# ---- design 1 ----
**Design 1: cell area per tile**

The die is cut into 10 by 10 equal tiles; white is low, dark blue is high, 0 to 100% covered.
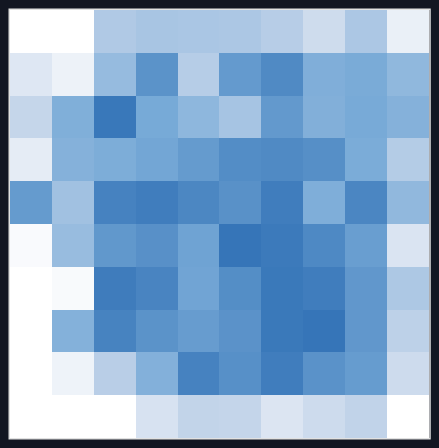

### config.mk
export PLATFORM = sky130hd
export DESIGN_NAME = fir_sequencer
export DESIGN_NICKNAME = d
export VERILOG_FILES = /design/src/rtl/fir_sequencer.sv
export SDC_FILE = /design/constraint.sdc
export NUM_CORES = 1
export LEC_CHECK = 0
export ABC_CLOCK_PERIOD_IN_PS = 2000
export CAP_MARGIN = 0
export CELL_PAD_IN_SITES_DETAIL_PLACEMENT = 1
export CELL_PAD_IN_SITES_GLOBAL_PLACEMENT = 1
export CORE_AREA = 3 3 94 96
export DETAILED_ROUTE_END_ITERATION = 7
export DIE_AREA = 0 0 97 99
export PLACE_DENSITY_LB_ADDON = 0.2
export SYNTH_ARGS = -nofsm -noshare
export SYNTH_HDL_FRONTEND = slang
export SYNTH_SLANG_ARGS = --single-unit
### constraint.sdc
create_clock -name CLOCK_50 -period 2 [get_ports CLOCK_50]
set_clock_uncertainty 0.05 [all_clocks]
set_input_delay 0.3 -clock CLOCK_50 [delete_from_list [all_inputs] [get_ports CLOCK_50]]
set_output_delay 0.3 -clock CLOCK_50 [all_outputs]
set_load 0.1 [all_outputs]
### src/rtl/fir_sequencer.sv
// Run controller for the FIR / moving-average datapath: button debounce, run FSM, result tracking.
// Define FIR_SEQ_AUTOSTOP_EN to stop automatically after SAMPLE_LIMIT shifts.
module fir_sequencer #(
    parameter int unsigned DEBOUNCE_CYCLES = 1000000,
    parameter int unsigned SAMPLE_DIV      = 50000000,
    parameter int unsigned CALC_LAT        = 2,
    parameter int unsigned CNT_W           = 16,
    parameter int unsigned SAMPLE_LIMIT    = 1000
) (
    input  logic             CLOCK_50,
    input  logic             reset,
    input  logic             toggleBtn,
    output logic             running,
    output logic             clear_taps,
    output logic             shift_en,
    output logic             result_valid,
    output logic [CNT_W-1:0] sample_count
);
    localparam int unsigned DB_W = $clog2(DEBOUNCE_CYCLES + 1);
    localparam int unsigned TM_W = $clog2(SAMPLE_DIV + 1);
    localparam logic [DB_W-1:0] DB_LAST = DB_W'(DEBOUNCE_CYCLES - 1);
    localparam logic [TM_W-1:0] TM_LAST = TM_W'(SAMPLE_DIV - 1);

    if (SAMPLE_DIV <= CALC_LAT + 1) begin : g_bad_div
        $error("fir_sequencer: SAMPLE_DIV must exceed CALC_LAT+1");
    end
    if (CALC_LAT < 1 || SAMPLE_LIMIT < 1) begin : g_bad_lat
        $error("fir_sequencer: CALC_LAT and SAMPLE_LIMIT must be at least 1");
    end

    typedef enum logic [1:0] {IDLE, CLEAR, RUN, DRAIN} state_t;
    state_t state, state_nxt;

    logic                btn_m, btn_s, db, db_prev, press;
    logic [DB_W-1:0]     db_cnt;
    logic [TM_W-1:0]     timer;
    logic                timer_last, limit_hit, in_flight;
    logic [CALC_LAT-1:0] lat_line;

    always_ff @(posedge CLOCK_50) begin
        if (reset) begin
            btn_m   <= 1'b1;
            btn_s   <= 1'b1;
            db      <= 1'b1;
            db_prev <= 1'b1;
            db_cnt  <= '0;
        end else begin
            btn_m   <= toggleBtn;
            btn_s   <= btn_m;
            db_prev <= db;
            if (btn_s == db) begin
                db_cnt <= '0;
            end else if (db_cnt == DB_LAST) begin
                db     <= btn_s;
                db_cnt <= '0;
            end else begin
                db_cnt <= db_cnt + 1'b1;
            end
        end
    end

    always_comb press = db_prev & ~db;
    always_comb timer_last = (timer == TM_LAST);

`ifdef FIR_SEQ_AUTOSTOP_EN
    localparam int unsigned SC_W = $clog2(SAMPLE_LIMIT + 1);
    localparam logic [SC_W-1:0] SC_LAST = SC_W'(SAMPLE_LIMIT - 1);
    logic [SC_W-1:0] shift_cnt;

    always_ff @(posedge CLOCK_50) begin
        if (reset || state == CLEAR) shift_cnt <= '0;
        else if (shift_en)           shift_cnt <= shift_cnt + 1'b1;
    end
    // Derived from the timer rather than shift_en so it does not feed back through the FSM block.
    always_comb limit_hit = timer_last && (shift_cnt == SC_LAST);
`else
    always_comb limit_hit = 1'b0;
`endif

    always_ff @(posedge CLOCK_50) begin
        if (reset || state != RUN) timer <= '0;
        else if (timer_last)       timer <= '0;
        else                       timer <= timer + 1'b1;
    end

    always_ff @(posedge CLOCK_50) begin
        if (reset) begin
            lat_line <= '0;
        end else begin
            lat_line[0] <= shift_en;
            for (int unsigned i = 1; i < CALC_LAT; i++) lat_line[i] <= lat_line[i-1];
        end
    end

    always_comb result_valid = lat_line[CALC_LAT-1];

    // A result still short of the output stage keeps DRAIN alive.
    always_comb begin
        in_flight = 1'b0;
        for (int unsigned i = 0; i + 1 < CALC_LAT; i++) in_flight = in_flight | lat_line[i];
    end

    always_ff @(posedge CLOCK_50) begin
        if (reset || state == CLEAR) sample_count <= '0;
        else if (result_valid)       sample_count <= sample_count + 1'b1;
    end

    always_ff @(posedge CLOCK_50) begin
        if (reset) state <= IDLE;
        else       state <= state_nxt;
    end

    always_comb begin
        state_nxt  = state;
        running    = 1'b0;
        clear_taps = 1'b0;
        shift_en   = 1'b0;
        case (state)
            IDLE: if (press) state_nxt = CLEAR;
            CLEAR: begin
                running    = 1'b1;
                clear_taps = 1'b1;
                state_nxt  = RUN;
            end
            RUN: begin
                running  = 1'b1;
                shift_en = timer_last;
                if (press || limit_hit) state_nxt = DRAIN;
            end
            DRAIN: begin
                running = 1'b1;
                if (!in_flight) state_nxt = IDLE;
            end
            default: state_nxt = IDLE;
        endcase
    end
endmodule

# ---- design 2 ----
File: config.mk
export PLATFORM = sky130hd
export DESIGN_NAME = tdm_demux_16
export DESIGN_NICKNAME = d
export VERILOG_FILES = /design/src/rtl/tdm_demux_pkg.sv /design/src/rtl/tdm_slot_counter.sv /design/src/rtl/tdm_demux_16.sv
export SDC_FILE = /design/constraint.sdc
export NUM_CORES = 1
export LEC_CHECK = 0
export CORE_UTILIZATION = 47
export DETAILED_ROUTE_END_ITERATION = 10
export HOLD_SLACK_MARGIN = 0.12
export PLACE_DENSITY = 0.86
export SYNTH_ARGS = -nofsm -noshare
export SYNTH_HDL_FRONTEND = slang
export SYNTH_SLANG_ARGS = --single-unit
File: constraint.sdc
create_clock -name clk -period 1.9 [get_ports clk]
set_input_delay 0.475 -clock clk [delete_from_list [all_inputs] [get_ports clk]]
set_output_delay 0.475 -clock clk [all_outputs]
set_load 0.02 [all_outputs]
File: src/rtl/tdm_demux_pkg.sv
`default_nettype none
// +--------------------------------------------------------------------------+
// | Package     : tdm_demux_pkg                                              |
// | Description : Shared types and constants for the 16-slot TDM demux.      |
// | Revision    : 1.0 - initial release                                      |
// +--------------------------------------------------------------------------+
package tdm_demux_pkg;

  localparam int SLOTS_MAX = 16;
  localparam int S_W       = 4;

  typedef enum logic [0:0] {
    HUNT = 1'b0,
    RUN  = 1'b1
  } state_t;

  // Bit k set for every slot k that exists in a frame of 'slots' slots.
  function automatic logic [SLOTS_MAX-1:0] slot_mask(input int slots);
    logic [SLOTS_MAX-1:0] m;
    m = '0;
    for (int i = 0; i < SLOTS_MAX; i++) begin
      m[i] = (i < slots);
    end
    return m;
  endfunction

endpackage
`default_nettype wire

File: src/rtl/tdm_slot_counter.sv
`default_nettype none
// +--------------------------------------------------------------------------+
// | Module      : tdm_slot_counter                                           |
// | Description : Slot index counter with clear, load-1, and increment that  |
// |               wraps to 0 after slot SLOTS-1.                             |
// | Revision    : 1.0 - initial release                                      |
// +--------------------------------------------------------------------------+
module tdm_slot_counter
  import tdm_demux_pkg::*;
#(
  parameter int SLOTS = 16
) (
  input  logic           clk,
  input  logic           rst_n,
  input  logic           clear,
  input  logic           load1,
  input  logic           inc,
  output logic [S_W-1:0] count,
  output logic           last
);

  assign last = (count == S_W'(SLOTS - 1));

  // Slot index: clear has priority, then load-1 (slot 0 just taken), then step.
  always_ff @(posedge clk or negedge rst_n) begin
    if (!rst_n) begin
      count <= '0;
    end else if (clear) begin
      count <= '0;
    end else if (load1) begin
      count <= S_W'(1);
    end else if (inc) begin
      if (last) begin
        count <= '0;
      end else begin
        count <= count + S_W'(1);
      end
    end
  end

endmodule
`default_nettype wire

File: src/rtl/tdm_demux_16.sv
`default_nettype none
// +--------------------------------------------------------------------------+
// | Module      : tdm_demux_16                                               |
// | Description : Serial TDM demultiplexer. Collects one bit per slot into a |
// |               shadow register and publishes the whole frame on D with a  |
// |               one-cycle valid pulse. HUNT/RUN framing FSM with err pulse |
// |               on misplaced sync.                                         |
// | Option      : TDM_DEMUX_SYNC_CHECK_EN - when defined, a missing sync at  |
// |               slot 0 while locked is a framing error that drops to HUNT. |
// | Revision    : 1.0 - initial release                                      |
// +--------------------------------------------------------------------------+
module tdm_demux_16
  import tdm_demux_pkg::*;
#(
  parameter int SLOTS = 16
) (
  input  logic                 clk,
  input  logic                 rst_n,
  input  logic                 en,
  input  logic                 sync,
  input  logic                 Y,
  output logic [SLOTS_MAX-1:0] D,
  output logic [S_W-1:0]       S,
  output logic                 valid,
  output logic                 locked,
  output logic                 err
);

  localparam logic [SLOTS_MAX-1:0] c_slot_mask = slot_mask(SLOTS);

  state_t               r_state;
  logic [SLOTS_MAX-1:0] r_shadow;

  state_t               w_state_nxt;
  logic [SLOTS_MAX-1:0] w_frame;
  logic [S_W-1:0]       w_wr_idx;
  logic                 w_wr;
  logic                 w_clear;
  logic                 w_load1;
  logic                 w_inc;
  logic                 w_done;
  logic                 w_err_nxt;
  logic                 w_last;

  tdm_slot_counter #(
    .SLOTS (SLOTS)
  ) u_slot_counter (
    .clk   (clk),
    .rst_n (rst_n),
    .clear (w_clear),
    .load1 (w_load1),
    .inc   (w_inc),
    .count (S),
    .last  (w_last)
  );

  assign locked = (r_state == RUN);

  // Decode one sample strobe into counter ops, shadow write and pulse requests.
  always_comb begin
    w_state_nxt = r_state;
    w_wr        = 1'b0;
    w_wr_idx    = S;
    w_clear     = 1'b0;
    w_load1     = 1'b0;
    w_inc       = 1'b0;
    w_done      = 1'b0;
    w_err_nxt   = 1'b0;
    w_frame     = r_shadow;
    if (en) begin
      case (r_state)
        HUNT: begin
          if (sync) begin
            w_wr        = 1'b1;
            w_wr_idx    = '0;
            w_load1     = 1'b1;
            w_state_nxt = RUN;
          end
        end
        default: begin
          if (sync) begin
            // Sync anywhere but slot 0 realigns and throws away the partial frame.
            w_wr      = 1'b1;
            w_wr_idx  = '0;
            w_load1   = 1'b1;
            w_err_nxt = (S != '0);
          end else if (S != '0) begin
            w_wr   = 1'b1;
            w_inc  = 1'b1;
            w_done = w_last;
          end else begin
`ifdef TDM_DEMUX_SYNC_CHECK_EN
            w_err_nxt   = 1'b1;
            w_clear     = 1'b1;
            w_state_nxt = HUNT;
`else
            w_wr    = 1'b1;
            w_wr_idx = '0;
            w_load1 = 1'b1;
`endif
          end
        end
      endcase
    end
    if (w_wr) begin
      w_frame[w_wr_idx] = Y;
    end
  end

  // Framing state, shadow capture, frame publish and single-cycle pulses.
  always_ff @(posedge clk or negedge rst_n) begin
    if (!rst_n) begin
      r_state  <= HUNT;
      r_shadow <= '0;
      D        <= '0;
      valid    <= 1'b0;
      err      <= 1'b0;
    end else begin
      r_state <= w_state_nxt;
      valid   <= w_done;
      err     <= w_err_nxt;
      if (w_wr) begin
        r_shadow <= w_frame;
      end
      if (w_done) begin
        D <= w_frame & c_slot_mask;
      end
    end
  end

endmodule
`default_nettype wire

# ---- design 3 ----
## config.mk

```make
export PLATFORM = sky130hd
export DESIGN_NAME = reg_file_param
export DESIGN_NICKNAME = d
export VERILOG_FILES = /design/src/rtl/reg_file_pkg.sv /design/src/rtl/reg_file_param_rf_scoreboard.sv /design/src/rtl/reg_file_param.sv
export SDC_FILE = /design/constraint.sdc
export NUM_CORES = 1
export LEC_CHECK = 0
export CAP_MARGIN = 20
export CORE_ASPECT_RATIO = 0.5
export CORE_MARGIN = 1
export CORE_UTILIZATION = 30
export DETAILED_ROUTE_END_ITERATION = 8
export GPL_TIMING_DRIVEN = 0
export PLACE_DENSITY = 0.56
export SLEW_MARGIN = 10
export SYNTH_ARGS = -nofsm -noshare
export SYNTH_HDL_FRONTEND = slang
export SYNTH_SLANG_ARGS = --single-unit
```

## constraint.sdc

```tcl
create_clock -name clk -period 2.82 [get_ports clk]
set_input_delay 0.564 -clock clk [delete_from_list [all_inputs] [get_ports clk]]
set_output_delay 0.564 -clock clk [all_outputs]
set_load 0.005 [all_outputs]
```

## src/rtl/reg_file_pkg.sv

```systemverilog
// Shared helpers for the parametrised register file.
// Address-width derivation and reset-value generation.
package reg_file_pkg;

  function automatic int rf_addr_w(input int depth);
    return (depth < 2) ? 1 : $clog2(depth);
  endfunction

  function automatic logic [63:0] rf_init(
    input int idx,
    input int width
  );
    logic [63:0] v;
    v = 64'(idx);
    if (width < 64) v = v & ((64'd1 << width) - 64'd1);
    return v;
  endfunction

endpackage

```

## src/rtl/reg_file_param_rf_scoreboard.sv

```systemverilog
// Per-register busy scoreboard for pending producers.
// Set (reservation) beats clear (write-back) on the same register.
module rf_scoreboard
  import reg_file_pkg::*;
#(
  parameter int DEPTH  = 8,
  parameter int ADDR_W = rf_addr_w(DEPTH)
) (
  input  logic              clk,
  input  logic              rst,
  input  logic              set_en,
  input  logic [ADDR_W-1:0] set_addr,
  input  logic              clr_en,
  input  logic [ADDR_W-1:0] clr_addr,
  input  logic [ADDR_W-1:0] q_addr_a,
  input  logic [ADDR_W-1:0] q_addr_b,
  output logic              busy_nxt_a,
  output logic              busy_nxt_b
);

  logic [DEPTH-1:0] busy_q;
  logic [DEPTH-1:0] busy_d;

  // Next busy vector: clear first so a same-cycle set overrides it.
  always_comb begin
    busy_d = busy_q;
    if (clr_en) busy_d[clr_addr] = 1'b0;
    if (set_en) busy_d[set_addr] = 1'b1;
  end

  // Lookup of the post-update state for both read ports.
  always_comb begin
    busy_nxt_a = 1'b0;
    busy_nxt_b = 1'b0;
    if (32'(q_addr_a) < DEPTH) busy_nxt_a = busy_d[q_addr_a];
    if (32'(q_addr_b) < DEPTH) busy_nxt_b = busy_d[q_addr_b];
  end

  // Busy register; reset drops any pending set or clear.
  always_ff @(posedge clk) begin
    if (rst) busy_q <= '0;
    else     busy_q <= busy_d;
  end

endmodule

```

## src/rtl/reg_file_param.sv

```systemverilog
// Register file: 2 registered read ports, 1 write port,
// write-to-read bypass, optional zero register, busy flags.
module reg_file_param
  import reg_file_pkg::*;
#(
  parameter int WIDTH    = 8,
  parameter int DEPTH    = 8,
  localparam int ADDR_W  = rf_addr_w(DEPTH),
  parameter bit BYPASS   = 1'b1,
  parameter bit ZERO_REG = 1'b0
) (
  input  logic              clk,
  input  logic              rst,
  input  logic              rd_en,
  input  logic [ADDR_W-1:0] rd_addr_a,
  input  logic [ADDR_W-1:0] rd_addr_b,
  output logic [WIDTH-1:0]  rd_data_a,
  output logic [WIDTH-1:0]  rd_data_b,
  output logic              rd_busy_a,
  output logic              rd_busy_b,
  input  logic              wr_en,
  input  logic [ADDR_W-1:0] wr_addr,
  input  logic [WIDTH-1:0]  wr_data,
  input  logic              rsv_en,
  input  logic [ADDR_W-1:0] rsv_addr
);

  logic [WIDTH-1:0] mem_q [DEPTH];
  logic [WIDTH-1:0] mem_d [DEPTH];

  logic [WIDTH-1:0] rd_data_a_q, rd_data_a_d;
  logic [WIDTH-1:0] rd_data_b_q, rd_data_b_d;
  logic             rd_busy_a_q, rd_busy_a_d;
  logic             rd_busy_b_q, rd_busy_b_d;

  logic wr_ok, rsv_ok, ok_a, ok_b;
  logic bsy_a, bsy_b;

  function automatic logic addr_ok(
    input logic [ADDR_W-1:0] a
  );
    return (32'(a) < DEPTH) &&
           !(ZERO_REG && (a == '0));
  endfunction

  // Qualify every address against range and zero register.
  always_comb begin
    wr_ok  = wr_en  && addr_ok(wr_addr);
    rsv_ok = rsv_en && addr_ok(rsv_addr);
    ok_a   = addr_ok(rd_addr_a);
    ok_b   = addr_ok(rd_addr_b);
  end

  // Post-write storage image.
  always_comb begin
    mem_d = mem_q;
    if (wr_ok) mem_d[wr_addr] = wr_data;
  end

  rf_scoreboard #(
    .DEPTH  (DEPTH),
    .ADDR_W (ADDR_W)
  ) u_sb (
    .clk        (clk),
    .rst        (rst),
    .set_en     (rsv_ok),
    .set_addr   (rsv_addr),
    .clr_en     (wr_ok),
    .clr_addr   (wr_addr),
    .q_addr_a   (rd_addr_a),
    .q_addr_b   (rd_addr_b),
    .busy_nxt_a (bsy_a),
    .busy_nxt_b (bsy_b)
  );

  // Read capture; BYPASS picks post- or pre-write data.
  always_comb begin
    rd_data_a_d = rd_data_a_q;
    rd_data_b_d = rd_data_b_q;
    rd_busy_a_d = rd_busy_a_q;
    rd_busy_b_d = rd_busy_b_q;
    if (rd_en) begin
      rd_data_a_d = '0;
      rd_data_b_d = '0;
      rd_busy_a_d = 1'b0;
      rd_busy_b_d = 1'b0;
      if (ok_a) begin
        rd_data_a_d = BYPASS ? mem_d[rd_addr_a]
                             : mem_q[rd_addr_a];
        rd_busy_a_d = bsy_a;
      end
      if (ok_b) begin
        rd_data_b_d = BYPASS ? mem_d[rd_addr_b]
                             : mem_q[rd_addr_b];
        rd_busy_b_d = bsy_b;
      end
    end
  end

  // State update; reset is a one-edge parallel load.
  always_ff @(posedge clk) begin
    if (rst) begin
      for (int i = 0; i < DEPTH; i++)
        mem_q[i] <= WIDTH'(rf_init(i, WIDTH));
      rd_data_a_q <= '0;
      rd_data_b_q <= '0;
      rd_busy_a_q <= 1'b0;
      rd_busy_b_q <= 1'b0;
    end else begin
      mem_q       <= mem_d;
      rd_data_a_q <= rd_data_a_d;
      rd_data_b_q <= rd_data_b_d;
      rd_busy_a_q <= rd_busy_a_d;
      rd_busy_b_q <= rd_busy_b_d;
    end
  end

  assign rd_data_a = rd_data_a_q;
  assign rd_data_b = rd_data_b_q;
  assign rd_busy_a = rd_busy_a_q;
  assign rd_busy_b = rd_busy_b_q;

endmodule
```

**Design 1: wiring by layer**

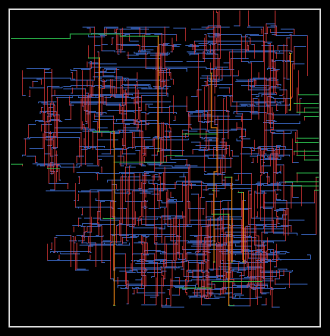
[metal 1] blue | wire length: 3720 um
[metal 3] green | wire length: 228 um
[metal 4] orange | wire length: 270 um
[metal 2] red | wire length: 3690 um
DR WL/cell: 14.6 um
via count: 2822
aggregate routed wire length: 7910 um
gr usage total: 17.4%

## Picture notes: 'cell area per tile' of design 1
mean over tiles: 42%
densest ninth of the die: centre
nearly empty tiles: 9.0%
Core Util, Final: 51.5%
CORE AREA: 8130 sq um

==> flow_summary.yaml, design 1 <==
# physical design summary
run_status:
  outcome: "finished with violations"
  violations: "setup timing"
sta:
  hold_viol_final: 0
  slew_headroom_pct: 72.3
  slew_violations: 0
  setup_tns_ns: -0.696
  setup_violations: 10
  fin_ws_ns: -0.232
  holdWs_ns: 0.363
  rsz0062_at_grt: "yes"
worst_hold_path:
  worstHoldStart: "btn_m"
setup_path:
  reg2reg_to: "timer[15]"
  critPathArrivalTime_ns: 1.88
  ff2ff_path_depth: 7
  path_max_fanout: 4
grt:
  grt.met1_usage_pct: 21.2
  grt_pass1_vias: 2904
  grt_pass1_wl_um: 13600
  grt_max_degree: 17
  grt_antenna_before_repair: 0
final_layout:
  regArea_sq_um: 1470
  lay_top_cells: "buf_4 (55), nor2_1 (47), dfxtp_1 (41)"
  fin_cells: 541
  final_nets: 442
  largest_reg_flops: 26
  flop-count: 70
  comb_share_pct: 42.3
  seq_share_pct: 35.0
  num_antenna_cells: 0
  signal_buffers: 64
power:
  p_clk_share_pct: 47.8
  pwr-share-comb_pct: 0.9
  seqPwrFrac_pct: 51.4
  sw_frac_of_total_pct: 22.1
placed_design:
  port-buffer-count: 22
  dp_hpwl_um: 5380
  gp_congestion: 0.774
yosys:
  ys_top_logic_family: "simple AND/OR/NAND/NOR gates"
  edf_count: 0
  yosys_warnings: 0
  ys_ff: 70
  most_common_cell: "dfxtp_1"
  ys_seq_share_pct: 44.1
  synth_cell_types: 40
  ys_cells: 364
drt:
  drt_iter0_drc: 72
  postRouteAntennaNets: 0
  drc_errors: 0
clock_tree:
  htreeDepth: 3
  cts-root-buf: "clkbuf_8"
  cts_buffers: 9
floorplanning:
  die_w_um: 97
  io_pins: 23
## design 1: cells by family after synthesis
group	count (synthesis)
AOI/OAI and AO/OA	48
xor gates and xnor gates	37
adders and majority gates	8
DFF	70
muxes	2
and+or+nand+nor	173
buffers and inverters	26
## design 1: repair_timing
item	4_1_cts	5_1_grt
gates resized	18	10
setup endpoints to repair	2	7
gates cloned	0	1
endpoints found under the hold margin	0	0
setup buffers	4	3
pin swaps	3	6
hold buffers	0	0
## design 1: critical path: stages, from the launching register on
cell and delay [ns]:
dfxtp_2 0.37, nand2_2 0.07, or3_4 0.41, nor4_4 0.30, and2_4 0.20, buf_12 0.17
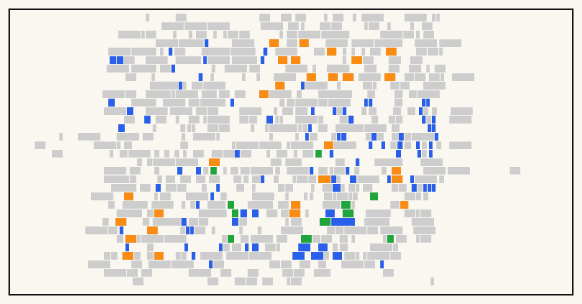
**Above:** design 3 (selected gate families).
[NAND gates] blue | cells: 88
[AND and OR gates] green | cells: 11
[AND-OR and OR-AND gates] orange | cells: 28
Top cell excl fill/tap: dfxtp_1
Final Non-Filler Cells: 762
Comb area share: 48.2%

**Design 3: wiring by layer**

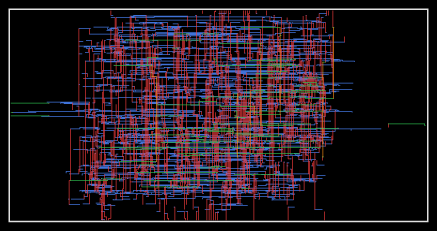
[metal 1] blue | wire length: 7570 um
[metal 3] green | wire length: 1170 um
[metal 4] orange | wire length: 239 um
[metal 2] red | wire length: 6740 um
aggregate routed wire length: 15700 um
DR WL/cell: 20.6 um
gr usage total: 19.5%
via count: 4217

==> flow_summary.yaml, design 3 <==
# physical design summary
run_status:
  violations: "DRC"
  outcome: "finished with violations"
setup_path:
  cp-endpoint: "rd_busy_a"
  r2r_start: "mem_q[40]"
  cp.depth: 8
  critPathBufInv: 3
  path_max_fanout: 10
yosys:
  ys_top_logic_family: "multiplexers"
  syn-cell-area_sq_um: 4740
  ys_ff: 90
  syn_inst: 508
final_layout:
  nonClkBufAreaFrac_pct: 10.0
  signal_buffers: 87
clock_tree:
  cts_hold_buf: 0
  htreeDepth: 3
  cts_tree: "yes"
grt:
  grt_antenna_before_repair: 0
power:
  seqPwrFrac_pct: 44.4
  p_leak_nw: 2.24
  pg_comb_mw: 0.449
  power_density_nw_per_um2: 528
drt:
  top_layer_used: "met4"
  drc_errors: 1
  wl_met3_um: 1170
placed_design:
  dp_slack_ns: -0.586
  dp_hpwl_um: 11200
sta:
  fin_skew_ns: 0.00523
floorplanning:
  core_sq_um: 15400
  rows: 32
  die_w_um: 180
[design 3: cells in the final DEF (no fill, tap or decap), drive strengths merged, types with 3 or more instances in the layout]
master         count
nor4bb             3
a22oi              4
clkdlybuf4s50     32
nand2b            12
mux2i             64
nor2b             12
a21oi             28
a2111oi            3
a32o               4
nand2             55
nand4b             3
a22o              13
clkbuf            48
mux2               5
o211ai             9
nand3             13
a211oi             3
o21ai              6
inv                4
and2               4
nor2              43
buf               18
a221oi             6
dfxtp             90
o31ai              3
o221ai             3
a31oi              9
nand4bb            3
o311a              5
clkinv             4
mux4              16
**Design 2: wiring by layer**

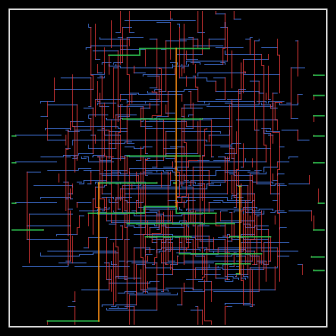
[metal 3] green | wire length: 193 um
[metal 2] red | wire length: 1720 um
[metal 1] blue | wire length: 1760 um
[metal 4] orange | wire length: 77.5 um
gr usage total: 20.8%
via count: 1399
aggregate routed wire length: 3740 um
DR WL/cell: 13.7 um

==> flow_summary.yaml, design 2 <==
# physical design summary
final_layout:
  mi_logic_area_sq_um: 742
  stdcell_area_sq_um: 2390
  final_nets: 231
  signal_buffers: 50
  layout_top_cell: "nand2_1"
  fin_util_pct: 65.4
drt:
  drt_iter0_drc: 105
power:
  power_leader: "sequential cells"
  p_leak_nw: 1.18
clock_tree:
  htreeDepth: 2
  cts_sinks: 39
sta:
  slew_violations: 0
  rsz0062_at_grt: "no"
grt:
  grt_max_degree: 40
  grt_pass1_vias: 1313
  grt_overflow: 0
floorplanning:
  io_pins: 28
  n_tap_cell: 48
run_status:
  outcome: "finished, final reports clean"
setup_path:
  r2r_setup_slack_ns: 0.17
  cpLargestDelayFamily: "buffers and inverters"
  r2r_start: "u_slot_counter.count[0]"
yosys:
  synth_cell_types: 37
  top_cells_by_count: "nand2_1 (43), dfrtp_1 (39), o21ai_0 (12)"
  synth-main-ff-cell: "dfrtp_1"
placed_design:
  dpl_cell_area_sq_um: 2250
-- design 2: kinds of logic (layout without fill, tap and decap cells) --
group / Yosys count / count (layout) / share of synthesized area, %
adders and majority gates: 2 / 2 / 1.39
and+or+nand+nor: 70 / 70 / 17.7
DFF: 39 / 39 / 54.2
buffers and inverters: 17 / 65 / 4.80
AOI/OAI and AO/OA: 35 / 35 / 13.1
muxes: 14 / 14 / 8.69
-- design 2: metal layers --
metal | wire (um) | track usage [%]
met1 | 1760 | 27.5
met2 | 1720 | 30.9
met3 | 193 | 6.43
met4 | 77 | 9.66
met5 | 0 | 0

# ---- design 4 ----
[src/rtl/capture_window_pkg.sv]
// Shared constants for the capture path: FSM state encoding and default bus widths.
// The sample RAM and the readout blocks size their ports from the same defaults,
// so changing a width here keeps the whole acquisition chain consistent.
package capture_pkg;

  // Default widths shared by the capture block, the sample RAM and the readout logic.
  localparam int DATA_WIDTH_DEF  = 8;
  localparam int ADDR_WIDTH_DEF  = 8;
  localparam int CAPTURE_LEN_DEF = 200;

  // Acquisition FSM encoding.
  typedef logic [1:0] cw_state_t;

  localparam cw_state_t ST_IDLE    = 2'd0;
  localparam cw_state_t ST_ARMED   = 2'd1;
  localparam cw_state_t ST_CAPTURE = 2'd2;
  localparam cw_state_t ST_DONE    = 2'd3;

  // True when a window length fits the RAM address space (1..2^addr_width).
  function automatic bit capture_len_ok(input int len, input int addr_width);
    return (len >= 1) && (len <= (1 << addr_width));
  endfunction

endpackage

[src/rtl/capture_window_if.sv]
// Sample input and RAM write port of the capture block bundled as one interface.
// master: the capture block (consumes samples, drives the RAM write port).
// slave: the surrounding top level (ADC front end plus the sample RAM).
interface capture_window_if
  import capture_pkg::*;
#(
  parameter int DATA_WIDTH = DATA_WIDTH_DEF,
  parameter int ADDR_WIDTH = ADDR_WIDTH_DEF
);

  // ADC side: one sample qualified by a valid strobe.
  logic                  sample_valid;
  logic [DATA_WIDTH-1:0] sample_data;

  // RAM write port, all registered by the capture block.
  logic                  mem_we;
  logic [ADDR_WIDTH-1:0] mem_addr;
  logic [DATA_WIDTH-1:0] mem_data;

  modport master (
    input  sample_valid,
    input  sample_data,
    output mem_we,
    output mem_addr,
    output mem_data
  );

  modport slave (
    output sample_valid,
    output sample_data,
    input  mem_we,
    input  mem_addr,
    input  mem_data
  );

endinterface

[src/rtl/capture_window.sv]
// Purpose: after arm, wait for the delayed trigger level, then write CAPTURE_LEN valid samples to RAM.
// Latency: one cycle from an accepted sample to its registered RAM write; done rises with the last write.
// Backpressure: none; samples are taken whenever sample_valid is high in CAPTURE, the RAM never stalls.
module capture_window
  import capture_pkg::*;
#(
  parameter int DATA_WIDTH  = DATA_WIDTH_DEF,
  parameter int ADDR_WIDTH  = ADDR_WIDTH_DEF,
  parameter int CAPTURE_LEN = CAPTURE_LEN_DEF
) (
  input  logic                  clk,
  input  logic                  reset,
  input  logic                  arm,
  input  logic                  trigger_in,
  capture_window_if.master      bus,
  output logic                  busy,
  output logic                  done,
  output logic [ADDR_WIDTH:0]   sample_count
);

  // The counter carries one extra bit so a window of exactly 2^ADDR_WIDTH samples
  // can report its full length without wrapping.
  localparam int CNT_W = ADDR_WIDTH + 1;
  localparam logic [CNT_W-1:0] LAST_IDX = CNT_W'(CAPTURE_LEN - 1);

  // Reject window lengths the RAM cannot hold.
  if (!capture_len_ok(CAPTURE_LEN, ADDR_WIDTH)) begin : g_bad_capture_len
    $error("capture_window: CAPTURE_LEN must lie in 1..2**ADDR_WIDTH");
  end

  cw_state_t state;

  // Acquisition FSM; every output is a register updated alongside the state.
  always_ff @(posedge clk or posedge reset) begin
    if (reset) begin
      state        <= ST_IDLE;
      bus.mem_we   <= 1'b0;
      bus.mem_addr <= '0;
      bus.mem_data <= '0;
      busy         <= 1'b0;
      done         <= 1'b0;
      sample_count <= '0;
    end else begin
      // A write strobe lasts exactly one cycle; address and data simply hold.
      bus.mem_we <= 1'b0;

      case (state)
        ST_IDLE: begin
          if (arm) begin
            state        <= ST_ARMED;
            busy         <= 1'b1;
            done         <= 1'b0;
            sample_count <= '0;
          end
        end

        // Waiting for the trigger level. A sample arriving together with the
        // trigger is deliberately dropped: the window starts one cycle later.
        // A repeated arm here changes nothing.
        ST_ARMED: begin
          if (trigger_in) begin
            state <= ST_CAPTURE;
          end
        end

        // Trigger and arm are both ignored while filling the window.
        ST_CAPTURE: begin
          if (bus.sample_valid) begin
            bus.mem_we   <= 1'b1;
            bus.mem_addr <= sample_count[ADDR_WIDTH-1:0];
            bus.mem_data <= bus.sample_data;
            sample_count <= sample_count + CNT_W'(1);
            // Final write: done and the last strobe appear on the same edge.
            if (sample_count == LAST_IDX) begin
              state <= ST_DONE;
              busy  <= 1'b0;
              done  <= 1'b1;
            end
          end
        end

        // Buffer is full and stays readable until re-armed. With a still-high
        // trigger the new window starts straight after ARMED, which is intended.
        ST_DONE: begin
          if (arm) begin
            state        <= ST_ARMED;
            busy         <= 1'b1;
            done         <= 1'b0;
            sample_count <= '0;
          end
        end

        default: begin
          state <= ST_IDLE;
          busy  <= 1'b0;
          done  <= 1'b0;
        end
      endcase
    end
  end

  // busy and done describe mutually exclusive phases of one acquisition.
  a_busy_done_excl: assert property (@(posedge clk) disable iff (reset) !(busy && done));

  // Writes happen only while filling, or on the final write that enters DONE.
  a_we_in_window: assert property (@(posedge clk) disable iff (reset)
    bus.mem_we |-> (state == ST_CAPTURE || state == ST_DONE));

  // The count never exceeds the window length.
  a_count_bound: assert property (@(posedge clk) disable iff (reset)
    sample_count <= CNT_W'(CAPTURE_LEN));

endmodule

[src/flat_wrapper.sv]
// flat-port wrapper written by rule: the top's interface ports become plain ports
module capture_window_flat import capture_pkg::*;
#(
  parameter int DATA_WIDTH  = DATA_WIDTH_DEF,
  parameter int ADDR_WIDTH  = ADDR_WIDTH_DEF,
  parameter int CAPTURE_LEN = CAPTURE_LEN_DEF
)
  (clk, reset, arm, trigger_in, busy, done, sample_count, bus_sample_valid, bus_sample_data, bus_mem_we, bus_mem_addr, bus_mem_data);
  capture_window_if #(.DATA_WIDTH(DATA_WIDTH), .ADDR_WIDTH(ADDR_WIDTH)) bus_i ();
  input  logic clk;
  input  logic reset;
  input  logic arm;
  input  logic trigger_in;
  output logic busy;
  output logic done;
  output logic [ADDR_WIDTH:0] sample_count;
  input wire logic [$bits(bus_i.sample_valid)-1:0] bus_sample_valid;
  input wire logic [$bits(bus_i.sample_data)-1:0] bus_sample_data;
  output wire logic [$bits(bus_i.mem_we)-1:0] bus_mem_we;
  output wire logic [$bits(bus_i.mem_addr)-1:0] bus_mem_addr;
  output wire logic [$bits(bus_i.mem_data)-1:0] bus_mem_data;
  assign bus_i.sample_valid = bus_sample_valid;
  assign bus_i.sample_data = bus_sample_data;
  assign bus_mem_we = bus_i.mem_we;
  assign bus_mem_addr = bus_i.mem_addr;
  assign bus_mem_data = bus_i.mem_data;
  capture_window #(.DATA_WIDTH(DATA_WIDTH), .ADDR_WIDTH(ADDR_WIDTH), .CAPTURE_LEN(CAPTURE_LEN)) u_core (.clk(clk), .reset(reset), .arm(arm), .trigger_in(trigger_in), .bus(bus_i), .busy(busy), .done(done), .sample_count(sample_count));
endmodule
[config.mk]
export PLATFORM = sky130hd
export DESIGN_NAME = capture_window_flat
export DESIGN_NICKNAME = d
export VERILOG_FILES = /design/src/rtl/capture_window_pkg.sv /design/src/rtl/capture_window_if.sv /design/src/rtl/capture_window.sv /design/src/flat_wrapper.sv
export SDC_FILE = /design/constraint.sdc
export NUM_CORES = 1
export LEC_CHECK = 0
export CORE_UTILIZATION = 46
export DETAILED_ROUTE_END_ITERATION = 12
export GPL_ROUTABILITY_DRIVEN = 0
export PLACE_DENSITY = 0.78
export SYNTH_ARGS = -nofsm -noshare
export SYNTH_HDL_FRONTEND = slang
export SYNTH_SLANG_ARGS = --single-unit
export TNS_END_PERCENT = 100
[constraint.sdc]
create_clock -name clk -period 2.5 [get_ports clk]
set_input_delay 0.625 -clock clk [delete_from_list [all_inputs] [get_ports clk]]
set_output_delay 0.625 -clock clk [all_outputs]
set_load 0.01 [all_outputs]
# ---- design 5 ----
===== src/rtl/nibble_add_sequencer.sv =====
// Wide add/subtract sequenced through one shared 4-bit adder slice.
// Operands are processed LSB nibble first; the carry is threaded through a register.
module nibble_add_sequencer #(
  parameter int NIBBLES = 4
) (
  input  logic                   clk,
  input  logic                   rst,
  input  logic                   start,
  input  logic [4*NIBBLES-1:0]   op_a,
  input  logic [4*NIBBLES-1:0]   op_b,
  input  logic                   op_cin,
  input  logic                   sub,
  output logic                   ready,
  output logic                   busy,
  output logic                   done,
  output logic [4*NIBBLES-1:0]   result,
  output logic                   cout,
  output logic                   overflow,
  output logic [3:0]             add_a,
  output logic [3:0]             add_b,
  output logic                   add_cin,
  input  logic [3:0]             add_sum,
  input  logic                   add_cout
);

  localparam int W  = 4 * NIBBLES;
  localparam int IW = (NIBBLES > 1) ? $clog2(NIBBLES) : 1;
  localparam logic [IW-1:0] LAST = IW'(NIBBLES - 1);

  typedef enum logic [1:0] {
    IDLE,
    RUN,
    DONE
  } state_t;

  state_t          state;
  state_t          state_d;
  logic            load;
  logic            step;
  logic            last;
  logic [IW-1:0]   idx;
  logic            carry;
  logic [W-1:0]    a_q;
  logic [W-1:0]    b_q;
  logic [3:0]      a_nib;
  logic [3:0]      b_nib;

  assign last = (idx == LAST);

  always_ff @(posedge clk) begin
    if (rst) begin
      state <= IDLE;
    end else begin
      state <= state_d;
    end
  end

  always_comb begin
    state_d = state;
    load    = 1'b0;
    step    = 1'b0;
    unique case (state)
      IDLE: begin
        if (start) begin
          load    = 1'b1;
          state_d = RUN;
        end
      end
      RUN: begin
        step = 1'b1;
        if (last) begin
          state_d = DONE;
        end
      end
      DONE: begin
        state_d = IDLE;
      end
      default: begin
        state_d = IDLE;
      end
    endcase
  end

  assign ready = (state == IDLE);
  assign busy  = (state == RUN);
  assign done  = (state == DONE);

  // Nibble select by shifting keeps the index arithmetic width-clean.
  assign a_nib = 4'(a_q >> {idx, 2'b00});
  assign b_nib = 4'(b_q >> {idx, 2'b00});

  assign add_a   = busy ? a_nib : 4'h0;
  assign add_b   = busy ? b_nib : 4'h0;
  assign add_cin = busy ? carry : 1'b0;

  always_ff @(posedge clk) begin
    if (rst) begin
      idx      <= '0;
      carry    <= 1'b0;
      a_q      <= '0;
      b_q      <= '0;
      result   <= '0;
      cout     <= 1'b0;
      overflow <= 1'b0;
    end else if (load) begin
      idx    <= '0;
      a_q    <= op_a;
      b_q    <= sub ? ~op_b : op_b;
      carry  <= sub | op_cin;
      result <= '0;
    end else if (step) begin
      carry <= add_cout;
      for (int i = 0; i < NIBBLES; i++) begin
        if (idx == IW'(i)) begin
          result[4*i +: 4] <= add_sum;
        end
      end
      if (last) begin
        cout     <= add_cout;
        // MSB carry-in is recovered from the top bit's sum.
        overflow <= a_q[W-1] ^ b_q[W-1] ^ add_sum[3] ^ add_cout;
      end else begin
        idx <= idx + 1'b1;
      end
    end
  end

endmodule


===== config.mk =====
export PLATFORM = sky130hd
export DESIGN_NAME = nibble_add_sequencer
export DESIGN_NICKNAME = d
export VERILOG_FILES = /design/src/rtl/nibble_add_sequencer.sv
export SDC_FILE = /design/constraint.sdc
export NUM_CORES = 1
export LEC_CHECK = 0
export CORE_ASPECT_RATIO = 1.5
export CORE_MARGIN = 3
export CORE_UTILIZATION = 49
export CTS_BUF_LIST = sky130_fd_sc_hd__clkbuf_2
export CTS_CLUSTER_SIZE = 24
export DETAILED_ROUTE_END_ITERATION = 16
export MAX_ROUTING_LAYER = met4
export PLACE_DENSITY_LB_ADDON = 0.1
export SKIP_LAST_GASP = 1
export SLEW_MARGIN = 15
export SYNTH_ARGS = -nofsm -noshare
export SYNTH_HDL_FRONTEND = slang
export SYNTH_SLANG_ARGS = --single-unit

===== constraint.sdc =====
create_clock -name clk -period 1.85 [get_ports clk]
set_clock_uncertainty 0.2 [all_clocks]
set_input_delay 0.185 -clock clk [delete_from_list [all_inputs] [get_ports clk]]
set_output_delay 0.185 -clock clk [all_outputs]
set_load 0.02 [all_outputs]

# ---- design 6 ----
## config.mk

```make
export PLATFORM = sky130hd
export DESIGN_NAME = nibble_serial_adder_flat
export DESIGN_NICKNAME = d
export VERILOG_FILES = /design/src/rtl/nibble_serial_adder_pkg.sv /design/src/rtl/nibble_serial_adder_if.sv /design/src/rtl/nibble_serial_adder_rca.sv /design/src/rtl/nibble_serial_adder.sv /design/src/flat_wrapper.sv
export SDC_FILE = /design/constraint.sdc
export NUM_CORES = 1
export LEC_CHECK = 0
export CORE_ASPECT_RATIO = 0.7
export CORE_MARGIN = 2
export CORE_UTILIZATION = 41
export DETAILED_ROUTE_END_ITERATION = 12
export GPL_TIMING_DRIVEN = 0
export HOLD_SLACK_MARGIN = 0.03
export SLEW_MARGIN = 20
export SYNTH_ARGS = -nofsm -noshare
export SYNTH_HDL_FRONTEND = slang
export SYNTH_HIERARCHICAL = 1
export SYNTH_SLANG_ARGS = --single-unit
```

## constraint.sdc

```tcl
create_clock -name clk -period 6.8 [get_ports clk]
set_input_delay 2.04 -clock clk [delete_from_list [all_inputs] [get_ports clk]]
set_output_delay 2.04 -clock clk [all_outputs]
set_load 0.01 [all_outputs]
```

## src/rtl/nibble_serial_adder_pkg.sv

```systemverilog
// Shared constants and FSM encoding for the nibble-serial adder.
package nibble_serial_adder_pkg;

  localparam int NIBBLE_W = 4;

  typedef enum logic [1:0] {
    IDLE = 2'd0,
    RUN  = 2'd1,
    DONE = 2'd2
  } state_e;

  function automatic int idx_w(input int n);
    return (n > 1) ? $clog2(n) : 1;
  endfunction

endpackage

```

## src/rtl/nibble_serial_adder_if.sv

```systemverilog
// Request/result bundle between a requester and the nibble-serial adder.
interface nibble_serial_adder_if #(
  parameter int NIBBLES = 4
);
  import nibble_serial_adder_pkg::*;

  localparam int W = NIBBLE_W * NIBBLES;

  logic         start;
  logic [W-1:0] a;
  logic [W-1:0] b;
  logic         cin;
  logic         busy;
  logic         done;
  logic [W-1:0] sum;
  logic         cout;

  modport master (
    output start, a, b, cin,
    input  busy, done, sum, cout
  );

  modport slave (
    input  start, a, b, cin,
    output busy, done, sum, cout
  );

endinterface

```

## src/rtl/nibble_serial_adder_rca.sv

```systemverilog
// 4-bit ripple-carry adder slice.
module rca (
  input  logic [3:0] a_i,
  input  logic [3:0] b_i,
  input  logic       c_i,
  output logic [3:0] s_o,
  output logic       c_o
);

  always_comb begin
    logic cy;
    cy  = c_i;
    s_o = '0;
    for (int i = 0; i < 4; i++) begin
      s_o[i] = a_i[i] ^ b_i[i] ^ cy;
      cy     = (a_i[i] & b_i[i]) |
               (cy & (a_i[i] ^ b_i[i]));
    end
    c_o = cy;
  end

endmodule

```

## src/rtl/nibble_serial_adder.sv

```systemverilog
// Wide adder that feeds one nibble per clock through a 4-bit rca,
// LSB first, registering the carry between slices.
module nibble_serial_adder
  import nibble_serial_adder_pkg::*;
#(
  parameter int NIBBLES = 4
) (
  input  logic                 clk,
  input  logic                 rst,
  nibble_serial_adder_if.slave bus
);

  localparam int W  = NIBBLE_W * NIBBLES;
  localparam int IW = idx_w(NIBBLES);

  state_e          state_q, state_d;
  logic [IW-1:0]   idx_q, idx_d;
  logic [W-1:0]    a_q, a_d;
  logic [W-1:0]    b_q, b_d;
  logic [W-1:0]    res_q, res_d;
  logic [W-1:0]    sum_q, sum_d;
  logic            carry_q, carry_d;
  logic            cout_q, cout_d;

  logic [NIBBLE_W-1:0] rca_s;
  logic                rca_c;
  logic [W-1:0]        res_next;
  logic                last;
  logic                accept;

  rca u_rca (
    .a_i (a_q[NIBBLE_W-1:0]),
    .b_i (b_q[NIBBLE_W-1:0]),
    .c_i (carry_q),
    .s_o (rca_s),
    .c_o (rca_c)
  );

  // New sum nibble enters at the top; after NIBBLES shifts it is aligned.
  assign res_next = W'({rca_s, res_q} >> NIBBLE_W);
  assign last     = (idx_q == IW'(NIBBLES - 1));
  assign accept   = bus.start && (state_q != RUN);

  always_comb begin
    state_d = state_q;
    idx_d   = idx_q;
    a_d     = a_q;
    b_d     = b_q;
    res_d   = res_q;
    sum_d   = sum_q;
    carry_d = carry_q;
    cout_d  = cout_q;

    unique case (state_q)
      IDLE: begin
        if (bus.start) state_d = RUN;
      end
      RUN: begin
        res_d   = res_next;
        carry_d = rca_c;
        a_d     = a_q >> NIBBLE_W;
        b_d     = b_q >> NIBBLE_W;
        idx_d   = idx_q + IW'(1);
        if (last) begin
          state_d = DONE;
          sum_d   = res_next;
          cout_d  = rca_c;
        end
      end
      DONE: begin
        state_d = bus.start ? RUN : IDLE;
      end
      default: state_d = IDLE;
    endcase

    if (accept) begin
      a_d     = bus.a;
      b_d     = bus.b;
      carry_d = bus.cin;
      idx_d   = '0;
    end
  end

  always_ff @(posedge clk or posedge rst) begin
    if (rst) begin
      state_q <= IDLE;
      idx_q   <= '0;
      a_q     <= '0;
      b_q     <= '0;
      res_q   <= '0;
      sum_q   <= '0;
      carry_q <= 1'b0;
      cout_q  <= 1'b0;
    end else begin
      state_q <= state_d;
      idx_q   <= idx_d;
      a_q     <= a_d;
      b_q     <= b_d;
      res_q   <= res_d;
      sum_q   <= sum_d;
      carry_q <= carry_d;
      cout_q  <= cout_d;
    end
  end

  assign bus.busy = (state_q == RUN);
  assign bus.done = (state_q == DONE);
  assign bus.sum  = sum_q;
  assign bus.cout = cout_q;

endmodule

```

## src/flat_wrapper.sv

```systemverilog
// flat-port wrapper written by rule: the top's interface ports become plain ports
module nibble_serial_adder_flat import nibble_serial_adder_pkg::*;
#(
  parameter int NIBBLES = 4
)
  (clk, rst, bus_start, bus_a, bus_b, bus_cin, bus_busy, bus_done, bus_sum, bus_cout);
  nibble_serial_adder_if #(.NIBBLES(NIBBLES)) bus_i ();
  input  logic clk;
  input  logic rst;
  input wire logic [$bits(bus_i.start)-1:0] bus_start;
  input wire logic [$bits(bus_i.a)-1:0] bus_a;
  input wire logic [$bits(bus_i.b)-1:0] bus_b;
  input wire logic [$bits(bus_i.cin)-1:0] bus_cin;
  output wire logic [$bits(bus_i.busy)-1:0] bus_busy;
  output wire logic [$bits(bus_i.done)-1:0] bus_done;
  output wire logic [$bits(bus_i.sum)-1:0] bus_sum;
  output wire logic [$bits(bus_i.cout)-1:0] bus_cout;
  assign bus_i.start = bus_start;
  assign bus_i.a = bus_a;
  assign bus_i.b = bus_b;
  assign bus_i.cin = bus_cin;
  assign bus_busy = bus_i.busy;
  assign bus_done = bus_i.done;
  assign bus_sum = bus_i.sum;
  assign bus_cout = bus_i.cout;
  nibble_serial_adder #(.NIBBLES(NIBBLES)) u_core (.clk(clk), .rst(rst), .bus(bus_i));
endmodule
```

# ---- design 7 ----
==> config.mk <==
export PLATFORM = sky130hd
export DESIGN_NAME = seven_seg_display_ctrl
export DESIGN_NICKNAME = d
export VERILOG_FILES = /design/src/rtl/seven_seg_display_ctrl.sv
export SDC_FILE = /design/constraint.sdc
export NUM_CORES = 1
export LEC_CHECK = 0
export CELL_PAD_IN_SITES_DETAIL_PLACEMENT = 2
export CELL_PAD_IN_SITES_GLOBAL_PLACEMENT = 2
export CORE_MARGIN = 4
export CORE_UTILIZATION = 42
export DETAILED_ROUTE_END_ITERATION = 8
export GPL_TIMING_DRIVEN = 0
export PLACE_DENSITY_LB_ADDON = 0.05
export RECOVER_POWER = 100
export SYNTH_ARGS = -nofsm -noshare
export SYNTH_HDL_FRONTEND = slang
export SYNTH_SLANG_ARGS = --single-unit
==> constraint.sdc <==
create_clock -name clk -period 3.2 [get_ports clk]
set_input_delay 0.48 -clock clk [delete_from_list [all_inputs] [get_ports clk]]
set_output_delay 0.48 -clock clk [all_outputs]
set_load 0.005 [all_outputs]
==> src/rtl/seven_seg_display_ctrl.sv <==
// rtl/seven_seg_display_ctrl.sv - 4-digit multiplexed seven-segment display sequencer
//
// Purpose:
//    Divides clk into per-digit refresh ticks and rotates the active digit
//    rightmost-first. It drives registered, hex-decoded, active-low segments
//    for the selected digit. Display values arrive over a valid/ready
//    handshake into a pending buffer. They are copied to the active buffer
//    only at frame boundaries, or at once while the scan is disabled.
//
// Optional feature macro: LEADING_ZERO_BLANK_EN
//    When defined, leading-zero digits 3..1 are blanked.
//
// Ports:
//    clk         in   1   system clock, rising edge
//    reset       in   1   asynchronous, active-high reset
//    enable      in   1   1 = scan display, 0 = blank display and hold scan at slot 0
//    load_valid  in   1   new display value offered
//    load_ready  out  1   pending buffer empty
//    load_data   in   16  four hex nibbles, [3:0] = rightmost digit
//    load_dp     in   4   decimal points, bit i = digit i, 1 = lit
//    anode       out  4   active-low digit enables, bit 0 = rightmost digit
//    seg         out  7   active-low segments {g,f,e,d,c,b,a}
//    dp          out  1   active-low decimal point
//    frame_done  out  1   one-cycle pulse on the slot 3 -> slot 0 tick

module seven_seg_display_ctrl #(
   parameter int REFRESH_DIV = 100000,
   parameter int DIV_W       = 17
) (
   input  logic        clk,
   input  logic        reset,
   input  logic        enable,
   input  logic        load_valid,
   output logic        load_ready,
   input  logic [15:0] load_data,
   input  logic [3:0]  load_dp,
   output logic [3:0]  anode,
   output logic [6:0]  seg,
   output logic        dp,
   output logic        frame_done
);

   logic [DIV_W-1:0] presc;
   logic [1:0]       slot;
   logic [15:0]      act_data;
   logic [3:0]       act_dp;
   logic [15:0]      pend_data;
   logic [3:0]       pend_dp;
   logic             pend_full;

   logic             tick;
   logic             wrap;
   logic             commit;
   logic             xfer;
   logic [3:0]       cur_nib;
   logic             cur_dp;
   logic             blank;

   assign tick       = enable && (presc == DIV_W'(REFRESH_DIV - 1));
   assign wrap       = tick && (slot == 2'd3);
   assign frame_done = wrap;
   assign load_ready = ~pend_full;

   // With the scan stopped there is no frame to tear, so pending goes
   // straight through on the cycle after capture.
   assign commit = pend_full && (enable ? wrap : 1'b1);

   // A capture only happens into an empty buffer, and a commit only
   // happens from a full one. A transfer on a slot-3 tick therefore waits
   // for the next boundary.
   assign xfer = load_valid && ~pend_full;

   function automatic logic [6:0] hex_seg(input logic [3:0] n);
      case (n)
         4'h0: hex_seg = 7'h40;
         4'h1: hex_seg = 7'h79;
         4'h2: hex_seg = 7'h24;
         4'h3: hex_seg = 7'h30;
         4'h4: hex_seg = 7'h19;
         4'h5: hex_seg = 7'h12;
         4'h6: hex_seg = 7'h02;
         4'h7: hex_seg = 7'h78;
         4'h8: hex_seg = 7'h00;
         4'h9: hex_seg = 7'h10;
         4'hA: hex_seg = 7'h08;
         4'hB: hex_seg = 7'h03;
         4'hC: hex_seg = 7'h46;
         4'hD: hex_seg = 7'h21;
         4'hE: hex_seg = 7'h06;
         default: hex_seg = 7'h0E;
      endcase
   endfunction

   always_comb begin
      cur_nib = 4'h0;
      cur_dp  = 1'b0;
      case (slot)
         2'd0: begin cur_nib = act_data[3:0];   cur_dp = act_dp[0]; end
         2'd1: begin cur_nib = act_data[7:4];   cur_dp = act_dp[1]; end
         2'd2: begin cur_nib = act_data[11:8];  cur_dp = act_dp[2]; end
         default: begin cur_nib = act_data[15:12]; cur_dp = act_dp[3]; end
      endcase
   end

`ifdef LEADING_ZERO_BLANK_EN
   // A digit is a leading zero when it and every more-significant nibble are 0.
   logic zero3;
   logic zero2;
   logic zero1;
   assign zero3 = (act_data[15:12] == 4'h0);
   assign zero2 = zero3 && (act_data[11:8] == 4'h0);
   assign zero1 = zero2 && (act_data[7:4] == 4'h0);

   always_comb begin
      blank = 1'b0;
      case (slot)
         2'd1: blank = zero1;
         2'd2: blank = zero2;
         2'd3: blank = zero3;
         default: blank = 1'b0;
      endcase
   end
`else
   assign blank = 1'b0;
`endif

   // Prescaler and slot counter
   always_ff @(posedge clk or posedge reset) begin
      if (reset) begin
         presc <= '0;
         slot  <= 2'd0;
      end else if (!enable) begin
         presc <= '0;
         slot  <= 2'd0;
      end else if (tick) begin
         presc <= '0;
         slot  <= slot + 2'd1;
      end else begin
         presc <= presc + DIV_W'(1);
      end
   end

   // Pending and active buffers
   always_ff @(posedge clk or posedge reset) begin
      if (reset) begin
         pend_full <= 1'b0;
         pend_data <= 16'h0000;
         pend_dp   <= 4'h0;
         act_data  <= 16'h0000;
         act_dp    <= 4'h0;
      end else if (commit) begin
         act_data  <= pend_data;
         act_dp    <= pend_dp;
         pend_full <= 1'b0;
      end else if (xfer) begin
         pend_data <= load_data;
         pend_dp   <= load_dp;
         pend_full <= 1'b1;
      end
   end

   // Registered display drive: one cycle behind slot and active value
   always_ff @(posedge clk or posedge reset) begin
      if (reset) begin
         anode <= 4'hF;
         seg   <= 7'h7F;
         dp    <= 1'b1;
      end else if (!enable || blank) begin
         anode <= 4'hF;
         seg   <= 7'h7F;
         dp    <= 1'b1;
      end else begin
         anode <= ~(4'b0001 << slot);
         seg   <= hex_seg(cur_nib);
         dp    <= ~cur_dp;
      end
   end

endmodule

==> layout pictures side by side <==
Selected gate families.
(a)
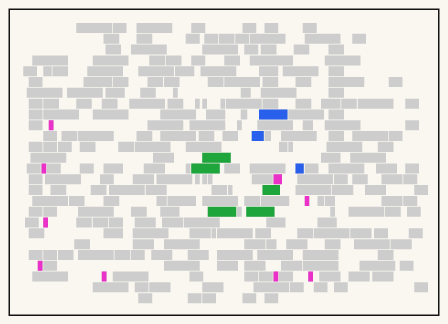
(b)
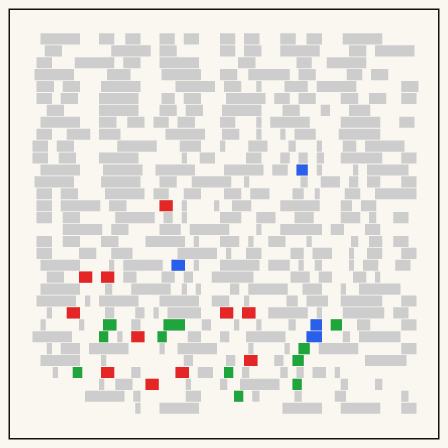
(c)
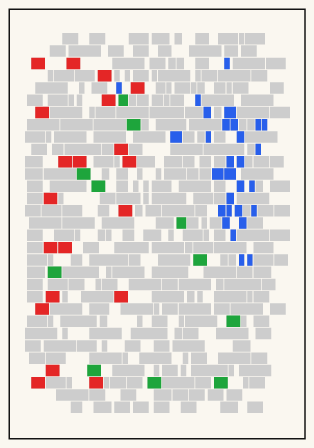
(d)
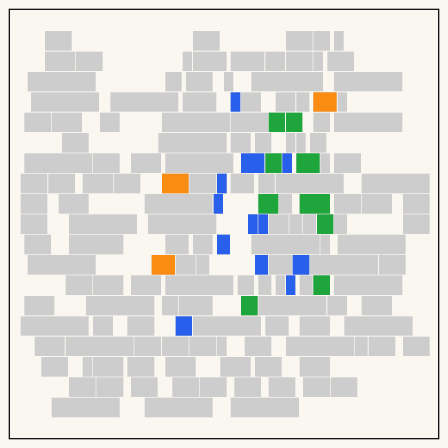
- fewest cells: (d)
| from | picture |
|---|---|
| design 7 | (b) |
| design 4 | (d) |
| design 5 | (c) |
| design 6 | (a) |

**Design 5: wiring by layer**

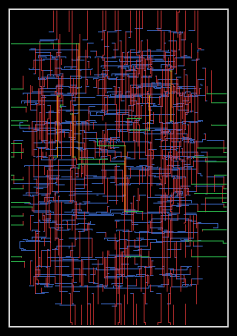
[metal 2] red | wire length: 3310 um
[metal 1] blue | wire length: 2400 um
[metal 3] green | wire length: 251 um
[metal 4] orange | wire length: 111 um
DR WL/cell: 14.7 um
via count: 2125
gr usage total: 19.3%
aggregate routed wire length: 6070 um

**Design 5: M2 wires**

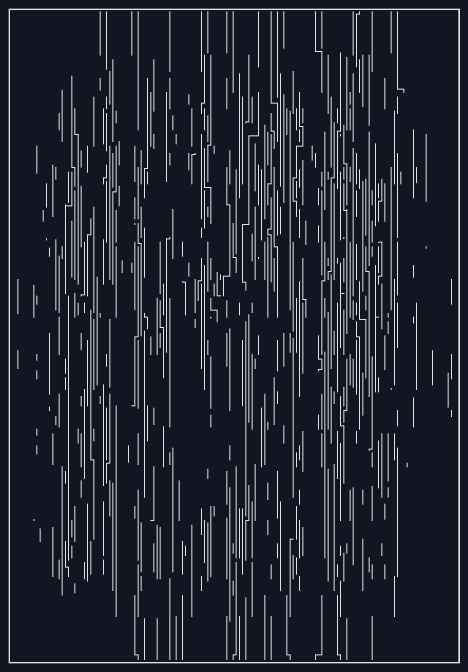
wire length on this layer: 3310 um
longest straight run: 38.4 um
met2 Use GR: 33.4%

==> flow_summary.yaml, design 5 <==
# physical design summary
power:
  power_leader: "sequential cells"
  power_density_nw_per_um2: 636
  pg_seq_mw: 1.29
  power.switching_mw: 0.666
yosys:
  yosysTopAreaCell: "dfxtp_1"
  ys_chip_area_sq_um: 2570
  topCellsByArea: "dfxtp_1 (43%), mux2i_1 (8.6%), a211oi_2 (7.8%)"
floorplanning:
  die_w_um: 65.2
run_status:
  outcome: "finished with violations"
  violations: "setup timing"
drt:
  postRouteAntennaNets: 0
  drc_errors: 0
  wl_met2_um: 3310
  first_pass_iters: 4
grt:
  gr-usage-met3_pct: 3.21
  grt_pass1_wl_um: 9130
final_layout:
  seq_share_pct: 29.9
  fin_cells: 413
sta:
  period_used_pct: 115
  fin_ws_ns: -0.275
  setup_violations: 9
worst_hold_path:
  worstHoldStart: "op_a[1]"
clock_tree:
  cts.clk_slew.worst_paths_ns: 0.26
setup_path:
  r2r_start: "idx[0]"
## design 5: cells in the final DEF, fill, tap and decap left out, types with 12 or more instances in the layout
cell and count:
nor2_1 45, xnor2_1 20, clkdlybuf4s50_1 40, dfxtp_1 51, buf_4 23, nand2_1 13, a21oi_1 14, a211oi_2 16
mux2i_1 22, buf_6 14, nand3_1 12
## design 5: flip-flops by register name (all words and copies together), names as in the netlist
signal	count
a_q	16
overflow	1
b_q	16
state	2
idx	2
carry	1
result	16
cout	1
## design 5: critical path, stage by stage, from the launching register on
cell and delay, ns:
dfxtp_2 0.40, buf_6 0.13, mux4_2 0.50, and2_4 0.15, buf_6 0.12
**Design 6: M2 wires**

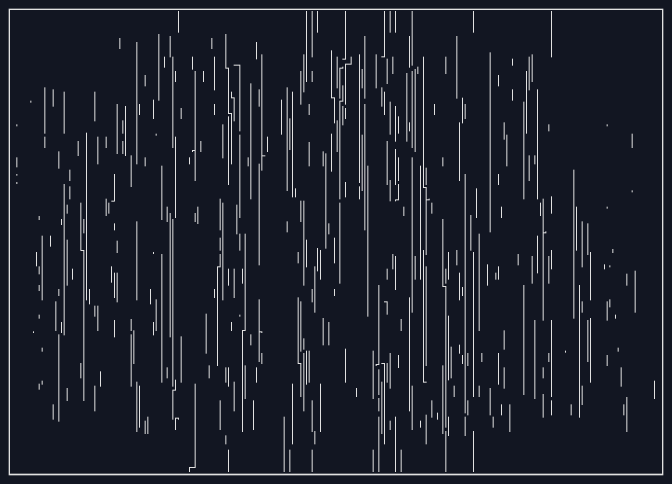
longest straight run: 39.4 um
main direction: vertical
nets with wire on the layer: 258
share of all routed wire: 40%
aggregate routed wire length: 5600 um
met2 Use GR: 20.1%
via count: 1696

==> flow_summary.yaml, design 6 <==
# physical design summary
power:
  p_int_mw: 1.25
  power_leader: "combinational cells"
  p_clk_mw: 0.335
drt:
  wl_met3_um: 356
  drt_iter0_drc: 43
  top_layer_used: "met4"
final_layout:
  inverters: 14
  nClkBuffers: 12
  num-multi-input-gates: 108
  drive_gt1_share_pct: 40.3
  stdcell_area_sq_um: 3970
  fin_util_pct: 54.5
setup_path:
  r2r_setup_slack_ns: 4.57
  path_max_fanout: 10
  cpLargestDelayFamily: "buffers and inverters"
  reg2reg_to: "u_core/bus.sum[15]"
  crit_type: "reg -> out"
  cp.depth: 4
run_status:
  outcome: "finished, final reports clean"
placed_design:
  port-buffer-count: 53
  dp.cells: 350
yosys:
  synthMuxAreaShare_pct: 35.5
  synthAoiAreaFrac_pct: 0.203
  ys_cells: 198
==> design 6: synth_stat cells <==
master    instances  area, sq um
buf_12            2         40.0
nand2b_2          1         8.76
nand3b_4          1         20.0
nor2b_1           1         6.26
buf_6             4         45.0
buf_2             2         10.0
buf_4             2         15.0
and2b_1           1         7.51
mux2_1            1         11.3
inv_1            14         52.6
nand2b_1          1         6.26
fa_1              4         80.1
dfrtp_1          66         1650
mux2_2           51          574
mux2i_1           9         90.1
mux2_4           28          420
o22ai_1           1         6.26
ha_1              1         12.5
nor2_1            8         30.0
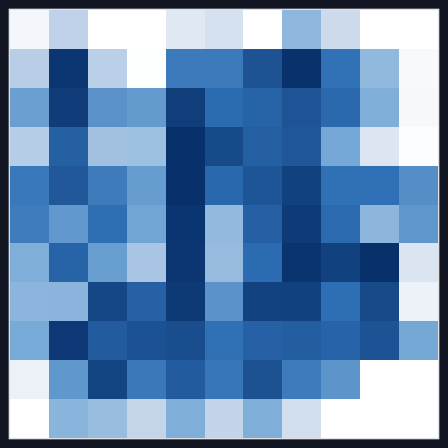
**Above:** design 4 (cell area per tile).
The die is cut into 11 by 11 equal tiles; white is low, dark blue is high, 0 to 100% covered.
nearly empty tiles: 11%
densest ninth of the die: centre
tiles over 75% full: 38%
fullest tile: 100%
Core Util, Final: 67.2%
CORE AREA: 2830 sq um
Core Util at FP: 49.5%

==> flow_summary.yaml, design 4 <==
# physical design summary
yosys:
  synth_cell_types: 36
  syn_inst: 116
  ys_cells: 116
  async_flop_share_pct: 100
  ys_chip_area_sq_um: 1400
  syn_area_per_cell_sq_um: 12.1
setup_path:
  cp-start-kind: "flip-flop"
run_status:
  violations: "DRC"
  outcome: "finished with violations"
final_layout:
  num_antenna_cells: 0
  clk_share_pct: 2.37
sta:
  rsz0062_at_grt: "no"
  finalCriticalPeriod_ns: 2.11
  period_used_pct: 84.3
clock_tree:
  cts-root-buf: "clkbuf_4"
power:
  pwr-share-comb_pct: 49.1
floorplanning:
  die_height_um: 57.2
drt:
  drc_errors: 3
-- design 4: state kept, by name, summed over array words and instances, names as in the netlist --
name,count
u_core.bus.mem_addr,8
u_core.bus.mem_data,8
u_core.bus.mem_we,1
u_core.busy,1
u_core.done,1
u_core.sample_count,9
u_core.state,2
-- design 4: per-stage QoR --
step	hold slack, ns	setup WS (ns)	utilization, %	cells	area, sq um
after floorplan	0.532	0.604	-	116	1400
after global placement	0.488	0.210	65.6	186	1860
after detailed placement	0.495	0.168	65.6	186	1860
after CTS	0.514	0.389	67.2	193	1900
after global routing	0.533	0.331	67.2	193	1900
final	0.508	0.392	67.2	193	1900
**Design 7: M2 wires**

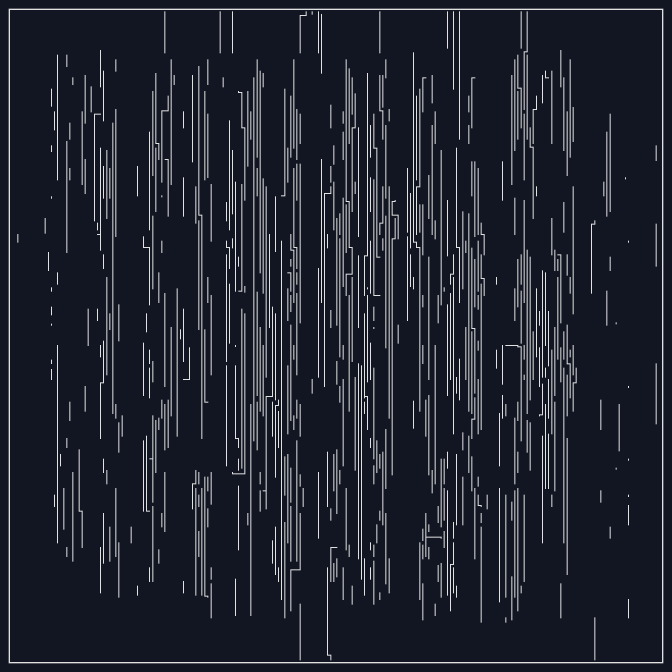
longest straight run: 54.4 um
wire length on this layer: 4260 um
main direction: vertical
nets with wire on the layer: 318
met2 Use GR: 30.7%
via count: 2293

==> flow_summary.yaml, design 7 <==
# physical design summary
run_status:
  outcome: "finished, final reports clean"
final_layout:
  drive_gt1_share_pct: 18.2
  num-multi-input-gates: 169
  largest_reg_flops: 17
sta:
  holdWs_ns: 0.452
  period_used_pct: 94.0
  fin_skew_ns: 0.0139
clock_tree:
  post_cts_buffers: 0
power:
  pg_comb_mw: 0.635
  power.switching_mw: 0.855
  pg_seq_mw: 1.27
setup_path:
  r2r_setup_slack_ns: 0.19
  critPathArrivalTime_ns: 3.24
drt:
  first_pass_iters: 6
  top_layer_used: "met4"
  drt_iter0_drc: 113
placed_design:
  dp.cells: 400
yosys:
  synthAoiAreaFrac_pct: 7.36
  syn-cell-area_sq_um: 3380
floorplanning:
  die_area_sq_um: 9550
  n_tap_cell: 102
  die_height_um: 97.7
  die_w_um: 97.7
worst_hold_path:
  min_path_type: "reg -> reg"
grt:
  gr-usage-met3_pct: 4.52
  grt.met1_usage_pct: 24.1
design 7: worst max-delay path: stages (launching register included):
cell,delay [ns]
dfrtp_1,0.46
inv_1,0.13
ha_1,0.33
a222oi_1,0.21
a21oi_1,0.54
inv_1,0.19
ha_1,0.37
a211oi_1,0.06
a2111oi_0,0.49
a41oi_1,0.12
design 7: worst paths after layout:
path,from,cells after the start,endpoint
max reg2reg,slot[0],9,seg[3]
min reg2reg,presc[0],1,presc[0]
max,slot[0],9,seg[3]
min,presc[0],1,presc[0]
min in group asynchronous,reset,2,presc[10]
max in group asynchronous,reset,3,act_data[11]

# ---- design 8 ----
**Design 8: routing congestion**

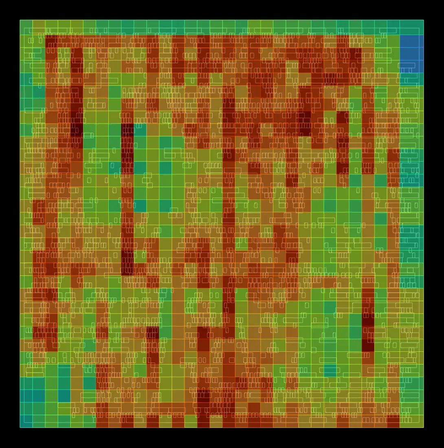

**config.mk**
```make
export PLATFORM = sky130hd
export DESIGN_NAME = rf_read_stage_multi
export DESIGN_NICKNAME = d
export VERILOG_FILES = /design/src/rtl/rf_read_stage_multi_pkg.sv /design/src/rtl/rf_read_stage_multi_operand_resolve.sv /design/src/rtl/rf_read_stage_multi.sv
export SDC_FILE = /design/constraint.sdc
export NUM_CORES = 1
export LEC_CHECK = 0
export ABC_AREA = 1
export CAP_MARGIN = 20
export CORE_AREA = 2 2 218 220
export CTS_CLUSTER_DIAMETER = 60
export DETAILED_ROUTE_END_ITERATION = 12
export DIE_AREA = 0 0 220 222
export DONT_BUFFER_PORTS = 1
export HOLD_SLACK_MARGIN = 0.08
export SLEW_MARGIN = 25
export SYNTH_ARGS = -nofsm -noshare
export SYNTH_HDL_FRONTEND = slang
export SYNTH_HIERARCHICAL = 1
export SYNTH_SLANG_ARGS = --single-unit
```
**constraint.sdc**
```tcl
create_clock -name clk -period 7.5 [get_ports clk]
set_input_delay 1.5 -clock clk [delete_from_list [all_inputs] [get_ports clk]]
set_output_delay 1.5 -clock clk [all_outputs]
set_load 0.1 [all_outputs]
```
**src/rtl/rf_read_stage_multi_pkg.sv**
```systemverilog
// Shared widths, the zero-register constant and the immediate sign-extension helper
// for the register-read stage.
package rf_read_stage_multi_pkg;

    localparam int DATA_W    = 32;
    localparam int PRW_DEF   = 6;
    localparam int ROBW_DEF  = 6;
    localparam int OPW_DEF   = 5;
    localparam int IMMW_DEF  = 20;
    localparam int PREG_ZERO = 0;

    // Sign-extend the low w bits of raw to a full data word.
    function automatic logic [DATA_W-1:0] sext_imm(input logic [DATA_W-1:0] raw, input int w);
        logic [DATA_W-1:0] mask;
        mask = (w >= DATA_W) ? '1 : ((DATA_W'(1) << w) - DATA_W'(1));
        return raw[w-1] ? (raw | ~mask) : (raw & mask);
    endfunction

endpackage

```
**src/rtl/rf_read_stage_multi_operand_resolve.sv**
```systemverilog
// Resolves one source operand: hard zero for preg 0, else lowest-index matching
// bypass bus, else the register-file value. Purely combinational.
module rf_read_stage_multi_operand_resolve
    import rf_read_stage_multi_pkg::*;
#(
    parameter int NUM_BYPASS = 3,
    parameter int PRW        = PRW_DEF
) (
    input  logic [PRW-1:0]               preg,
    input  logic [DATA_W-1:0]            rf_data,
    input  logic [NUM_BYPASS-1:0]        byp_vld,
    input  logic [NUM_BYPASS*PRW-1:0]    byp_pr,
    input  logic [NUM_BYPASS*DATA_W-1:0] byp_data,
    output logic [DATA_W-1:0]            value
);

    logic hit;

    always_comb begin
        value = rf_data;
        hit   = 1'b0;
        for (int b = 0; b < NUM_BYPASS; b++) begin
            if (!hit && byp_vld[b] && (byp_pr[b*PRW +: PRW] == preg)) begin
                value = byp_data[b*DATA_W +: DATA_W];
                hit   = 1'b1;
            end
        end
        // preg 0 is architecturally zero, so a bus tagged 0 must never leak in.
        if (preg == PRW'(PREG_ZERO)) begin
            value = '0;
        end
    end

endmodule

```
**src/rtl/rf_read_stage_multi.sv**
```systemverilog
// Multi-lane register-read stage: regfile address drive, per-operand forwarding,
// immediate substitution and a lock-step valid/ready output register with flush.
module rf_read_stage_multi
    import rf_read_stage_multi_pkg::*;
#(
    parameter int NUM_LANES  = 2,
    parameter int NUM_BYPASS = 3,
    parameter int PRW        = PRW_DEF,
    parameter int ROBW       = ROBW_DEF,
    parameter int OPW        = OPW_DEF,
    parameter int IMMW       = IMMW_DEF
) (
    input  logic                           clk,
    input  logic                           rst,
    input  logic                           flush,
    input  logic [NUM_LANES-1:0]           in_vld,
    output logic                           in_ready,
    input  logic [NUM_LANES*OPW-1:0]       in_op,
    input  logic [NUM_LANES*IMMW-1:0]      in_imm,
    input  logic [NUM_LANES-1:0]           in_src2_imm,
    input  logic [NUM_LANES*PRW-1:0]       in_dest,
    input  logic [NUM_LANES*PRW-1:0]       in_src1,
    input  logic [NUM_LANES*PRW-1:0]       in_src2,
    input  logic [NUM_LANES*ROBW-1:0]      in_rob_id,
    output logic [NUM_LANES*2*PRW-1:0]     rf_raddr,
    input  logic [NUM_LANES*2*DATA_W-1:0]  rf_rdata,
    input  logic [NUM_BYPASS-1:0]          byp_vld,
    input  logic [NUM_BYPASS*PRW-1:0]      byp_pr,
    input  logic [NUM_BYPASS*DATA_W-1:0]   byp_data,
    output logic [NUM_LANES-1:0]           out_vld,
    input  logic                           out_ready,
    output logic [NUM_LANES*OPW-1:0]       out_op,
    output logic [NUM_LANES*PRW-1:0]       out_dest,
    output logic [NUM_LANES*ROBW-1:0]      out_rob_id,
    output logic [NUM_LANES*PRW-1:0]       out_pr_src1,
    output logic [NUM_LANES*PRW-1:0]       out_pr_src2,
    output logic [NUM_LANES*DATA_W-1:0]    out_data1,
    output logic [NUM_LANES*DATA_W-1:0]    out_data2
);

    logic [NUM_LANES*DATA_W-1:0] res1, res2;
    logic                        capture;

    logic [NUM_LANES-1:0]        vld_q,    vld_d;
    logic [NUM_LANES*OPW-1:0]    op_q,     op_d;
    logic [NUM_LANES*PRW-1:0]    dest_q,   dest_d;
    logic [NUM_LANES*ROBW-1:0]   rob_q,    rob_d;
    logic [NUM_LANES*PRW-1:0]    pr1_q,    pr1_d;
    logic [NUM_LANES*PRW-1:0]    pr2_q,    pr2_d;
    logic [NUM_LANES*DATA_W-1:0] data1_q,  data1_d;
    logic [NUM_LANES*DATA_W-1:0] data2_q,  data2_d;

    assign in_ready = ~|vld_q | out_ready;
    assign capture  = in_ready & ~flush;

    for (genvar l = 0; l < NUM_LANES; l++) begin : g_lane
        assign rf_raddr[(2*l)*PRW   +: PRW] = in_src1[l*PRW +: PRW];
        assign rf_raddr[(2*l+1)*PRW +: PRW] = in_src2[l*PRW +: PRW];

        rf_read_stage_multi_operand_resolve #(
            .NUM_BYPASS (NUM_BYPASS),
            .PRW        (PRW)
        ) u_res1 (
            .preg     (in_src1[l*PRW +: PRW]),
            .rf_data  (rf_rdata[(2*l)*DATA_W +: DATA_W]),
            .byp_vld  (byp_vld),
            .byp_pr   (byp_pr),
            .byp_data (byp_data),
            .value    (res1[l*DATA_W +: DATA_W])
        );

        rf_read_stage_multi_operand_resolve #(
            .NUM_BYPASS (NUM_BYPASS),
            .PRW        (PRW)
        ) u_res2 (
            .preg     (in_src2[l*PRW +: PRW]),
            .rf_data  (rf_rdata[(2*l+1)*DATA_W +: DATA_W]),
            .byp_vld  (byp_vld),
            .byp_pr   (byp_pr),
            .byp_data (byp_data),
            .value    (res2[l*DATA_W +: DATA_W])
        );
    end

    always_comb begin
        vld_d   = flush ? '0 : (in_ready ? in_vld : vld_q);
        op_d    = op_q;
        dest_d  = dest_q;
        rob_d   = rob_q;
        pr1_d   = pr1_q;
        pr2_d   = pr2_q;
        data1_d = data1_q;
        data2_d = data2_q;
        // Idle lanes keep their old payload; only valid lanes are reloaded.
        for (int l = 0; l < NUM_LANES; l++) begin
            if (capture && in_vld[l]) begin
                op_d[l*OPW +: OPW]       = in_op[l*OPW +: OPW];
                dest_d[l*PRW +: PRW]     = in_dest[l*PRW +: PRW];
                rob_d[l*ROBW +: ROBW]    = in_rob_id[l*ROBW +: ROBW];
                pr1_d[l*PRW +: PRW]      = in_src1[l*PRW +: PRW];
                data1_d[l*DATA_W +: DATA_W] = res1[l*DATA_W +: DATA_W];
                if (in_src2_imm[l]) begin
                    // Zero tag keeps downstream forwarding from matching an immediate.
                    pr2_d[l*PRW +: PRW]         = '0;
                    data2_d[l*DATA_W +: DATA_W] = sext_imm(DATA_W'(in_imm[l*IMMW +: IMMW]), IMMW);
                end else begin
                    pr2_d[l*PRW +: PRW]         = in_src2[l*PRW +: PRW];
                    data2_d[l*DATA_W +: DATA_W] = res2[l*DATA_W +: DATA_W];
                end
            end
        end
    end

    always_ff @(posedge clk or posedge rst) begin
        if (rst) begin
            vld_q   <= '0;
            op_q    <= '0;
            dest_q  <= '0;
            rob_q   <= '0;
            pr1_q   <= '0;
            pr2_q   <= '0;
            data1_q <= '0;
            data2_q <= '0;
        end else begin
            vld_q   <= vld_d;
            op_q    <= op_d;
            dest_q  <= dest_d;
            rob_q   <= rob_d;
            pr1_q   <= pr1_d;
            pr2_q   <= pr2_d;
            data1_q <= data1_d;
            data2_q <= data2_d;
        end
    end

    assign out_vld     = vld_q;
    assign out_op      = op_q;
    assign out_dest    = dest_q;
    assign out_rob_id  = rob_q;
    assign out_pr_src1 = pr1_q;
    assign out_pr_src2 = pr2_q;
    assign out_data1   = data1_q;
    assign out_data2   = data2_q;

endmodule

```
# ---- design 9 ----
[config.mk]
export PLATFORM = sky130hd
export DESIGN_NAME = ps2_keycode_rx
export DESIGN_NICKNAME = d
export VERILOG_FILES = /design/src/rtl/ps2_keycode_rx.sv
export SDC_FILE = /design/constraint.sdc
export NUM_CORES = 1
export LEC_CHECK = 0
export ABC_AREA = 0
export CAP_MARGIN = 20
export CORE_MARGIN = 8
export CORE_UTILIZATION = 30
export CTS_CLUSTER_DIAMETER = 150
export DETAILED_ROUTE_END_ITERATION = 10
export PLACE_DENSITY = 0.56
export SYNTH_ARGS = -nofsm -noshare
export SYNTH_HDL_FRONTEND = slang
export SYNTH_SLANG_ARGS = --single-unit
[constraint.sdc]
create_clock -name clk -period 2.12 [get_ports clk]
set_input_delay 0.424 -clock clk [delete_from_list [all_inputs] [get_ports clk]]
set_output_delay 0.424 -clock clk [all_outputs]
set_load 0.05 [all_outputs]
[src/rtl/ps2_keycode_rx.sv]
// PS/2 set-2 keyboard receiver: syncs and filters the PS/2 lines,
// frames 11-bit words, decodes make/break/E0/F0 into keycode/press.
// Ports: clk, reset (sync, high); ps2_clk, ps2_data (raw async in);
// keycode[7:0], press, extended, code_valid (pulse), frame_err (pulse).
`timescale 1ns/1ps
module ps2_keycode_rx #(
  parameter int FILTER_LEN     = 4,
  parameter int TIMEOUT_CYCLES = 50000
) (
  input  logic       clk,
  input  logic       reset,
  input  logic       ps2_clk,
  input  logic       ps2_data,
  output logic [7:0] keycode,
  output logic       press,
  output logic       extended,
  output logic       code_valid,
  output logic       frame_err
);

  localparam int TW = $clog2(TIMEOUT_CYCLES);
  localparam logic [TW-1:0] TLAST = TW'(TIMEOUT_CYCLES - 1);

  typedef enum logic [1:0] {F_IDLE, F_DATA, F_PAR, F_STOP} fst_t;
  typedef enum logic {D_NORM, D_BRK} dst_t;

  logic clk_s1, clk_s2, dat_s1, dat_s2;
  logic [FILTER_LEN-1:0] hist;
  logic filt, fall;

  always_ff @(posedge clk) begin
    if (reset) begin
      clk_s1 <= 1'b1;
      clk_s2 <= 1'b1;
      dat_s1 <= 1'b1;
      dat_s2 <= 1'b1;
      hist   <= '1;
      filt   <= 1'b1;
    end else begin
      clk_s1 <= ps2_clk;
      clk_s2 <= clk_s1;
      dat_s1 <= ps2_data;
      dat_s2 <= dat_s1;
      hist   <= {hist[FILTER_LEN-2:0], clk_s2};
      if (&hist)       filt <= 1'b1;
      else if (~|hist) filt <= 1'b0;
    end
  end

  // Edge fires on the cycle the filter accepts a new low level.
  assign fall = filt & ~|hist;

  fst_t fst, fst_nx;
  logic [7:0] shift, rx_byte;
  logic [2:0] bitcnt;
  logic par, byte_rdy, rdy_c, err_c, tmo;
  logic [TW-1:0] tcnt;

  // A coincident edge takes priority over the timeout.
  assign tmo = !fall && (fst != F_IDLE) && (tcnt == TLAST);

  always_ff @(posedge clk) begin
    if (reset) fst <= F_IDLE;
    else       fst <= fst_nx;
  end

  always_comb begin
    fst_nx = fst;
    if (tmo) fst_nx = F_IDLE;
    else if (fall) begin
      case (fst)
        F_IDLE: if (!dat_s2) fst_nx = F_DATA;
        F_DATA: if (bitcnt == 3'd7) fst_nx = F_PAR;
        F_PAR:  fst_nx = F_STOP;
        F_STOP: fst_nx = F_IDLE;
        default: fst_nx = F_IDLE;
      endcase
    end
  end

  always_comb begin
    rdy_c = 1'b0;
    err_c = tmo;
    if (fall && fst == F_IDLE && dat_s2) err_c = 1'b1;
    if (fall && fst == F_STOP) begin
      if (dat_s2 && (^{shift, par})) rdy_c = 1'b1;
      else                           err_c = 1'b1;
    end
  end

  always_ff @(posedge clk) begin
    if (reset) begin
      shift     <= '0;
      bitcnt    <= '0;
      par       <= 1'b0;
      tcnt      <= '0;
      byte_rdy  <= 1'b0;
      frame_err <= 1'b0;
      rx_byte   <= '0;
    end else begin
      byte_rdy  <= rdy_c;
      frame_err <= err_c;
      if (rdy_c) rx_byte <= shift;
      if (fall || fst == F_IDLE) tcnt <= '0;
      else                       tcnt <= tcnt + TW'(1);
      if (fall) begin
        case (fst)
          F_IDLE: bitcnt <= '0;
          F_DATA: begin
            shift  <= {dat_s2, shift[7:1]};
            bitcnt <= bitcnt + 3'd1;
          end
          F_PAR:  par <= dat_s2;
          default: ;
        endcase
      end
    end
  end

  dst_t dst, dst_nx;
  logic ext_pend, ign, is_make, hit;
  logic set_ext, clr_ext;

  assign ign = rx_byte inside {8'hAA, 8'hFA, 8'hEE, 8'hFE, 8'h00, 8'hFF};

  always_ff @(posedge clk) begin
    if (reset) dst <= D_NORM;
    else       dst <= dst_nx;
  end

  always_comb begin
    dst_nx = dst;
    if (byte_rdy) begin
      if (dst == D_BRK)            dst_nx = D_NORM;
      else if (rx_byte == 8'hF0)   dst_nx = D_BRK;
    end
  end

  always_comb begin
    is_make = 1'b0;
    hit     = 1'b0;
    set_ext = 1'b0;
    clr_ext = 1'b0;
    if (byte_rdy) begin
      if (dst == D_BRK) begin
        hit     = (rx_byte == keycode) && (ext_pend == extended);
        clr_ext = 1'b1;
      end else if (rx_byte == 8'hE0) begin
        set_ext = 1'b1;
      end else if (rx_byte != 8'hF0) begin
        is_make = !ign;
        clr_ext = 1'b1;
      end
    end
  end

  always_ff @(posedge clk) begin
    if (reset) begin
      keycode    <= '0;
      press      <= 1'b0;
      extended   <= 1'b0;
      code_valid <= 1'b0;
      ext_pend   <= 1'b0;
    end else begin
      code_valid <= is_make | hit;
      if (set_ext)      ext_pend <= 1'b1;
      else if (clr_ext) ext_pend <= 1'b0;
      if (is_make) begin
        keycode  <= rx_byte;
        extended <= ext_pend;
        press    <= 1'b1;
      end else if (hit) begin
        press    <= 1'b0;
      end
    end
  end

endmodule

# ---- design 10 ----
<file path="src/rtl/sweep_pkg.sv">
// sweep_pkg: shared types for the cache sweep controller.
//   sweep_func_t  - sweep operation encoding as carried on the func port
//   sweep_state_t - sweep sequencer FSM states
package sweep_pkg;

  typedef enum logic [1:0] {
    SWP_VALIDATE   = 2'd0,
    SWP_UNLOAD     = 2'd1,
    SWP_UNLOAD_INV = 2'd2,
    SWP_INVAL      = 2'd3
  } sweep_func_t;

  typedef enum logic [2:0] {
    IDLE = 3'd0,
    DIR  = 3'd1,
    WB   = 3'd2,
    INV  = 3'd3,
    NEXT = 3'd4,
    DONE = 3'd5
  } sweep_state_t;

endpackage

</file>
<file path="src/rtl/sweep_addr_ctr.sv">
// sweep_addr_ctr: line/way walker for the cache sweep.
//   clk, rst_n  - clock, asynchronous active-low reset
//   i_clr       - return to line 0 / way 0
//   i_adv       - step to the next entry (way first, then line)
//   o_line      - current line index (registered)
//   o_way       - current way index (registered)
//   o_last_c    - current entry is the final line/way (combinational)
module sweep_addr_ctr #(
  parameter int unsigned LINE_BITS = 7,
  parameter int unsigned WAY_BITS  = 2
) (
  input  logic                 clk,
  input  logic                 rst_n,
  input  logic                 i_clr,
  input  logic                 i_adv,
  output logic [LINE_BITS-1:0] o_line,
  output logic [WAY_BITS-1:0]  o_way,
  output logic                 o_last_c
);

  logic [LINE_BITS-1:0] r_line;
  logic [WAY_BITS-1:0]  r_way;

  // Way advances first; the line steps when the way wraps.
  always_ff @(posedge clk or negedge rst_n) begin
    if (!rst_n) begin
      r_line <= '0;
      r_way  <= '0;
    end else if (i_clr) begin
      r_line <= '0;
      r_way  <= '0;
    end else if (i_adv) begin
      if (r_way == '1) begin
        r_way  <= '0;
        r_line <= r_line + LINE_BITS'(1);
      end else begin
        r_way <= r_way + WAY_BITS'(1);
      end
    end
  end

  assign o_line   = r_line;
  assign o_way    = r_way;
  assign o_last_c = (&r_line) & (&r_way);

endmodule

</file>
<file path="src/rtl/csh_sweep_ctl.sv">
// csh_sweep_ctl: sequences a full cache sweep (validate / unload / invalidate)
// over every line of every way, using req/ack handshakes to the cache
// directory, writeback and invalidate paths.
//   clk, RESET_N          - clock, asynchronous active-low reset
//   start, func           - sweep command strobe and operation
//   page_en, page         - optional page restriction (sampled at start)
//   abort                 - stop at the next entry boundary
//   dir_req/dir_ack       - directory read; dir_valid/dir_written/dir_tag with ack
//   wb_req/wb_ack         - writeback handshake
//   inv_req/inv_ack       - invalidate handshake
//   line, way             - current entry
//   sweep_busy/sweep_done - busy level and one-cycle completion pulse
//   count                 - lines written back this sweep (saturating)
module csh_sweep_ctl
  import sweep_pkg::*;
#(
  parameter int unsigned LINE_BITS = 7,
  parameter int unsigned WAY_BITS  = 2,
  parameter int unsigned PAGE_BITS = 9
) (
  input  logic                        clk,
  input  logic                        RESET_N,
  input  logic                        start,
  input  logic [1:0]                  func,
  input  logic                        page_en,
  input  logic [PAGE_BITS-1:0]        page,
  input  logic                        abort,
  output logic                        dir_req,
  input  logic                        dir_ack,
  input  logic                        dir_valid,
  input  logic                        dir_written,
  input  logic [PAGE_BITS-1:0]        dir_tag,
  output logic                        wb_req,
  input  logic                        wb_ack,
  output logic                        inv_req,
  input  logic                        inv_ack,
  output logic [LINE_BITS-1:0]        line,
  output logic [WAY_BITS-1:0]         way,
  output logic                        sweep_busy,
  output logic                        sweep_done,
  output logic [LINE_BITS+WAY_BITS:0] count
);

  localparam int unsigned CNT_BITS = LINE_BITS + WAY_BITS + 1;

  sweep_state_t         r_state;
  sweep_state_t         w_state_nxt;
  sweep_func_t          r_func;
  logic                 r_page_en;
  logic [PAGE_BITS-1:0] r_page;
  logic                 r_abort;
  logic                 r_need_inv;
  logic [CNT_BITS-1:0]  r_count;
  logic                 r_dir_req;
  logic                 r_wb_req;
  logic                 r_inv_req;
  logic                 r_busy;
  logic                 r_done;

  logic w_hit;
  logic w_need_wb;
  logic w_need_inv;
  logic w_last;
  logic w_finish;
  logic w_clr;
  logic w_adv;
  logic w_cnt_inc;
  logic w_dir_req_d;
  logic w_wb_req_d;
  logic w_inv_req_d;
  logic w_busy_d;
  logic w_done_d;

  sweep_addr_ctr #(
    .LINE_BITS (LINE_BITS),
    .WAY_BITS  (WAY_BITS)
  ) u_addr_ctr (
    .clk      (clk),
    .rst_n    (RESET_N),
    .i_clr    (w_clr),
    .i_adv    (w_adv),
    .o_line   (line),
    .o_way    (way),
    .o_last_c (w_last)
  );

  // Line classification from the directory response.
  assign w_hit      = dir_valid & (~r_page_en | (dir_tag == r_page));
  assign w_need_wb  = w_hit & dir_written & (r_func != SWP_INVAL);
  assign w_need_inv = w_hit & ((r_func == SWP_UNLOAD_INV) | (r_func == SWP_INVAL));
  // An abort arriving in the NEXT cycle itself also ends the sweep.
  assign w_finish   = r_abort | abort | w_last;

  // State register.
  always_ff @(posedge clk or negedge RESET_N) begin
    if (!RESET_N) r_state <= IDLE;
    else          r_state <= w_state_nxt;
  end

  // Next-state logic.
  always_comb begin
    w_state_nxt = r_state;
    unique case (r_state)
      IDLE: if (start) w_state_nxt = DIR;
      DIR: begin
        if (dir_ack) begin
          if (w_need_wb)       w_state_nxt = WB;
          else if (w_need_inv) w_state_nxt = INV;
          else                 w_state_nxt = NEXT;
        end
      end
      WB:   if (wb_ack)  w_state_nxt = r_need_inv ? INV : NEXT;
      INV:  if (inv_ack) w_state_nxt = NEXT;
      NEXT: w_state_nxt = w_finish ? DONE : DIR;
      DONE: w_state_nxt = IDLE;
      default: w_state_nxt = IDLE;
    endcase
  end

  // Output/control decode; port outputs are registered from the next state.
  always_comb begin
    w_clr       = (r_state == IDLE) & start;
    w_adv       = (r_state == NEXT) & ~w_finish;
    w_cnt_inc   = (r_state == WB) & wb_ack & (r_count != '1);
    w_dir_req_d = (w_state_nxt == DIR);
    w_wb_req_d  = (w_state_nxt == WB);
    w_inv_req_d = (w_state_nxt == INV);
    w_done_d    = (w_state_nxt == DONE);
    w_busy_d    = (w_state_nxt == DIR) | (w_state_nxt == WB) |
                  (w_state_nxt == INV) | (w_state_nxt == NEXT);
  end

  always_ff @(posedge clk or negedge RESET_N) begin
    if (!RESET_N) begin
      r_dir_req <= 1'b0;
      r_wb_req  <= 1'b0;
      r_inv_req <= 1'b0;
      r_busy    <= 1'b0;
      r_done    <= 1'b0;
    end else begin
      r_dir_req <= w_dir_req_d;
      r_wb_req  <= w_wb_req_d;
      r_inv_req <= w_inv_req_d;
      r_busy    <= w_busy_d;
      r_done    <= w_done_d;
    end
  end

  // Command latch, sticky abort, per-entry invalidate flag and writeback count.
  always_ff @(posedge clk or negedge RESET_N) begin
    if (!RESET_N) begin
      r_func     <= SWP_VALIDATE;
      r_page_en  <= 1'b0;
      r_page     <= '0;
      r_abort    <= 1'b0;
      r_need_inv <= 1'b0;
      r_count    <= '0;
    end else begin
      if (w_clr) begin
        r_func    <= sweep_func_t'(func);
        r_page_en <= page_en;
        r_page    <= page;
      end
      if (r_state == IDLE) r_abort <= 1'b0;
      else if (abort)      r_abort <= 1'b1;
      if ((r_state == DIR) && dir_ack) r_need_inv <= w_need_inv;
      if (w_clr)          r_count <= '0;
      else if (w_cnt_inc) r_count <= r_count + CNT_BITS'(1);
    end
  end

  assign dir_req    = r_dir_req;
  assign wb_req     = r_wb_req;
  assign inv_req    = r_inv_req;
  assign sweep_busy = r_busy;
  assign sweep_done = r_done;
  assign count      = r_count;

endmodule

</file>
<file path="config.mk">
export PLATFORM = sky130hd
export DESIGN_NAME = csh_sweep_ctl
export DESIGN_NICKNAME = d
export VERILOG_FILES = /design/src/rtl/sweep_pkg.sv /design/src/rtl/sweep_addr_ctr.sv /design/src/rtl/csh_sweep_ctl.sv
export SDC_FILE = /design/constraint.sdc
export NUM_CORES = 1
export LEC_CHECK = 0
export CORE_ASPECT_RATIO = 1.4
export CORE_UTILIZATION = 35
export DETAILED_ROUTE_END_ITERATION = 7
export SYNTH_ARGS = -nofsm -noshare
export SYNTH_HDL_FRONTEND = slang
export SYNTH_SLANG_ARGS = --single-unit
</file>
<file path="constraint.sdc">
create_clock -name clk -period 4.47 [get_ports clk]
set_input_delay 0.894 -clock clk [delete_from_list [all_inputs] [get_ports clk]]
set_output_delay 0.894 -clock clk [all_outputs]
set_load 0.005 [all_outputs]
</file>
# ---- design 11 ----
### config.mk
export PLATFORM = sky130hd
export DESIGN_NAME = alu_seq_ctrl
export DESIGN_NICKNAME = d
export VERILOG_FILES = /design/src/rtl/alu_seq_pkg.sv /design/src/rtl/alu.sv /design/src/rtl/btn_conditioner.sv /design/src/rtl/alu_seq_ctrl.sv
export SDC_FILE = /design/constraint.sdc
export NUM_CORES = 1
export LEC_CHECK = 0
export ABC_AREA = 1
export CORE_ASPECT_RATIO = 0.75
export CORE_UTILIZATION = 30
export CTS_BUF_LIST = sky130_fd_sc_hd__clkbuf_4 sky130_fd_sc_hd__clkbuf_8
export CTS_CLUSTER_DIAMETER = 60
export DETAILED_ROUTE_END_ITERATION = 7
export PLACE_DENSITY = 0.51
export SLEW_MARGIN = 20
export SYNTH_ARGS = -nofsm -noshare
export SYNTH_HDL_FRONTEND = slang
export SYNTH_HIERARCHICAL = 1
export SYNTH_SLANG_ARGS = --single-unit
### constraint.sdc
create_clock -name clock -period 2.6 [get_ports clock]
set_input_delay 0.52 -clock clock [delete_from_list [all_inputs] [get_ports clock]]
set_output_delay 0.52 -clock clock [all_outputs]
set_load 0.01 [all_outputs]
### src/rtl/alu_seq_pkg.sv
// rtl/alu_seq_pkg.sv - shared types and constants for the ALU front-end sequencer
package alu_seq_pkg;

    typedef enum logic [1:0] {
        IDLE  = 2'd0,
        EXEC  = 2'd1,
        LATCH = 2'd2
    } seq_state_e;

    localparam int BTN_A    = 0;
    localparam int BTN_B    = 1;
    localparam int BTN_OP   = 2;
    localparam int BTN_EXEC = 3;

    localparam logic [5:0] OP_ADD = 6'd0;
    localparam logic [5:0] OP_SUB = 6'd1;
    localparam logic [5:0] OP_AND = 6'd2;
    localparam logic [5:0] OP_OR  = 6'd3;
    localparam logic [5:0] OP_XOR = 6'd4;
    localparam logic [5:0] OP_NOR = 6'd5;
    localparam logic [5:0] OP_SRL = 6'd6;
    localparam logic [5:0] OP_SRA = 6'd7;

endpackage

### src/rtl/alu.sv
// rtl/alu.sv - combinational ALU; results truncated to NB_DATA, no carry-out
module ALU
    import alu_seq_pkg::*;
#(
    parameter int NB_DATA = 8,
    parameter int NB_OP   = 6
) (
    input  logic [NB_DATA-1:0] i_data_a,
    input  logic [NB_DATA-1:0] i_data_b,
    input  logic [NB_OP-1:0]   i_op,
    output logic [NB_DATA-1:0] o_result
);

    logic [5:0] op6;

    always_comb begin
        op6 = 6'(i_op);
        case (op6)
            OP_ADD:  o_result = i_data_a + i_data_b;
            OP_SUB:  o_result = i_data_a - i_data_b;
            OP_AND:  o_result = i_data_a & i_data_b;
            OP_OR:   o_result = i_data_a | i_data_b;
            OP_XOR:  o_result = i_data_a ^ i_data_b;
            OP_NOR:  o_result = ~(i_data_a | i_data_b);
            OP_SRL:  o_result = i_data_a >> i_data_b;
            OP_SRA:  o_result = $unsigned($signed(i_data_a) >>> i_data_b);
            default: o_result = '0;
        endcase
    end

endmodule

### src/rtl/btn_conditioner.sv
// rtl/btn_conditioner.sv - 2-FF synchroniser, debouncer and rising-edge pulse for one button
module btn_conditioner #(
    parameter int DBNC_CYCLES = 100000,
    parameter int NB_DBNC     = 17
) (
    input  logic clock,
    input  logic i_reset,
    input  logic i_btn,
    output logic o_pulse
);

    logic [1:0]         sync_q;
    logic [NB_DBNC-1:0] cnt_q, cnt_d;
    logic               stable_q, stable_d;
    logic               edge_q;

    // The stable level flips on the DBNC_CYCLES-th consecutive mismatching cycle.
    always_comb begin
        cnt_d    = cnt_q;
        stable_d = stable_q;
        if (sync_q[1] == stable_q) begin
            cnt_d = '0;
        end else if (cnt_q == NB_DBNC'(DBNC_CYCLES - 1)) begin
            stable_d = ~stable_q;
            cnt_d    = '0;
        end else begin
            cnt_d = cnt_q + 1'b1;
        end
    end

    always_ff @(posedge clock or negedge i_reset) begin
        if (!i_reset) begin
            sync_q   <= '0;
            cnt_q    <= '0;
            stable_q <= 1'b0;
            edge_q   <= 1'b0;
        end else begin
            sync_q   <= {sync_q[0], i_btn};
            cnt_q    <= cnt_d;
            stable_q <= stable_d;
            edge_q   <= stable_q;
        end
    end

    assign o_pulse = stable_q & ~edge_q;

endmodule

### src/rtl/alu_seq_ctrl.sv
// rtl/alu_seq_ctrl.sv - button-driven operand loading and execute sequencer around the ALU
module alu_seq_ctrl
    import alu_seq_pkg::*;
#(
    parameter int NB_BTN      = 4,
    parameter int NB_OP       = 6,
    parameter int NB_AB       = 8,
    parameter int DBNC_CYCLES = 100000,
    parameter int NB_DBNC     = 17
) (
    input  logic              clock,
    input  logic              i_reset,
    input  logic [NB_AB-1:0]  i_sw,
    input  logic [NB_BTN-1:0] i_btn,
    input  logic              i_acc,
    output logic [NB_AB-1:0]  o_led,
    output logic              o_zero,
    output logic              o_valid,
    output logic              o_busy
);

    localparam logic [1:0] ST_IDLE  = IDLE;
    localparam logic [1:0] ST_EXEC  = EXEC;
    localparam logic [1:0] ST_LATCH = LATCH;

    logic [NB_BTN-1:0] btn_pulse;
    logic [NB_AB-1:0]  alu_result;

    logic [1:0]       state_q, state_d;
    logic [NB_AB-1:0] a_q, a_d;
    logic [NB_AB-1:0] b_q, b_d;
    logic [NB_OP-1:0] op_q, op_d;
    logic [NB_AB-1:0] res_q, res_d;
    logic [NB_AB-1:0] led_q, led_d;
    logic             zero_q, zero_d;
    logic             valid_q, valid_d;

    for (genvar g = 0; g < NB_BTN; g++) begin : g_btn
        btn_conditioner #(
            .DBNC_CYCLES(DBNC_CYCLES),
            .NB_DBNC    (NB_DBNC)
        ) u_btn (
            .clock  (clock),
            .i_reset(i_reset),
            .i_btn  (i_btn[g]),
            .o_pulse(btn_pulse[g])
        );
    end

    ALU #(
        .NB_DATA(NB_AB),
        .NB_OP  (NB_OP)
    ) u_alu (
        .i_data_a(a_q),
        .i_data_b(b_q),
        .i_op    (op_q),
        .o_result(alu_result)
    );

    // Same-cycle pulses resolve by priority; losers are dropped, not queued.
    always_comb begin
        state_d = state_q;
        a_d     = a_q;
        b_d     = b_q;
        op_d    = op_q;
        res_d   = res_q;
        led_d   = led_q;
        zero_d  = zero_q;
        valid_d = valid_q;
        case (state_q)
            ST_IDLE: begin
                if (btn_pulse[BTN_A]) begin
                    a_d     = i_sw;
                    valid_d = 1'b0;
                end else if (btn_pulse[BTN_B]) begin
                    b_d     = i_sw;
                    valid_d = 1'b0;
                end else if (btn_pulse[BTN_OP]) begin
                    op_d    = i_sw[NB_OP-1:0];
                    valid_d = 1'b0;
                end else if (btn_pulse[BTN_EXEC]) begin
                    state_d = ST_EXEC;
                end
            end
            ST_EXEC: begin
                res_d   = alu_result;
                state_d = ST_LATCH;
            end
            ST_LATCH: begin
                led_d   = res_q;
                zero_d  = (res_q == '0);
                valid_d = 1'b1;
                if (i_acc) begin
                    a_d = res_q;
                end
                state_d = ST_IDLE;
            end
            default: state_d = ST_IDLE;
        endcase
    end

    always_ff @(posedge clock or negedge i_reset) begin
        if (!i_reset) begin
            state_q <= ST_IDLE;
            a_q     <= '0;
            b_q     <= '0;
            op_q    <= '0;
            res_q   <= '0;
            led_q   <= '0;
            zero_q  <= 1'b0;
            valid_q <= 1'b0;
        end else begin
            state_q <= state_d;
            a_q     <= a_d;
            b_q     <= b_d;
            op_q    <= op_d;
            res_q   <= res_d;
            led_q   <= led_d;
            zero_q  <= zero_d;
            valid_q <= valid_d;
        end
    end

    assign o_led   = led_q;
    assign o_zero  = zero_q;
    assign o_valid = valid_q;
    assign o_busy  = (state_q != ST_IDLE);

endmodule

**Design 11: M2 wires**

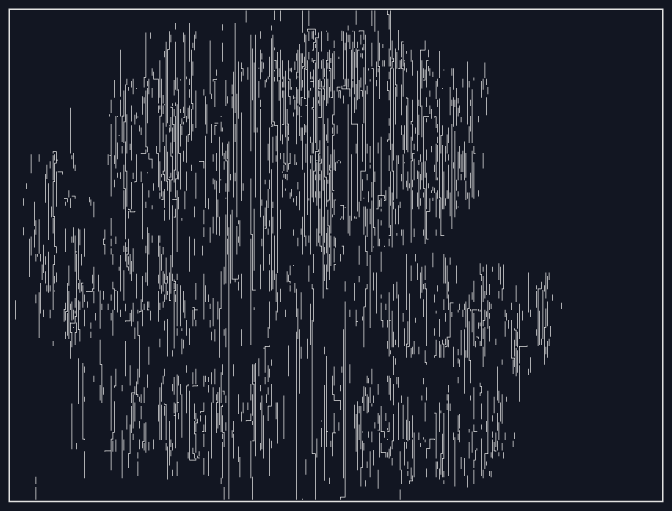
main direction: vertical
share of all routed wire: 40%
wire length on this layer: 8640 um
aggregate routed wire length: 21700 um
via count: 6971
met2 Use GR: 22.8%

==> flow_summary.yaml, design 11 <==
# physical design summary
grt:
  grt.met1_usage_pct: 25.7
  gr-usage-met3_pct: 4.18
  grt_use_total_pct: 16.7
  grt_antenna_before_repair: 0
setup_path:
  r2r_start: "op_q[0]"
  cp-start-kind: "flip-flop"
  slowest_stage: "dfrtp_1"
  path_max_fanout: 6
drt:
  wl_met3_um: 1290
  top_layer_used: "met4"
  routedWlPerCell_um: 14.2
  routed_via_density: 4.56
  wl_met1_um: 11600
  postRouteAntennaNets: 0
sta:
  fin_skew_ns: 0.0111
  worstMarginPinSlew_ns: 0.560
  slew_headroom_pct: 62.5
  fin_ws_ns: 0.148
placed_design:
  dp_slack_ns: 0.0964
  gp_congestion: 0.954
  dpl_cell_area_sq_um: 8850
power:
  sw_frac_of_total_pct: 23.2
  p_int_mw: 2.93
  pg_comb_mw: 0.144
  p_clk_mw: 1.67
  p_clk_share_pct: 43.8
  pg_seq_mw: 2.00
  p_total_mw: 3.81
final_layout:
  nClkBuffers: 24
  seq_share_pct: 33.8
  layout_top_cell: "nand2_1"
  flop-count: 126
  lay_top_cells: "nand2_1 (301), nor2_1 (166), dfrtp_1 (124)"
yosys:
  topCellsByArea: "dfrtp_1 (39%), nand2_1 (14%), nor2_1 (7.8%)"
  ys_cells: 1107
  most_common_cell: "nand2_1"
  synth_cell_types: 44
  simple_gate_share_pct: 40.5
  edf_count: 0
clock_tree:
  cts_sinks: 126
  cts_resized: 0
floorplanning:
  die_w_um: 191
run_status:
  outcome: "finished, final reports clean"
[design 11: sequential cells by signal, indices dropped and copies added, names as in the netlist]
| name | flops |
|---|---|
| g_btn.u_btn/stable_q | 4 |
| a_q | 8 |
| g_btn.u_btn/sync_q | 8 |
| o_valid | 1 |
| b_q | 8 |
| res_q | 8 |
| o_zero | 1 |
| op_q | 6 |
| state_q | 2 |
| g_btn.u_btn/cnt_q | 68 |
| g_btn.u_btn/edge_q | 4 |
| o_led | 8 |
**Design 10: M2 wires**

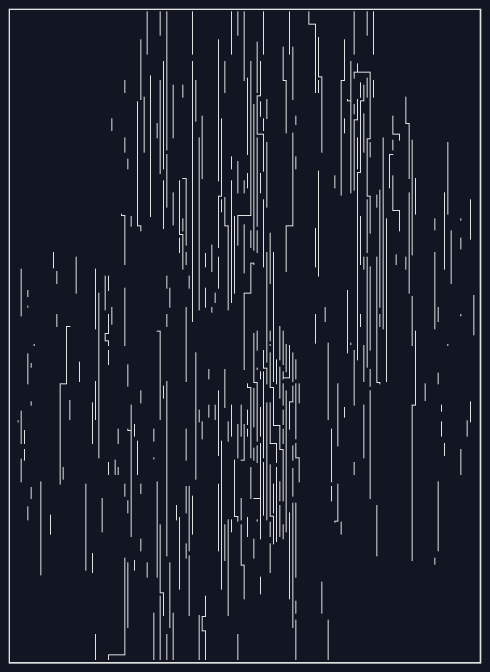
nets with wire on the layer: 230
share of all routed wire: 54%
main direction: vertical
wire length on this layer: 2210 um
longest straight run: 37.1 um
met2 Use GR: 25.6%
aggregate routed wire length: 4130 um

==> flow_summary.yaml, design 10 <==
# physical design summary
run_status:
  outcome: "finished, final reports clean"
clock_tree:
  cts.clk_slew.worst_paths_ns: 0.08
  cts_hold_buf: 0
  cts_buffers: 5
  cts_tree: "yes"
  cts-root-buf: "clkbuf_8"
  clock_latency_ns: 0.30
yosys:
  ys_chip_area_sq_um: 2060
  ys_seq_share_pct: 49.8
  top_cell_area_share_pct: 49.8
  syn_inst: 186
  syn_area_per_cell_sq_um: 11.1
  synthMuxAreaShare_pct: 8.98
  ys_top_logic_family: "simple AND/OR/NAND/NOR gates"
  syn-cell-area_sq_um: 2060
  synth_nets: 219
  synthAoiAreaFrac_pct: 9.65
  yosys_warnings: 0
worst_hold_path:
  worstHoldStart: "r_func[0]"
  worstHoldEndpoint: "r_func[0]"
  min_path_type: "reg -> reg"
setup_path:
  cp-start-kind: "input pin"
  reg2reg_to: "u_addr_ctr.o_line[4]"
  ff2ff_path_depth: 4
  crit_chain: "clkdlybuf4s50_1, nor4b_4, buf_4, nand2b_1, mux2i_1"
  cp-endpoint: "u_addr_ctr.o_line[4]"
  critPathBufInv: 2
  r2r_setup_slack_ns: 2.47
  slowest_delay_ns: 0.68
  cp.required_ns: 4.65
  r2r_start: "r_state[1]"
  cpLargestDelayFamily: "buffers and inverters"
power:
  power_density_nw_per_um2: 449
  p_leak_nw: 1.18
drt:
  vias: 1540
  first_pass_iters: 4
  top_layer_used: "met4"
  drt_iter0_drc: 59
  routed_via_density: 4.98
  routedWlPerCell_um: 13.4
  wl_met2_um: 2210
sta:
  setup_tns_ns: 0
  worstMarginPinSlew_ns: 0.929
  setup_violations: 0
  rsz0062_at_grt: "no"
  slew_headroom_pct: 38.1
flow_run:
  warnings: 26
placed_design:
  dp_hpwl_um: 3010
  gp_congestion: 0.777
  port-buffer-count: 53
  dpl_cell_area_sq_um: 2640
floorplanning:
  die_height_um: 92.8
  io_pins: 54
  die_w_um: 66.9
  fp_util_pct: 36.8
  core_sq_um: 5610
final_layout:
  nonClkBufAreaFrac_pct: 19.3
  drive_gt1_share_pct: 13.3
  layout_top_cell: "clkdlybuf4s50_1"
  flop-count: 41
  signal_buffers: 54
  largest_reg_flops: 10
  num_antenna_cells: 0
  dominant_cells: "flip-flops and latches"
  final_nets: 273
  comb_share_pct: 35.8
grt:
  gr-usage-met3_pct: 3.33
  grt_max_degree: 42
  grt.met1_usage_pct: 16.8
  grt_overflow: 0
design 10: where the power goes:
part	internal (mW)	leakage, nW	switching, mW	total, mW
sequential	0.466	0.535	0.0901	0.556
clock	0.182	0.0585	0.129	0.311
combinational	0.218	0.584	0.155	0.373
design 10: stage by stage:
step                std cells  power [mW]  util, %  hold slack, ns  worst slack [ns]
detailed placement        301       0.941     47.1           0.493              1.65
CTS                       309        1.26     49.2           0.512              1.97
floorplan                 186       0.819        -           0.471              2.55
global placement          301       0.935     47.1           0.494              1.66
global route              309        1.32     49.2           0.530              1.90
finish                    309        1.24     49.2           0.506              2.00
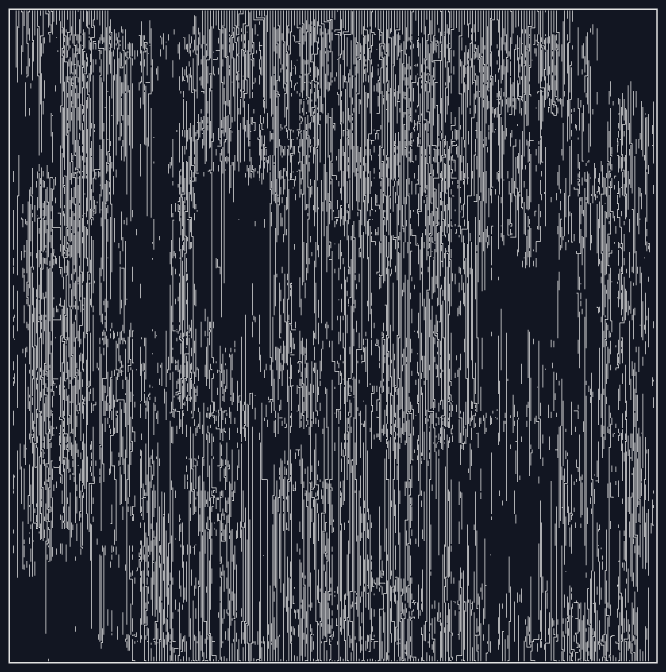
**Above:** design 8 (M2 wires).
wire length on this layer: 37.5 mm
main direction: vertical
share of all routed wire: 44%
nets with wire on the layer: 2282
met2 Use GR: 51.9%
aggregate routed wire length: 84500 um
via count: 19153

Notes on 'routing congestion' of design 8 above:
most crowded layer after global routing: met2
global routing usage on met3: 10.5%
gr usage total: 33.9%
DR WL/cell: 24.2 um

==> flow_summary.yaml, design 8 <==
# physical design summary
yosys:
  synth.cellmix.adderShare_pct: 0
  ys_cells: 3016
  edf_count: 0
  synth-main-ff-cell: "dfrtp_1"
  syn_area_per_cell_sq_um: 6.10
  yosysTopAreaCell: "dfrtp_1"
  most_common_cell: "nand2_1"
  synth_cell_types: 24
  ys_top_logic_family: "simple AND/OR/NAND/NOR gates"
  synthAoiAreaFrac_pct: 9.16
final_layout:
  drive_gt1_share_pct: 12.6
  lay_top_cells: "nand2_1 (865), inv_1 (696), nand3_1 (594)"
  num-multi-input-gates: 1907
  fill_cells: 5072
  seq_share_pct: 25.0
  dominant_cells: "multi-input combinational cells"
  mi_logic_area_sq_um: 9700
  comb_share_pct: 51.6
  fin_util_pct: 40.7
clock_tree:
  cts_sinks: 188
  clock_latency_ns: 0.49
  cts_hold_buf: 0
  post_cts_buffers: 0
  cts.clk_slew.worst_paths_ns: 0.08
  cts_resized: 0
  clockBufferDepth: 2
setup_path:
  cp-endpoint: "out_data2[45]"
  slowest_stage: "nor2_4"
  critPathMostFrequentCell: "nand2_1"
  r2r_setup_slack_ns: 4.55
  slowest_delay_ns: 0.84
  reg2reg_to: "out_vld[0]"
  setup.worst_path.start: "in_src2[8]"
  cp-start-kind: "input pin"
  crit_type: "in -> reg"
  r2r_start: "out_vld[1]"
  path_max_fanout: 33
sta:
  setup_tns_ns: 0
  fin_skew_ns: 0.00706
  holdWs_ns: 0.925
  fmax_mhz: 262
  setup_violations: 0
flow_run:
  cap_violations: 0
  warnings: 26
power:
  p_clk_mw: 1.03
  pg_seq_mw: 2.62
  p_clk_share_pct: 24.1
  power_leader: "sequential cells"
drt:
  drc_errors: 0
grt:
  grt_overflow: 0
placed_design:
  dp.cells: 3454
  gp_congestion: 0.953
run_status:
  outcome: "finished, final reports clean"
floorplanning:
  io_pins: 564
  die_area_sq_um: 48800
  core_sq_um: 46300
  n_tap_cell: 607
  fp_util_pct: 39.8
  die_w_um: 220
worst_hold_path:
  min_path_type: "in -> async"
[design 8: routing by layer]
layer,part of all wire [%],vias to the layer above,global-route usage [%]
met5,0,-,0
met4,3.3,0,12.9
met3,11,148,10.5
met2,44,1145,51.9
met1,41,8994,44.3
li1,-,8866,-
[design 8: registers in the layout (all words and copies together) (netlist names)]
name	flops
out_data1	64
out_data2	64
out_dest	12
out_op	10
out_pr_src1	12
out_pr_src2	12
out_rob_id	12
out_vld	2
**Design 9: cell area per tile**

The die is cut into 11 by 11 equal tiles; white is low, dark blue is high, 0 to 100% covered.
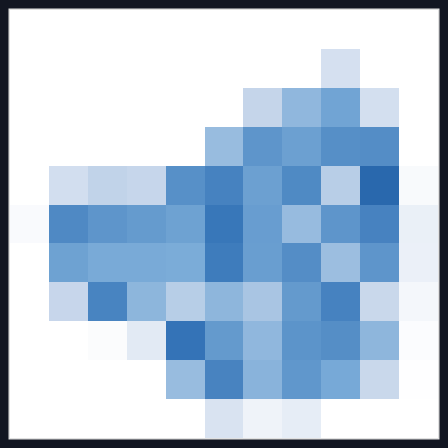
emptiest ninth of the die: upper left
tiles over 75% full: 0.80%
nearly empty tiles: 45%
mean over tiles: 25%
fullest tile: 78%
densest ninth of the die: centre
CORE AREA: 9110 sq um
Core Util at FP: 30.6%
Core Util, Final: 35.5%

==> flow_summary.yaml, design 9 <==
# physical design summary
run_status:
  outcome: "finished, final reports clean"
floorplanning:
  die_height_um: 112
  die_w_um: 112
  n_tap_cell: 111
  rows: 35
  io_pins: 16
yosys:
  yosys_warnings: 0
  ys_sh_xor_pct: 9.16
  ys_seq_share_pct: 44.5
  async_flop_share_pct: 0
  ys_top_logic_family: "simple AND/OR/NAND/NOR gates"
  edf_count: 0
  synth_cell_types: 44
  top_cell_area_share_pct: 44.5
  synth-main-ff-cell: "dfxtp_1"
  syn_area_per_cell_sq_um: 9.38
worst_hold_path:
  min_path_type: "reg -> reg"
final_layout:
  regArea_sq_um: 1240
  flop-count: 62
  seq_share_pct: 38.4
  comb_share_pct: 44.9
placed_design:
  gp_congestion: 0.718
  port-buffer-count: 15
  dpl_cell_area_sq_um: 3050
  dp_hpwl_um: 3590
clock_tree:
  clock_latency_ns: 0.34
  htreeDepth: 3
drt:
  wl_met3_um: 240
  drc_errors: 0
  vias: 2047
grt:
  grt_max_degree: 40
  gr-usage-met3_pct: 3.81
  grt_antenna_before_repair: 0
setup_path:
  cpLargestDelayFamily: "buffers and inverters"
  critPathBufInv: 1
  slowest_stage: "clkdlybuf4s50_1"
sta:
  setup_violations: 0
  worstMarginPinSlew_ns: 0.673
  finalCriticalPeriod_ns: 1.96
  setup_tns_ns: 0
power:
  power.switching_mw: 0.450
  p_total_mw: 2.20
flow_run:
  cap_violations: 0
-- design 9: state kept, by name, indices dropped and copies added (netlist names), 2 cells and up --
| name | count |
|---|---|
| shift | 8 |
| rx_byte | 8 |
| keycode | 8 |
| tcnt | 16 |
| hist | 4 |
| bitcnt | 3 |
| fst | 2 |
-- design 9: path summary, 6_finish.rpt --
path / start / cells after the start / to / slack, ns
worst min register to register: clk_s1 / 1 / clk_s2 / 0.41
worst max register to register: hist[0] / 5 / tcnt[10] / 0.29
worst max-delay path: keycode[4] / 1 / keycode[4] / 0.16
worst min-delay path: clk_s1 / 1 / clk_s2 / 0.41

# ---- design 12 ----
## src/rtl/dmem_port_arbiter.sv

```systemverilog
// dmem_port_arbiter
//
// Shares the single-port synchronous-read data memory between the kernel
// load/store port (port 0, fixed priority) and a loader/debug DMA port
// (port 1). Port 1 forward progress is guaranteed in two ways:
//   - Starvation: after MAX_WAIT consecutive denials, port 1 is granted
//     even when port 0 is requesting.
//   - Lock: port 1 may hold the memory back to back by asserting p1_lock.
//     Lock ownership is capped at 16 cycles, so port 0 always gets a chance.
// Returning read data is steered to the port that issued the read.
//
// Ports
//   clk, rst                    clock, synchronous active-low reset
//   p0_* / p1_*                 requester ports (req/we/addr/wdata in,
//                               gnt/rvalid/rdata out); p1_lock selects lock
//   mem_address0/ce0/we0/d0     memory command, driven from the granted port
//   mem_q0                      memory read data, one cycle after a read
//   starve_cnt                  current port-1 denial count (debug)
module dmem_port_arbiter #(
   parameter int unsigned AW       = 5,
   parameter int unsigned DW       = 32,
   parameter int unsigned MAX_WAIT = 4
) (
   input  logic          clk,
   input  logic          rst,

   input  logic          p0_req,
   input  logic          p0_we,
   input  logic [AW-1:0] p0_addr,
   input  logic [DW-1:0] p0_wdata,
   output logic          p0_gnt,
   output logic          p0_rvalid,
   output logic [DW-1:0] p0_rdata,

   input  logic          p1_req,
   input  logic          p1_we,
   input  logic [AW-1:0] p1_addr,
   input  logic [DW-1:0] p1_wdata,
   input  logic          p1_lock,
   output logic          p1_gnt,
   output logic          p1_rvalid,
   output logic [DW-1:0] p1_rdata,

   output logic [AW-1:0] mem_address0,
   output logic          mem_ce0,
   output logic          mem_we0,
   output logic [DW-1:0] mem_d0,
   input  logic [DW-1:0] mem_q0,

   output logic [3:0]    starve_cnt
);

   typedef enum logic [0:0] {StArb, StLock1} state_e;

   localparam logic [3:0] MaxWait  = 4'(MAX_WAIT);
   // Index of the 16th consecutive LOCK1 cycle.
   localparam logic [3:0] LockLast = 4'd15;

   state_e     state_q;
   logic [3:0] starve_q;
   logic [3:0] lock_cnt_q;
   logic       rd_pend_q;
   logic       rd_owner_q;   // 0 = port 0, 1 = port 1

   logic       arb_mode;
   logic       forced;
   logic       gnt0;
   logic       gnt1;

   // ---------------------------------------------------------------------
   // Grant decision
   // ---------------------------------------------------------------------
   always_comb begin
      // Dropping the lock while in LOCK1 makes that very cycle a normal
      // arbitration cycle.
      arb_mode = (state_q == StArb) || !p1_lock;
      forced   = p1_req && (starve_q == MaxWait);
      gnt0     = 1'b0;
      gnt1     = 1'b0;
      if (rst) begin
         if (arb_mode) begin
            if (p0_req && !forced) begin
               gnt0 = 1'b1;
            end else if (p1_req) begin
               gnt1 = 1'b1;
            end
         end else begin
            gnt1 = p1_req;
         end
      end
   end

   assign p0_gnt     = gnt0;
   assign p1_gnt     = gnt1;
   assign starve_cnt = starve_q;

   // ---------------------------------------------------------------------
   // Memory command from the granted port; idle bus is all zeros
   // ---------------------------------------------------------------------
   always_comb begin
      mem_ce0      = gnt0 | gnt1;
      mem_we0      = 1'b0;
      mem_address0 = '0;
      mem_d0       = '0;
      if (gnt0) begin
         mem_we0      = p0_we;
         mem_address0 = p0_addr;
         mem_d0       = p0_wdata;
      end else if (gnt1) begin
         mem_we0      = p1_we;
         mem_address0 = p1_addr;
         mem_d0       = p1_wdata;
      end
   end

   // ---------------------------------------------------------------------
   // Read response routing (gated by rst so nothing leaks during reset)
   // ---------------------------------------------------------------------
   always_comb begin
      p0_rvalid = rst && rd_pend_q && !rd_owner_q;
      p1_rvalid = rst && rd_pend_q &&  rd_owner_q;
      p0_rdata  = p0_rvalid ? mem_q0 : '0;
      p1_rdata  = p1_rvalid ? mem_q0 : '0;
   end

   // ---------------------------------------------------------------------
   // State: FSM, starvation counter, lock timer, pending read
   // ---------------------------------------------------------------------
   always_ff @(posedge clk) begin
      if (!rst) begin
         state_q    <= StArb;
         starve_q   <= 4'd0;
         lock_cnt_q <= 4'd0;
         rd_pend_q  <= 1'b0;
         rd_owner_q <= 1'b0;
      end else begin
         // Starvation counter: count denials, saturate, clear otherwise.
         if (p1_req && !gnt1) begin
            if (starve_q != MaxWait) begin
               starve_q <= starve_q + 4'd1;
            end
         end else begin
            starve_q <= 4'd0;
         end

         if (arb_mode) begin
            lock_cnt_q <= 4'd0;
            state_q    <= (gnt1 && p1_lock) ? StLock1 : StArb;
         end else if (lock_cnt_q == LockLast) begin
            // Lock time limit reached: hand one arbitration cycle back.
            lock_cnt_q <= 4'd0;
            state_q    <= StArb;
         end else begin
            lock_cnt_q <= lock_cnt_q + 4'd1;
         end

         rd_pend_q  <= (gnt0 || gnt1) && !mem_we0;
         rd_owner_q <= gnt1;
      end
   end

   // Single-port memory: at most one access per cycle.
   a_one_grant : assert property (@(posedge clk) !(gnt0 && gnt1));

endmodule

```

## config.mk

```make
export PLATFORM = sky130hd
export DESIGN_NAME = dmem_port_arbiter
export DESIGN_NICKNAME = d
export VERILOG_FILES = /design/src/rtl/dmem_port_arbiter.sv
export SDC_FILE = /design/constraint.sdc
export NUM_CORES = 1
export LEC_CHECK = 0
export ABC_AREA = 1
export CAP_MARGIN = 5
export CORE_AREA = 2 2 86 88
export DETAILED_ROUTE_END_ITERATION = 8
export DIE_AREA = 0 0 88 90
export PLACE_DENSITY = 0.86
export SLEW_MARGIN = 20
export SYNTH_ARGS = -nofsm -noshare
export SYNTH_HDL_FRONTEND = slang
export SYNTH_SLANG_ARGS = --single-unit
```

## constraint.sdc

```tcl
create_clock -name clk -period 1.9 [get_ports clk]
set_clock_uncertainty 0.05 [all_clocks]
set_input_delay 0.38 -clock clk [delete_from_list [all_inputs] [get_ports clk]]
set_output_delay 0.38 -clock clk [all_outputs]
set_load 0.005 [all_outputs]
```

**Design 12: M2 wires**

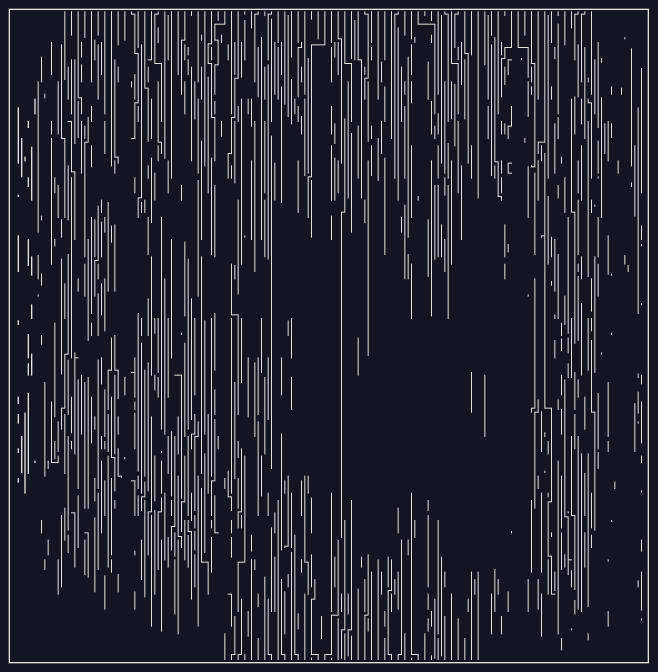
nets with wire on the layer: 596
main direction: vertical
share of all routed wire: 55%
wire length on this layer: 5390 um
longest straight run: 45.9 um
via count: 2858
met2 Use GR: 45.0%
aggregate routed wire length: 9730 um

**Design 12: cell area per tile**

The die is cut into 9 by 9 equal tiles; white is low, dark blue is high, 0 to 100% covered.
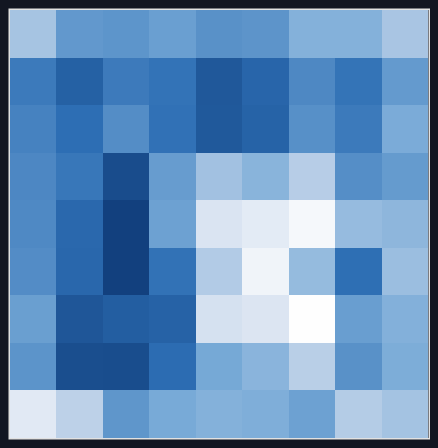
fullest tile: 94%
tiles over 75% full: 20%
mean over tiles: 55%
Core Util, Final: 64.3%
CORE AREA: 7020 sq um
Core Util at FP: 19.9%

==> flow_summary.yaml <==
# physical design summary
sta:
  hold_viol_final: 0
  fin_ws_ns: -0.287
  finalCriticalPeriod_ns: 2.19
  holdWs_ns: 0.410
  setup_tns_ns: -9.82
  fmax_mhz: 457
  worstMarginPinSlew_ns: 0.208
  slew_violations: 0
  setup_violations: 40
drt:
  wl_met3_um: 707
  drc_errors: 0
  routed_via_density: 4.28
  top_layer_used: "met4"
  drt_iter0_drc: 43
  routedWlPerCell_um: 14.6
final_layout:
  fill_cells: 624
  nClkBuffers: 3
  dominant_cells: "buffers"
  fin_cells: 668
  nonClkBufAreaFrac_pct: 59.7
  flop-count: 11
yosys:
  top_cells_by_count: "nand2_1 (119), nor2_1 (72), inv_1 (46)"
  async_flop_share_pct: 0
  syn_area_per_cell_sq_um: 4.81
  yosysTopAreaCell: "nand2_1"
  synth-main-ff-cell: "dfxtp_1"
  synth_nets: 406
  syn-cell-area_sq_um: 1400
grt:
  grt-busiest-layer: "met2"
  grt.met1_usage_pct: 23.3
  gr-usage-met3_pct: 4.59
  grt_pass1_vias: 2931
  grt_pass1_wl_um: 14400
  grt_max_degree: 17
  grt_antenna_before_repair: 0
power:
  p_clk_mw: 0.244
  p_leak_nw: 2.51
  power_leader: "combinational cells"
  pg_seq_mw: 0.241
run_status:
  violations: "setup timing"
  outcome: "finished with violations"
floorplanning:
  die_w_um: 88
  die_height_um: 90
clock_tree:
  cts_sinks: 11
  cts-root-buf: "clkbuf_8"
  htreeDepth: 1
  post_cts_buffers: 38
  clockBufferDepth: 2
  cts_tree: "yes"
placed_design:
  dpl_cell_area_sq_um: 3860
  port-buffer-count: 223
  dp_slack_ns: -0.796
setup_path:
  crit_type: "reg -> out"
  critPathArrivalTime_ns: 1.76
  end_kind: "output pin"
  path_max_fanout: 4
  cp.required_ns: 1.47
worst_hold_path:
  min_path_type: "reg -> reg"
[worst paths after layout]
check / end / slack [ns] / cells past startpoint
min reg2reg: lock_cnt_q[0] / 0.41 / 1
max: mem_d0[15] / -0.29 / 11
min: lock_cnt_q[0] / 0.41 / 1
max reg2reg: starve_cnt[0] / -0.23 / 15
[kinds of logic after synthesis]
group | Yosys count | synth area share (%)
and+or+nand+nor | 207 | 58.7
buffers and inverters | 61 | 19.2
DFF | 11 | 15.8
AOI/OAI and AO/OA | 5 | 1.79
xor gates and xnor gates | 3 | 1.88
adders and majority gates | 3 | 2.69


==> layout pictures side by side <==
Wiring by layer.
panel A
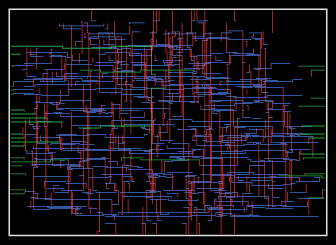
panel B
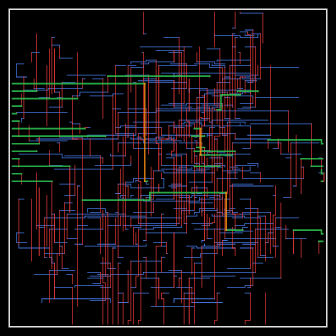
panel C
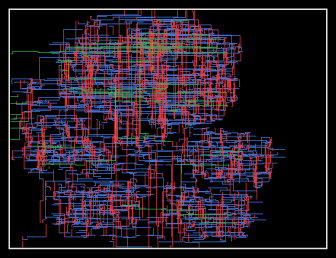
panel D
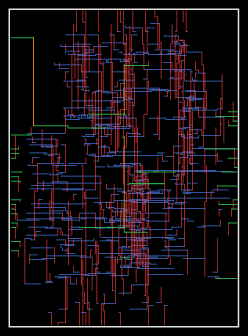
panel E
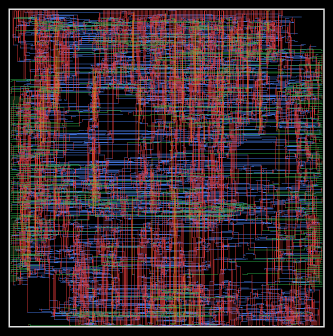
panel F
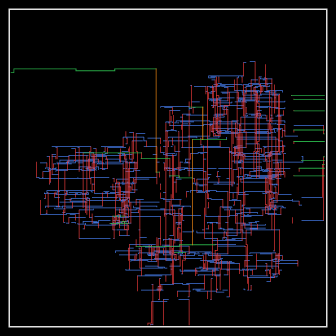
- design 10 = panel D
- design 4 = panel B
- design 6 = panel A
- design 9 = panel F
- design 8 = panel E
- design 11 = panel C
Of these, least wire: panel B


==> notes/layouts.md <==
Pictures saved along the way, in no particular order.

M2 wires.
picture 1
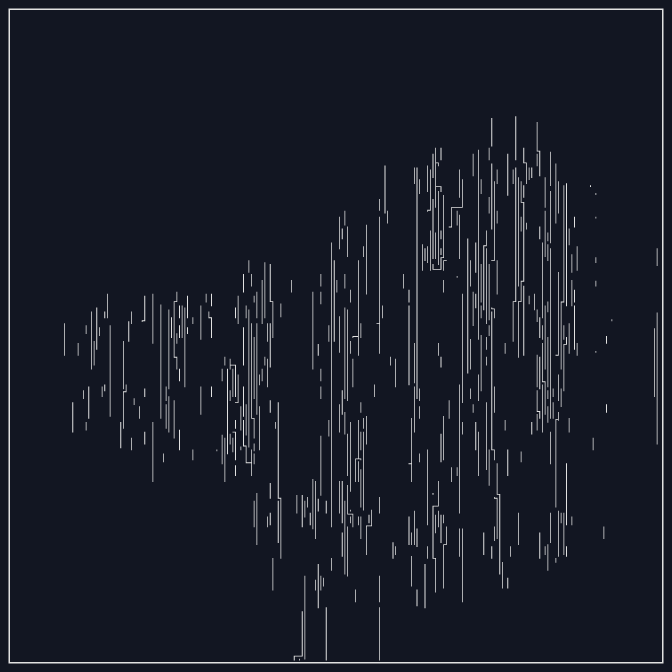
picture 2
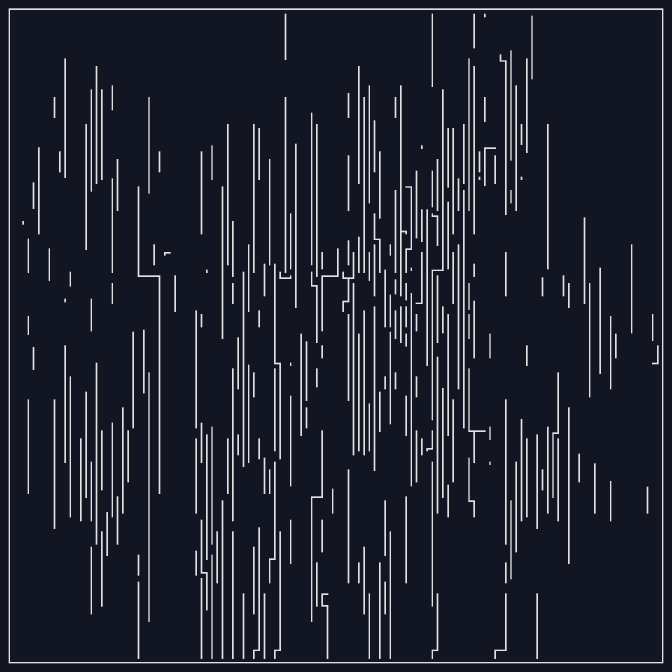
picture 3
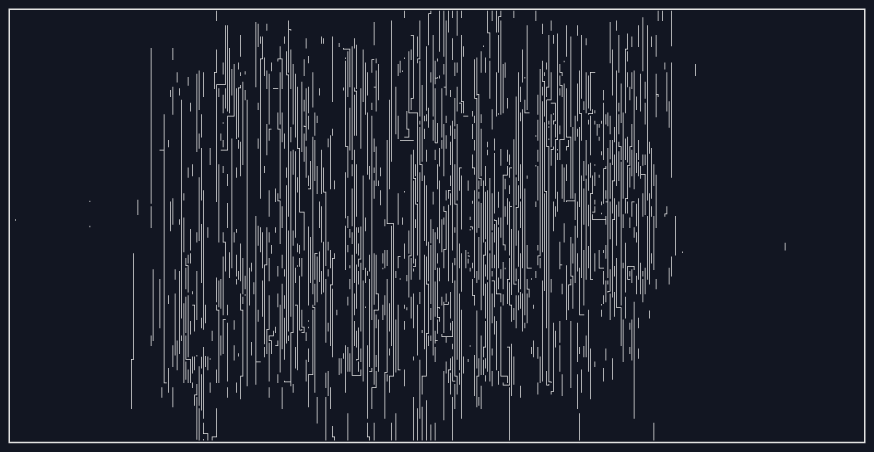
picture 4
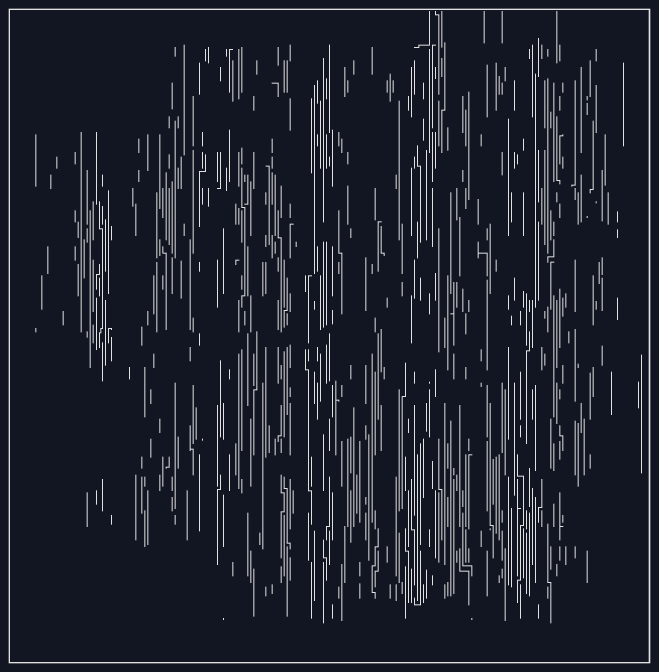
picture 5
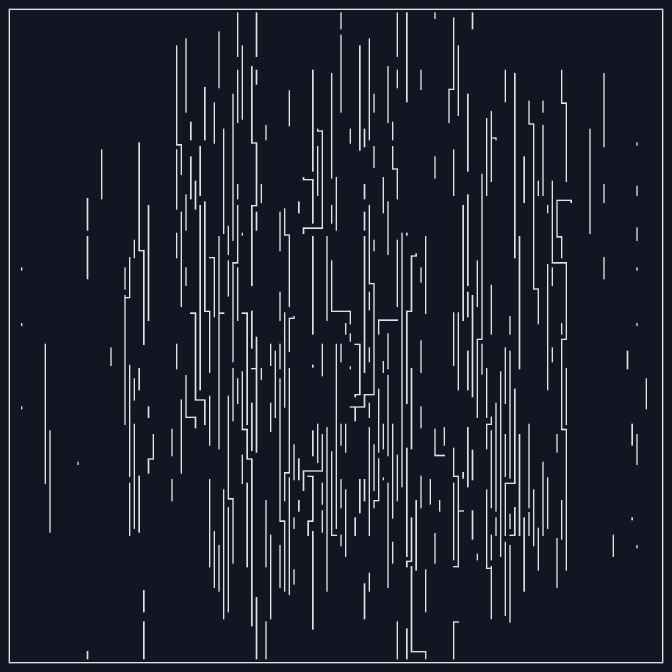
- picture 3 = design 3
- picture 2 = design 4
- picture 1 = design 9
- picture 4 = design 1
- picture 5 = design 2

Power figures rest on the tool's default switching activity, not on a simulated workload.
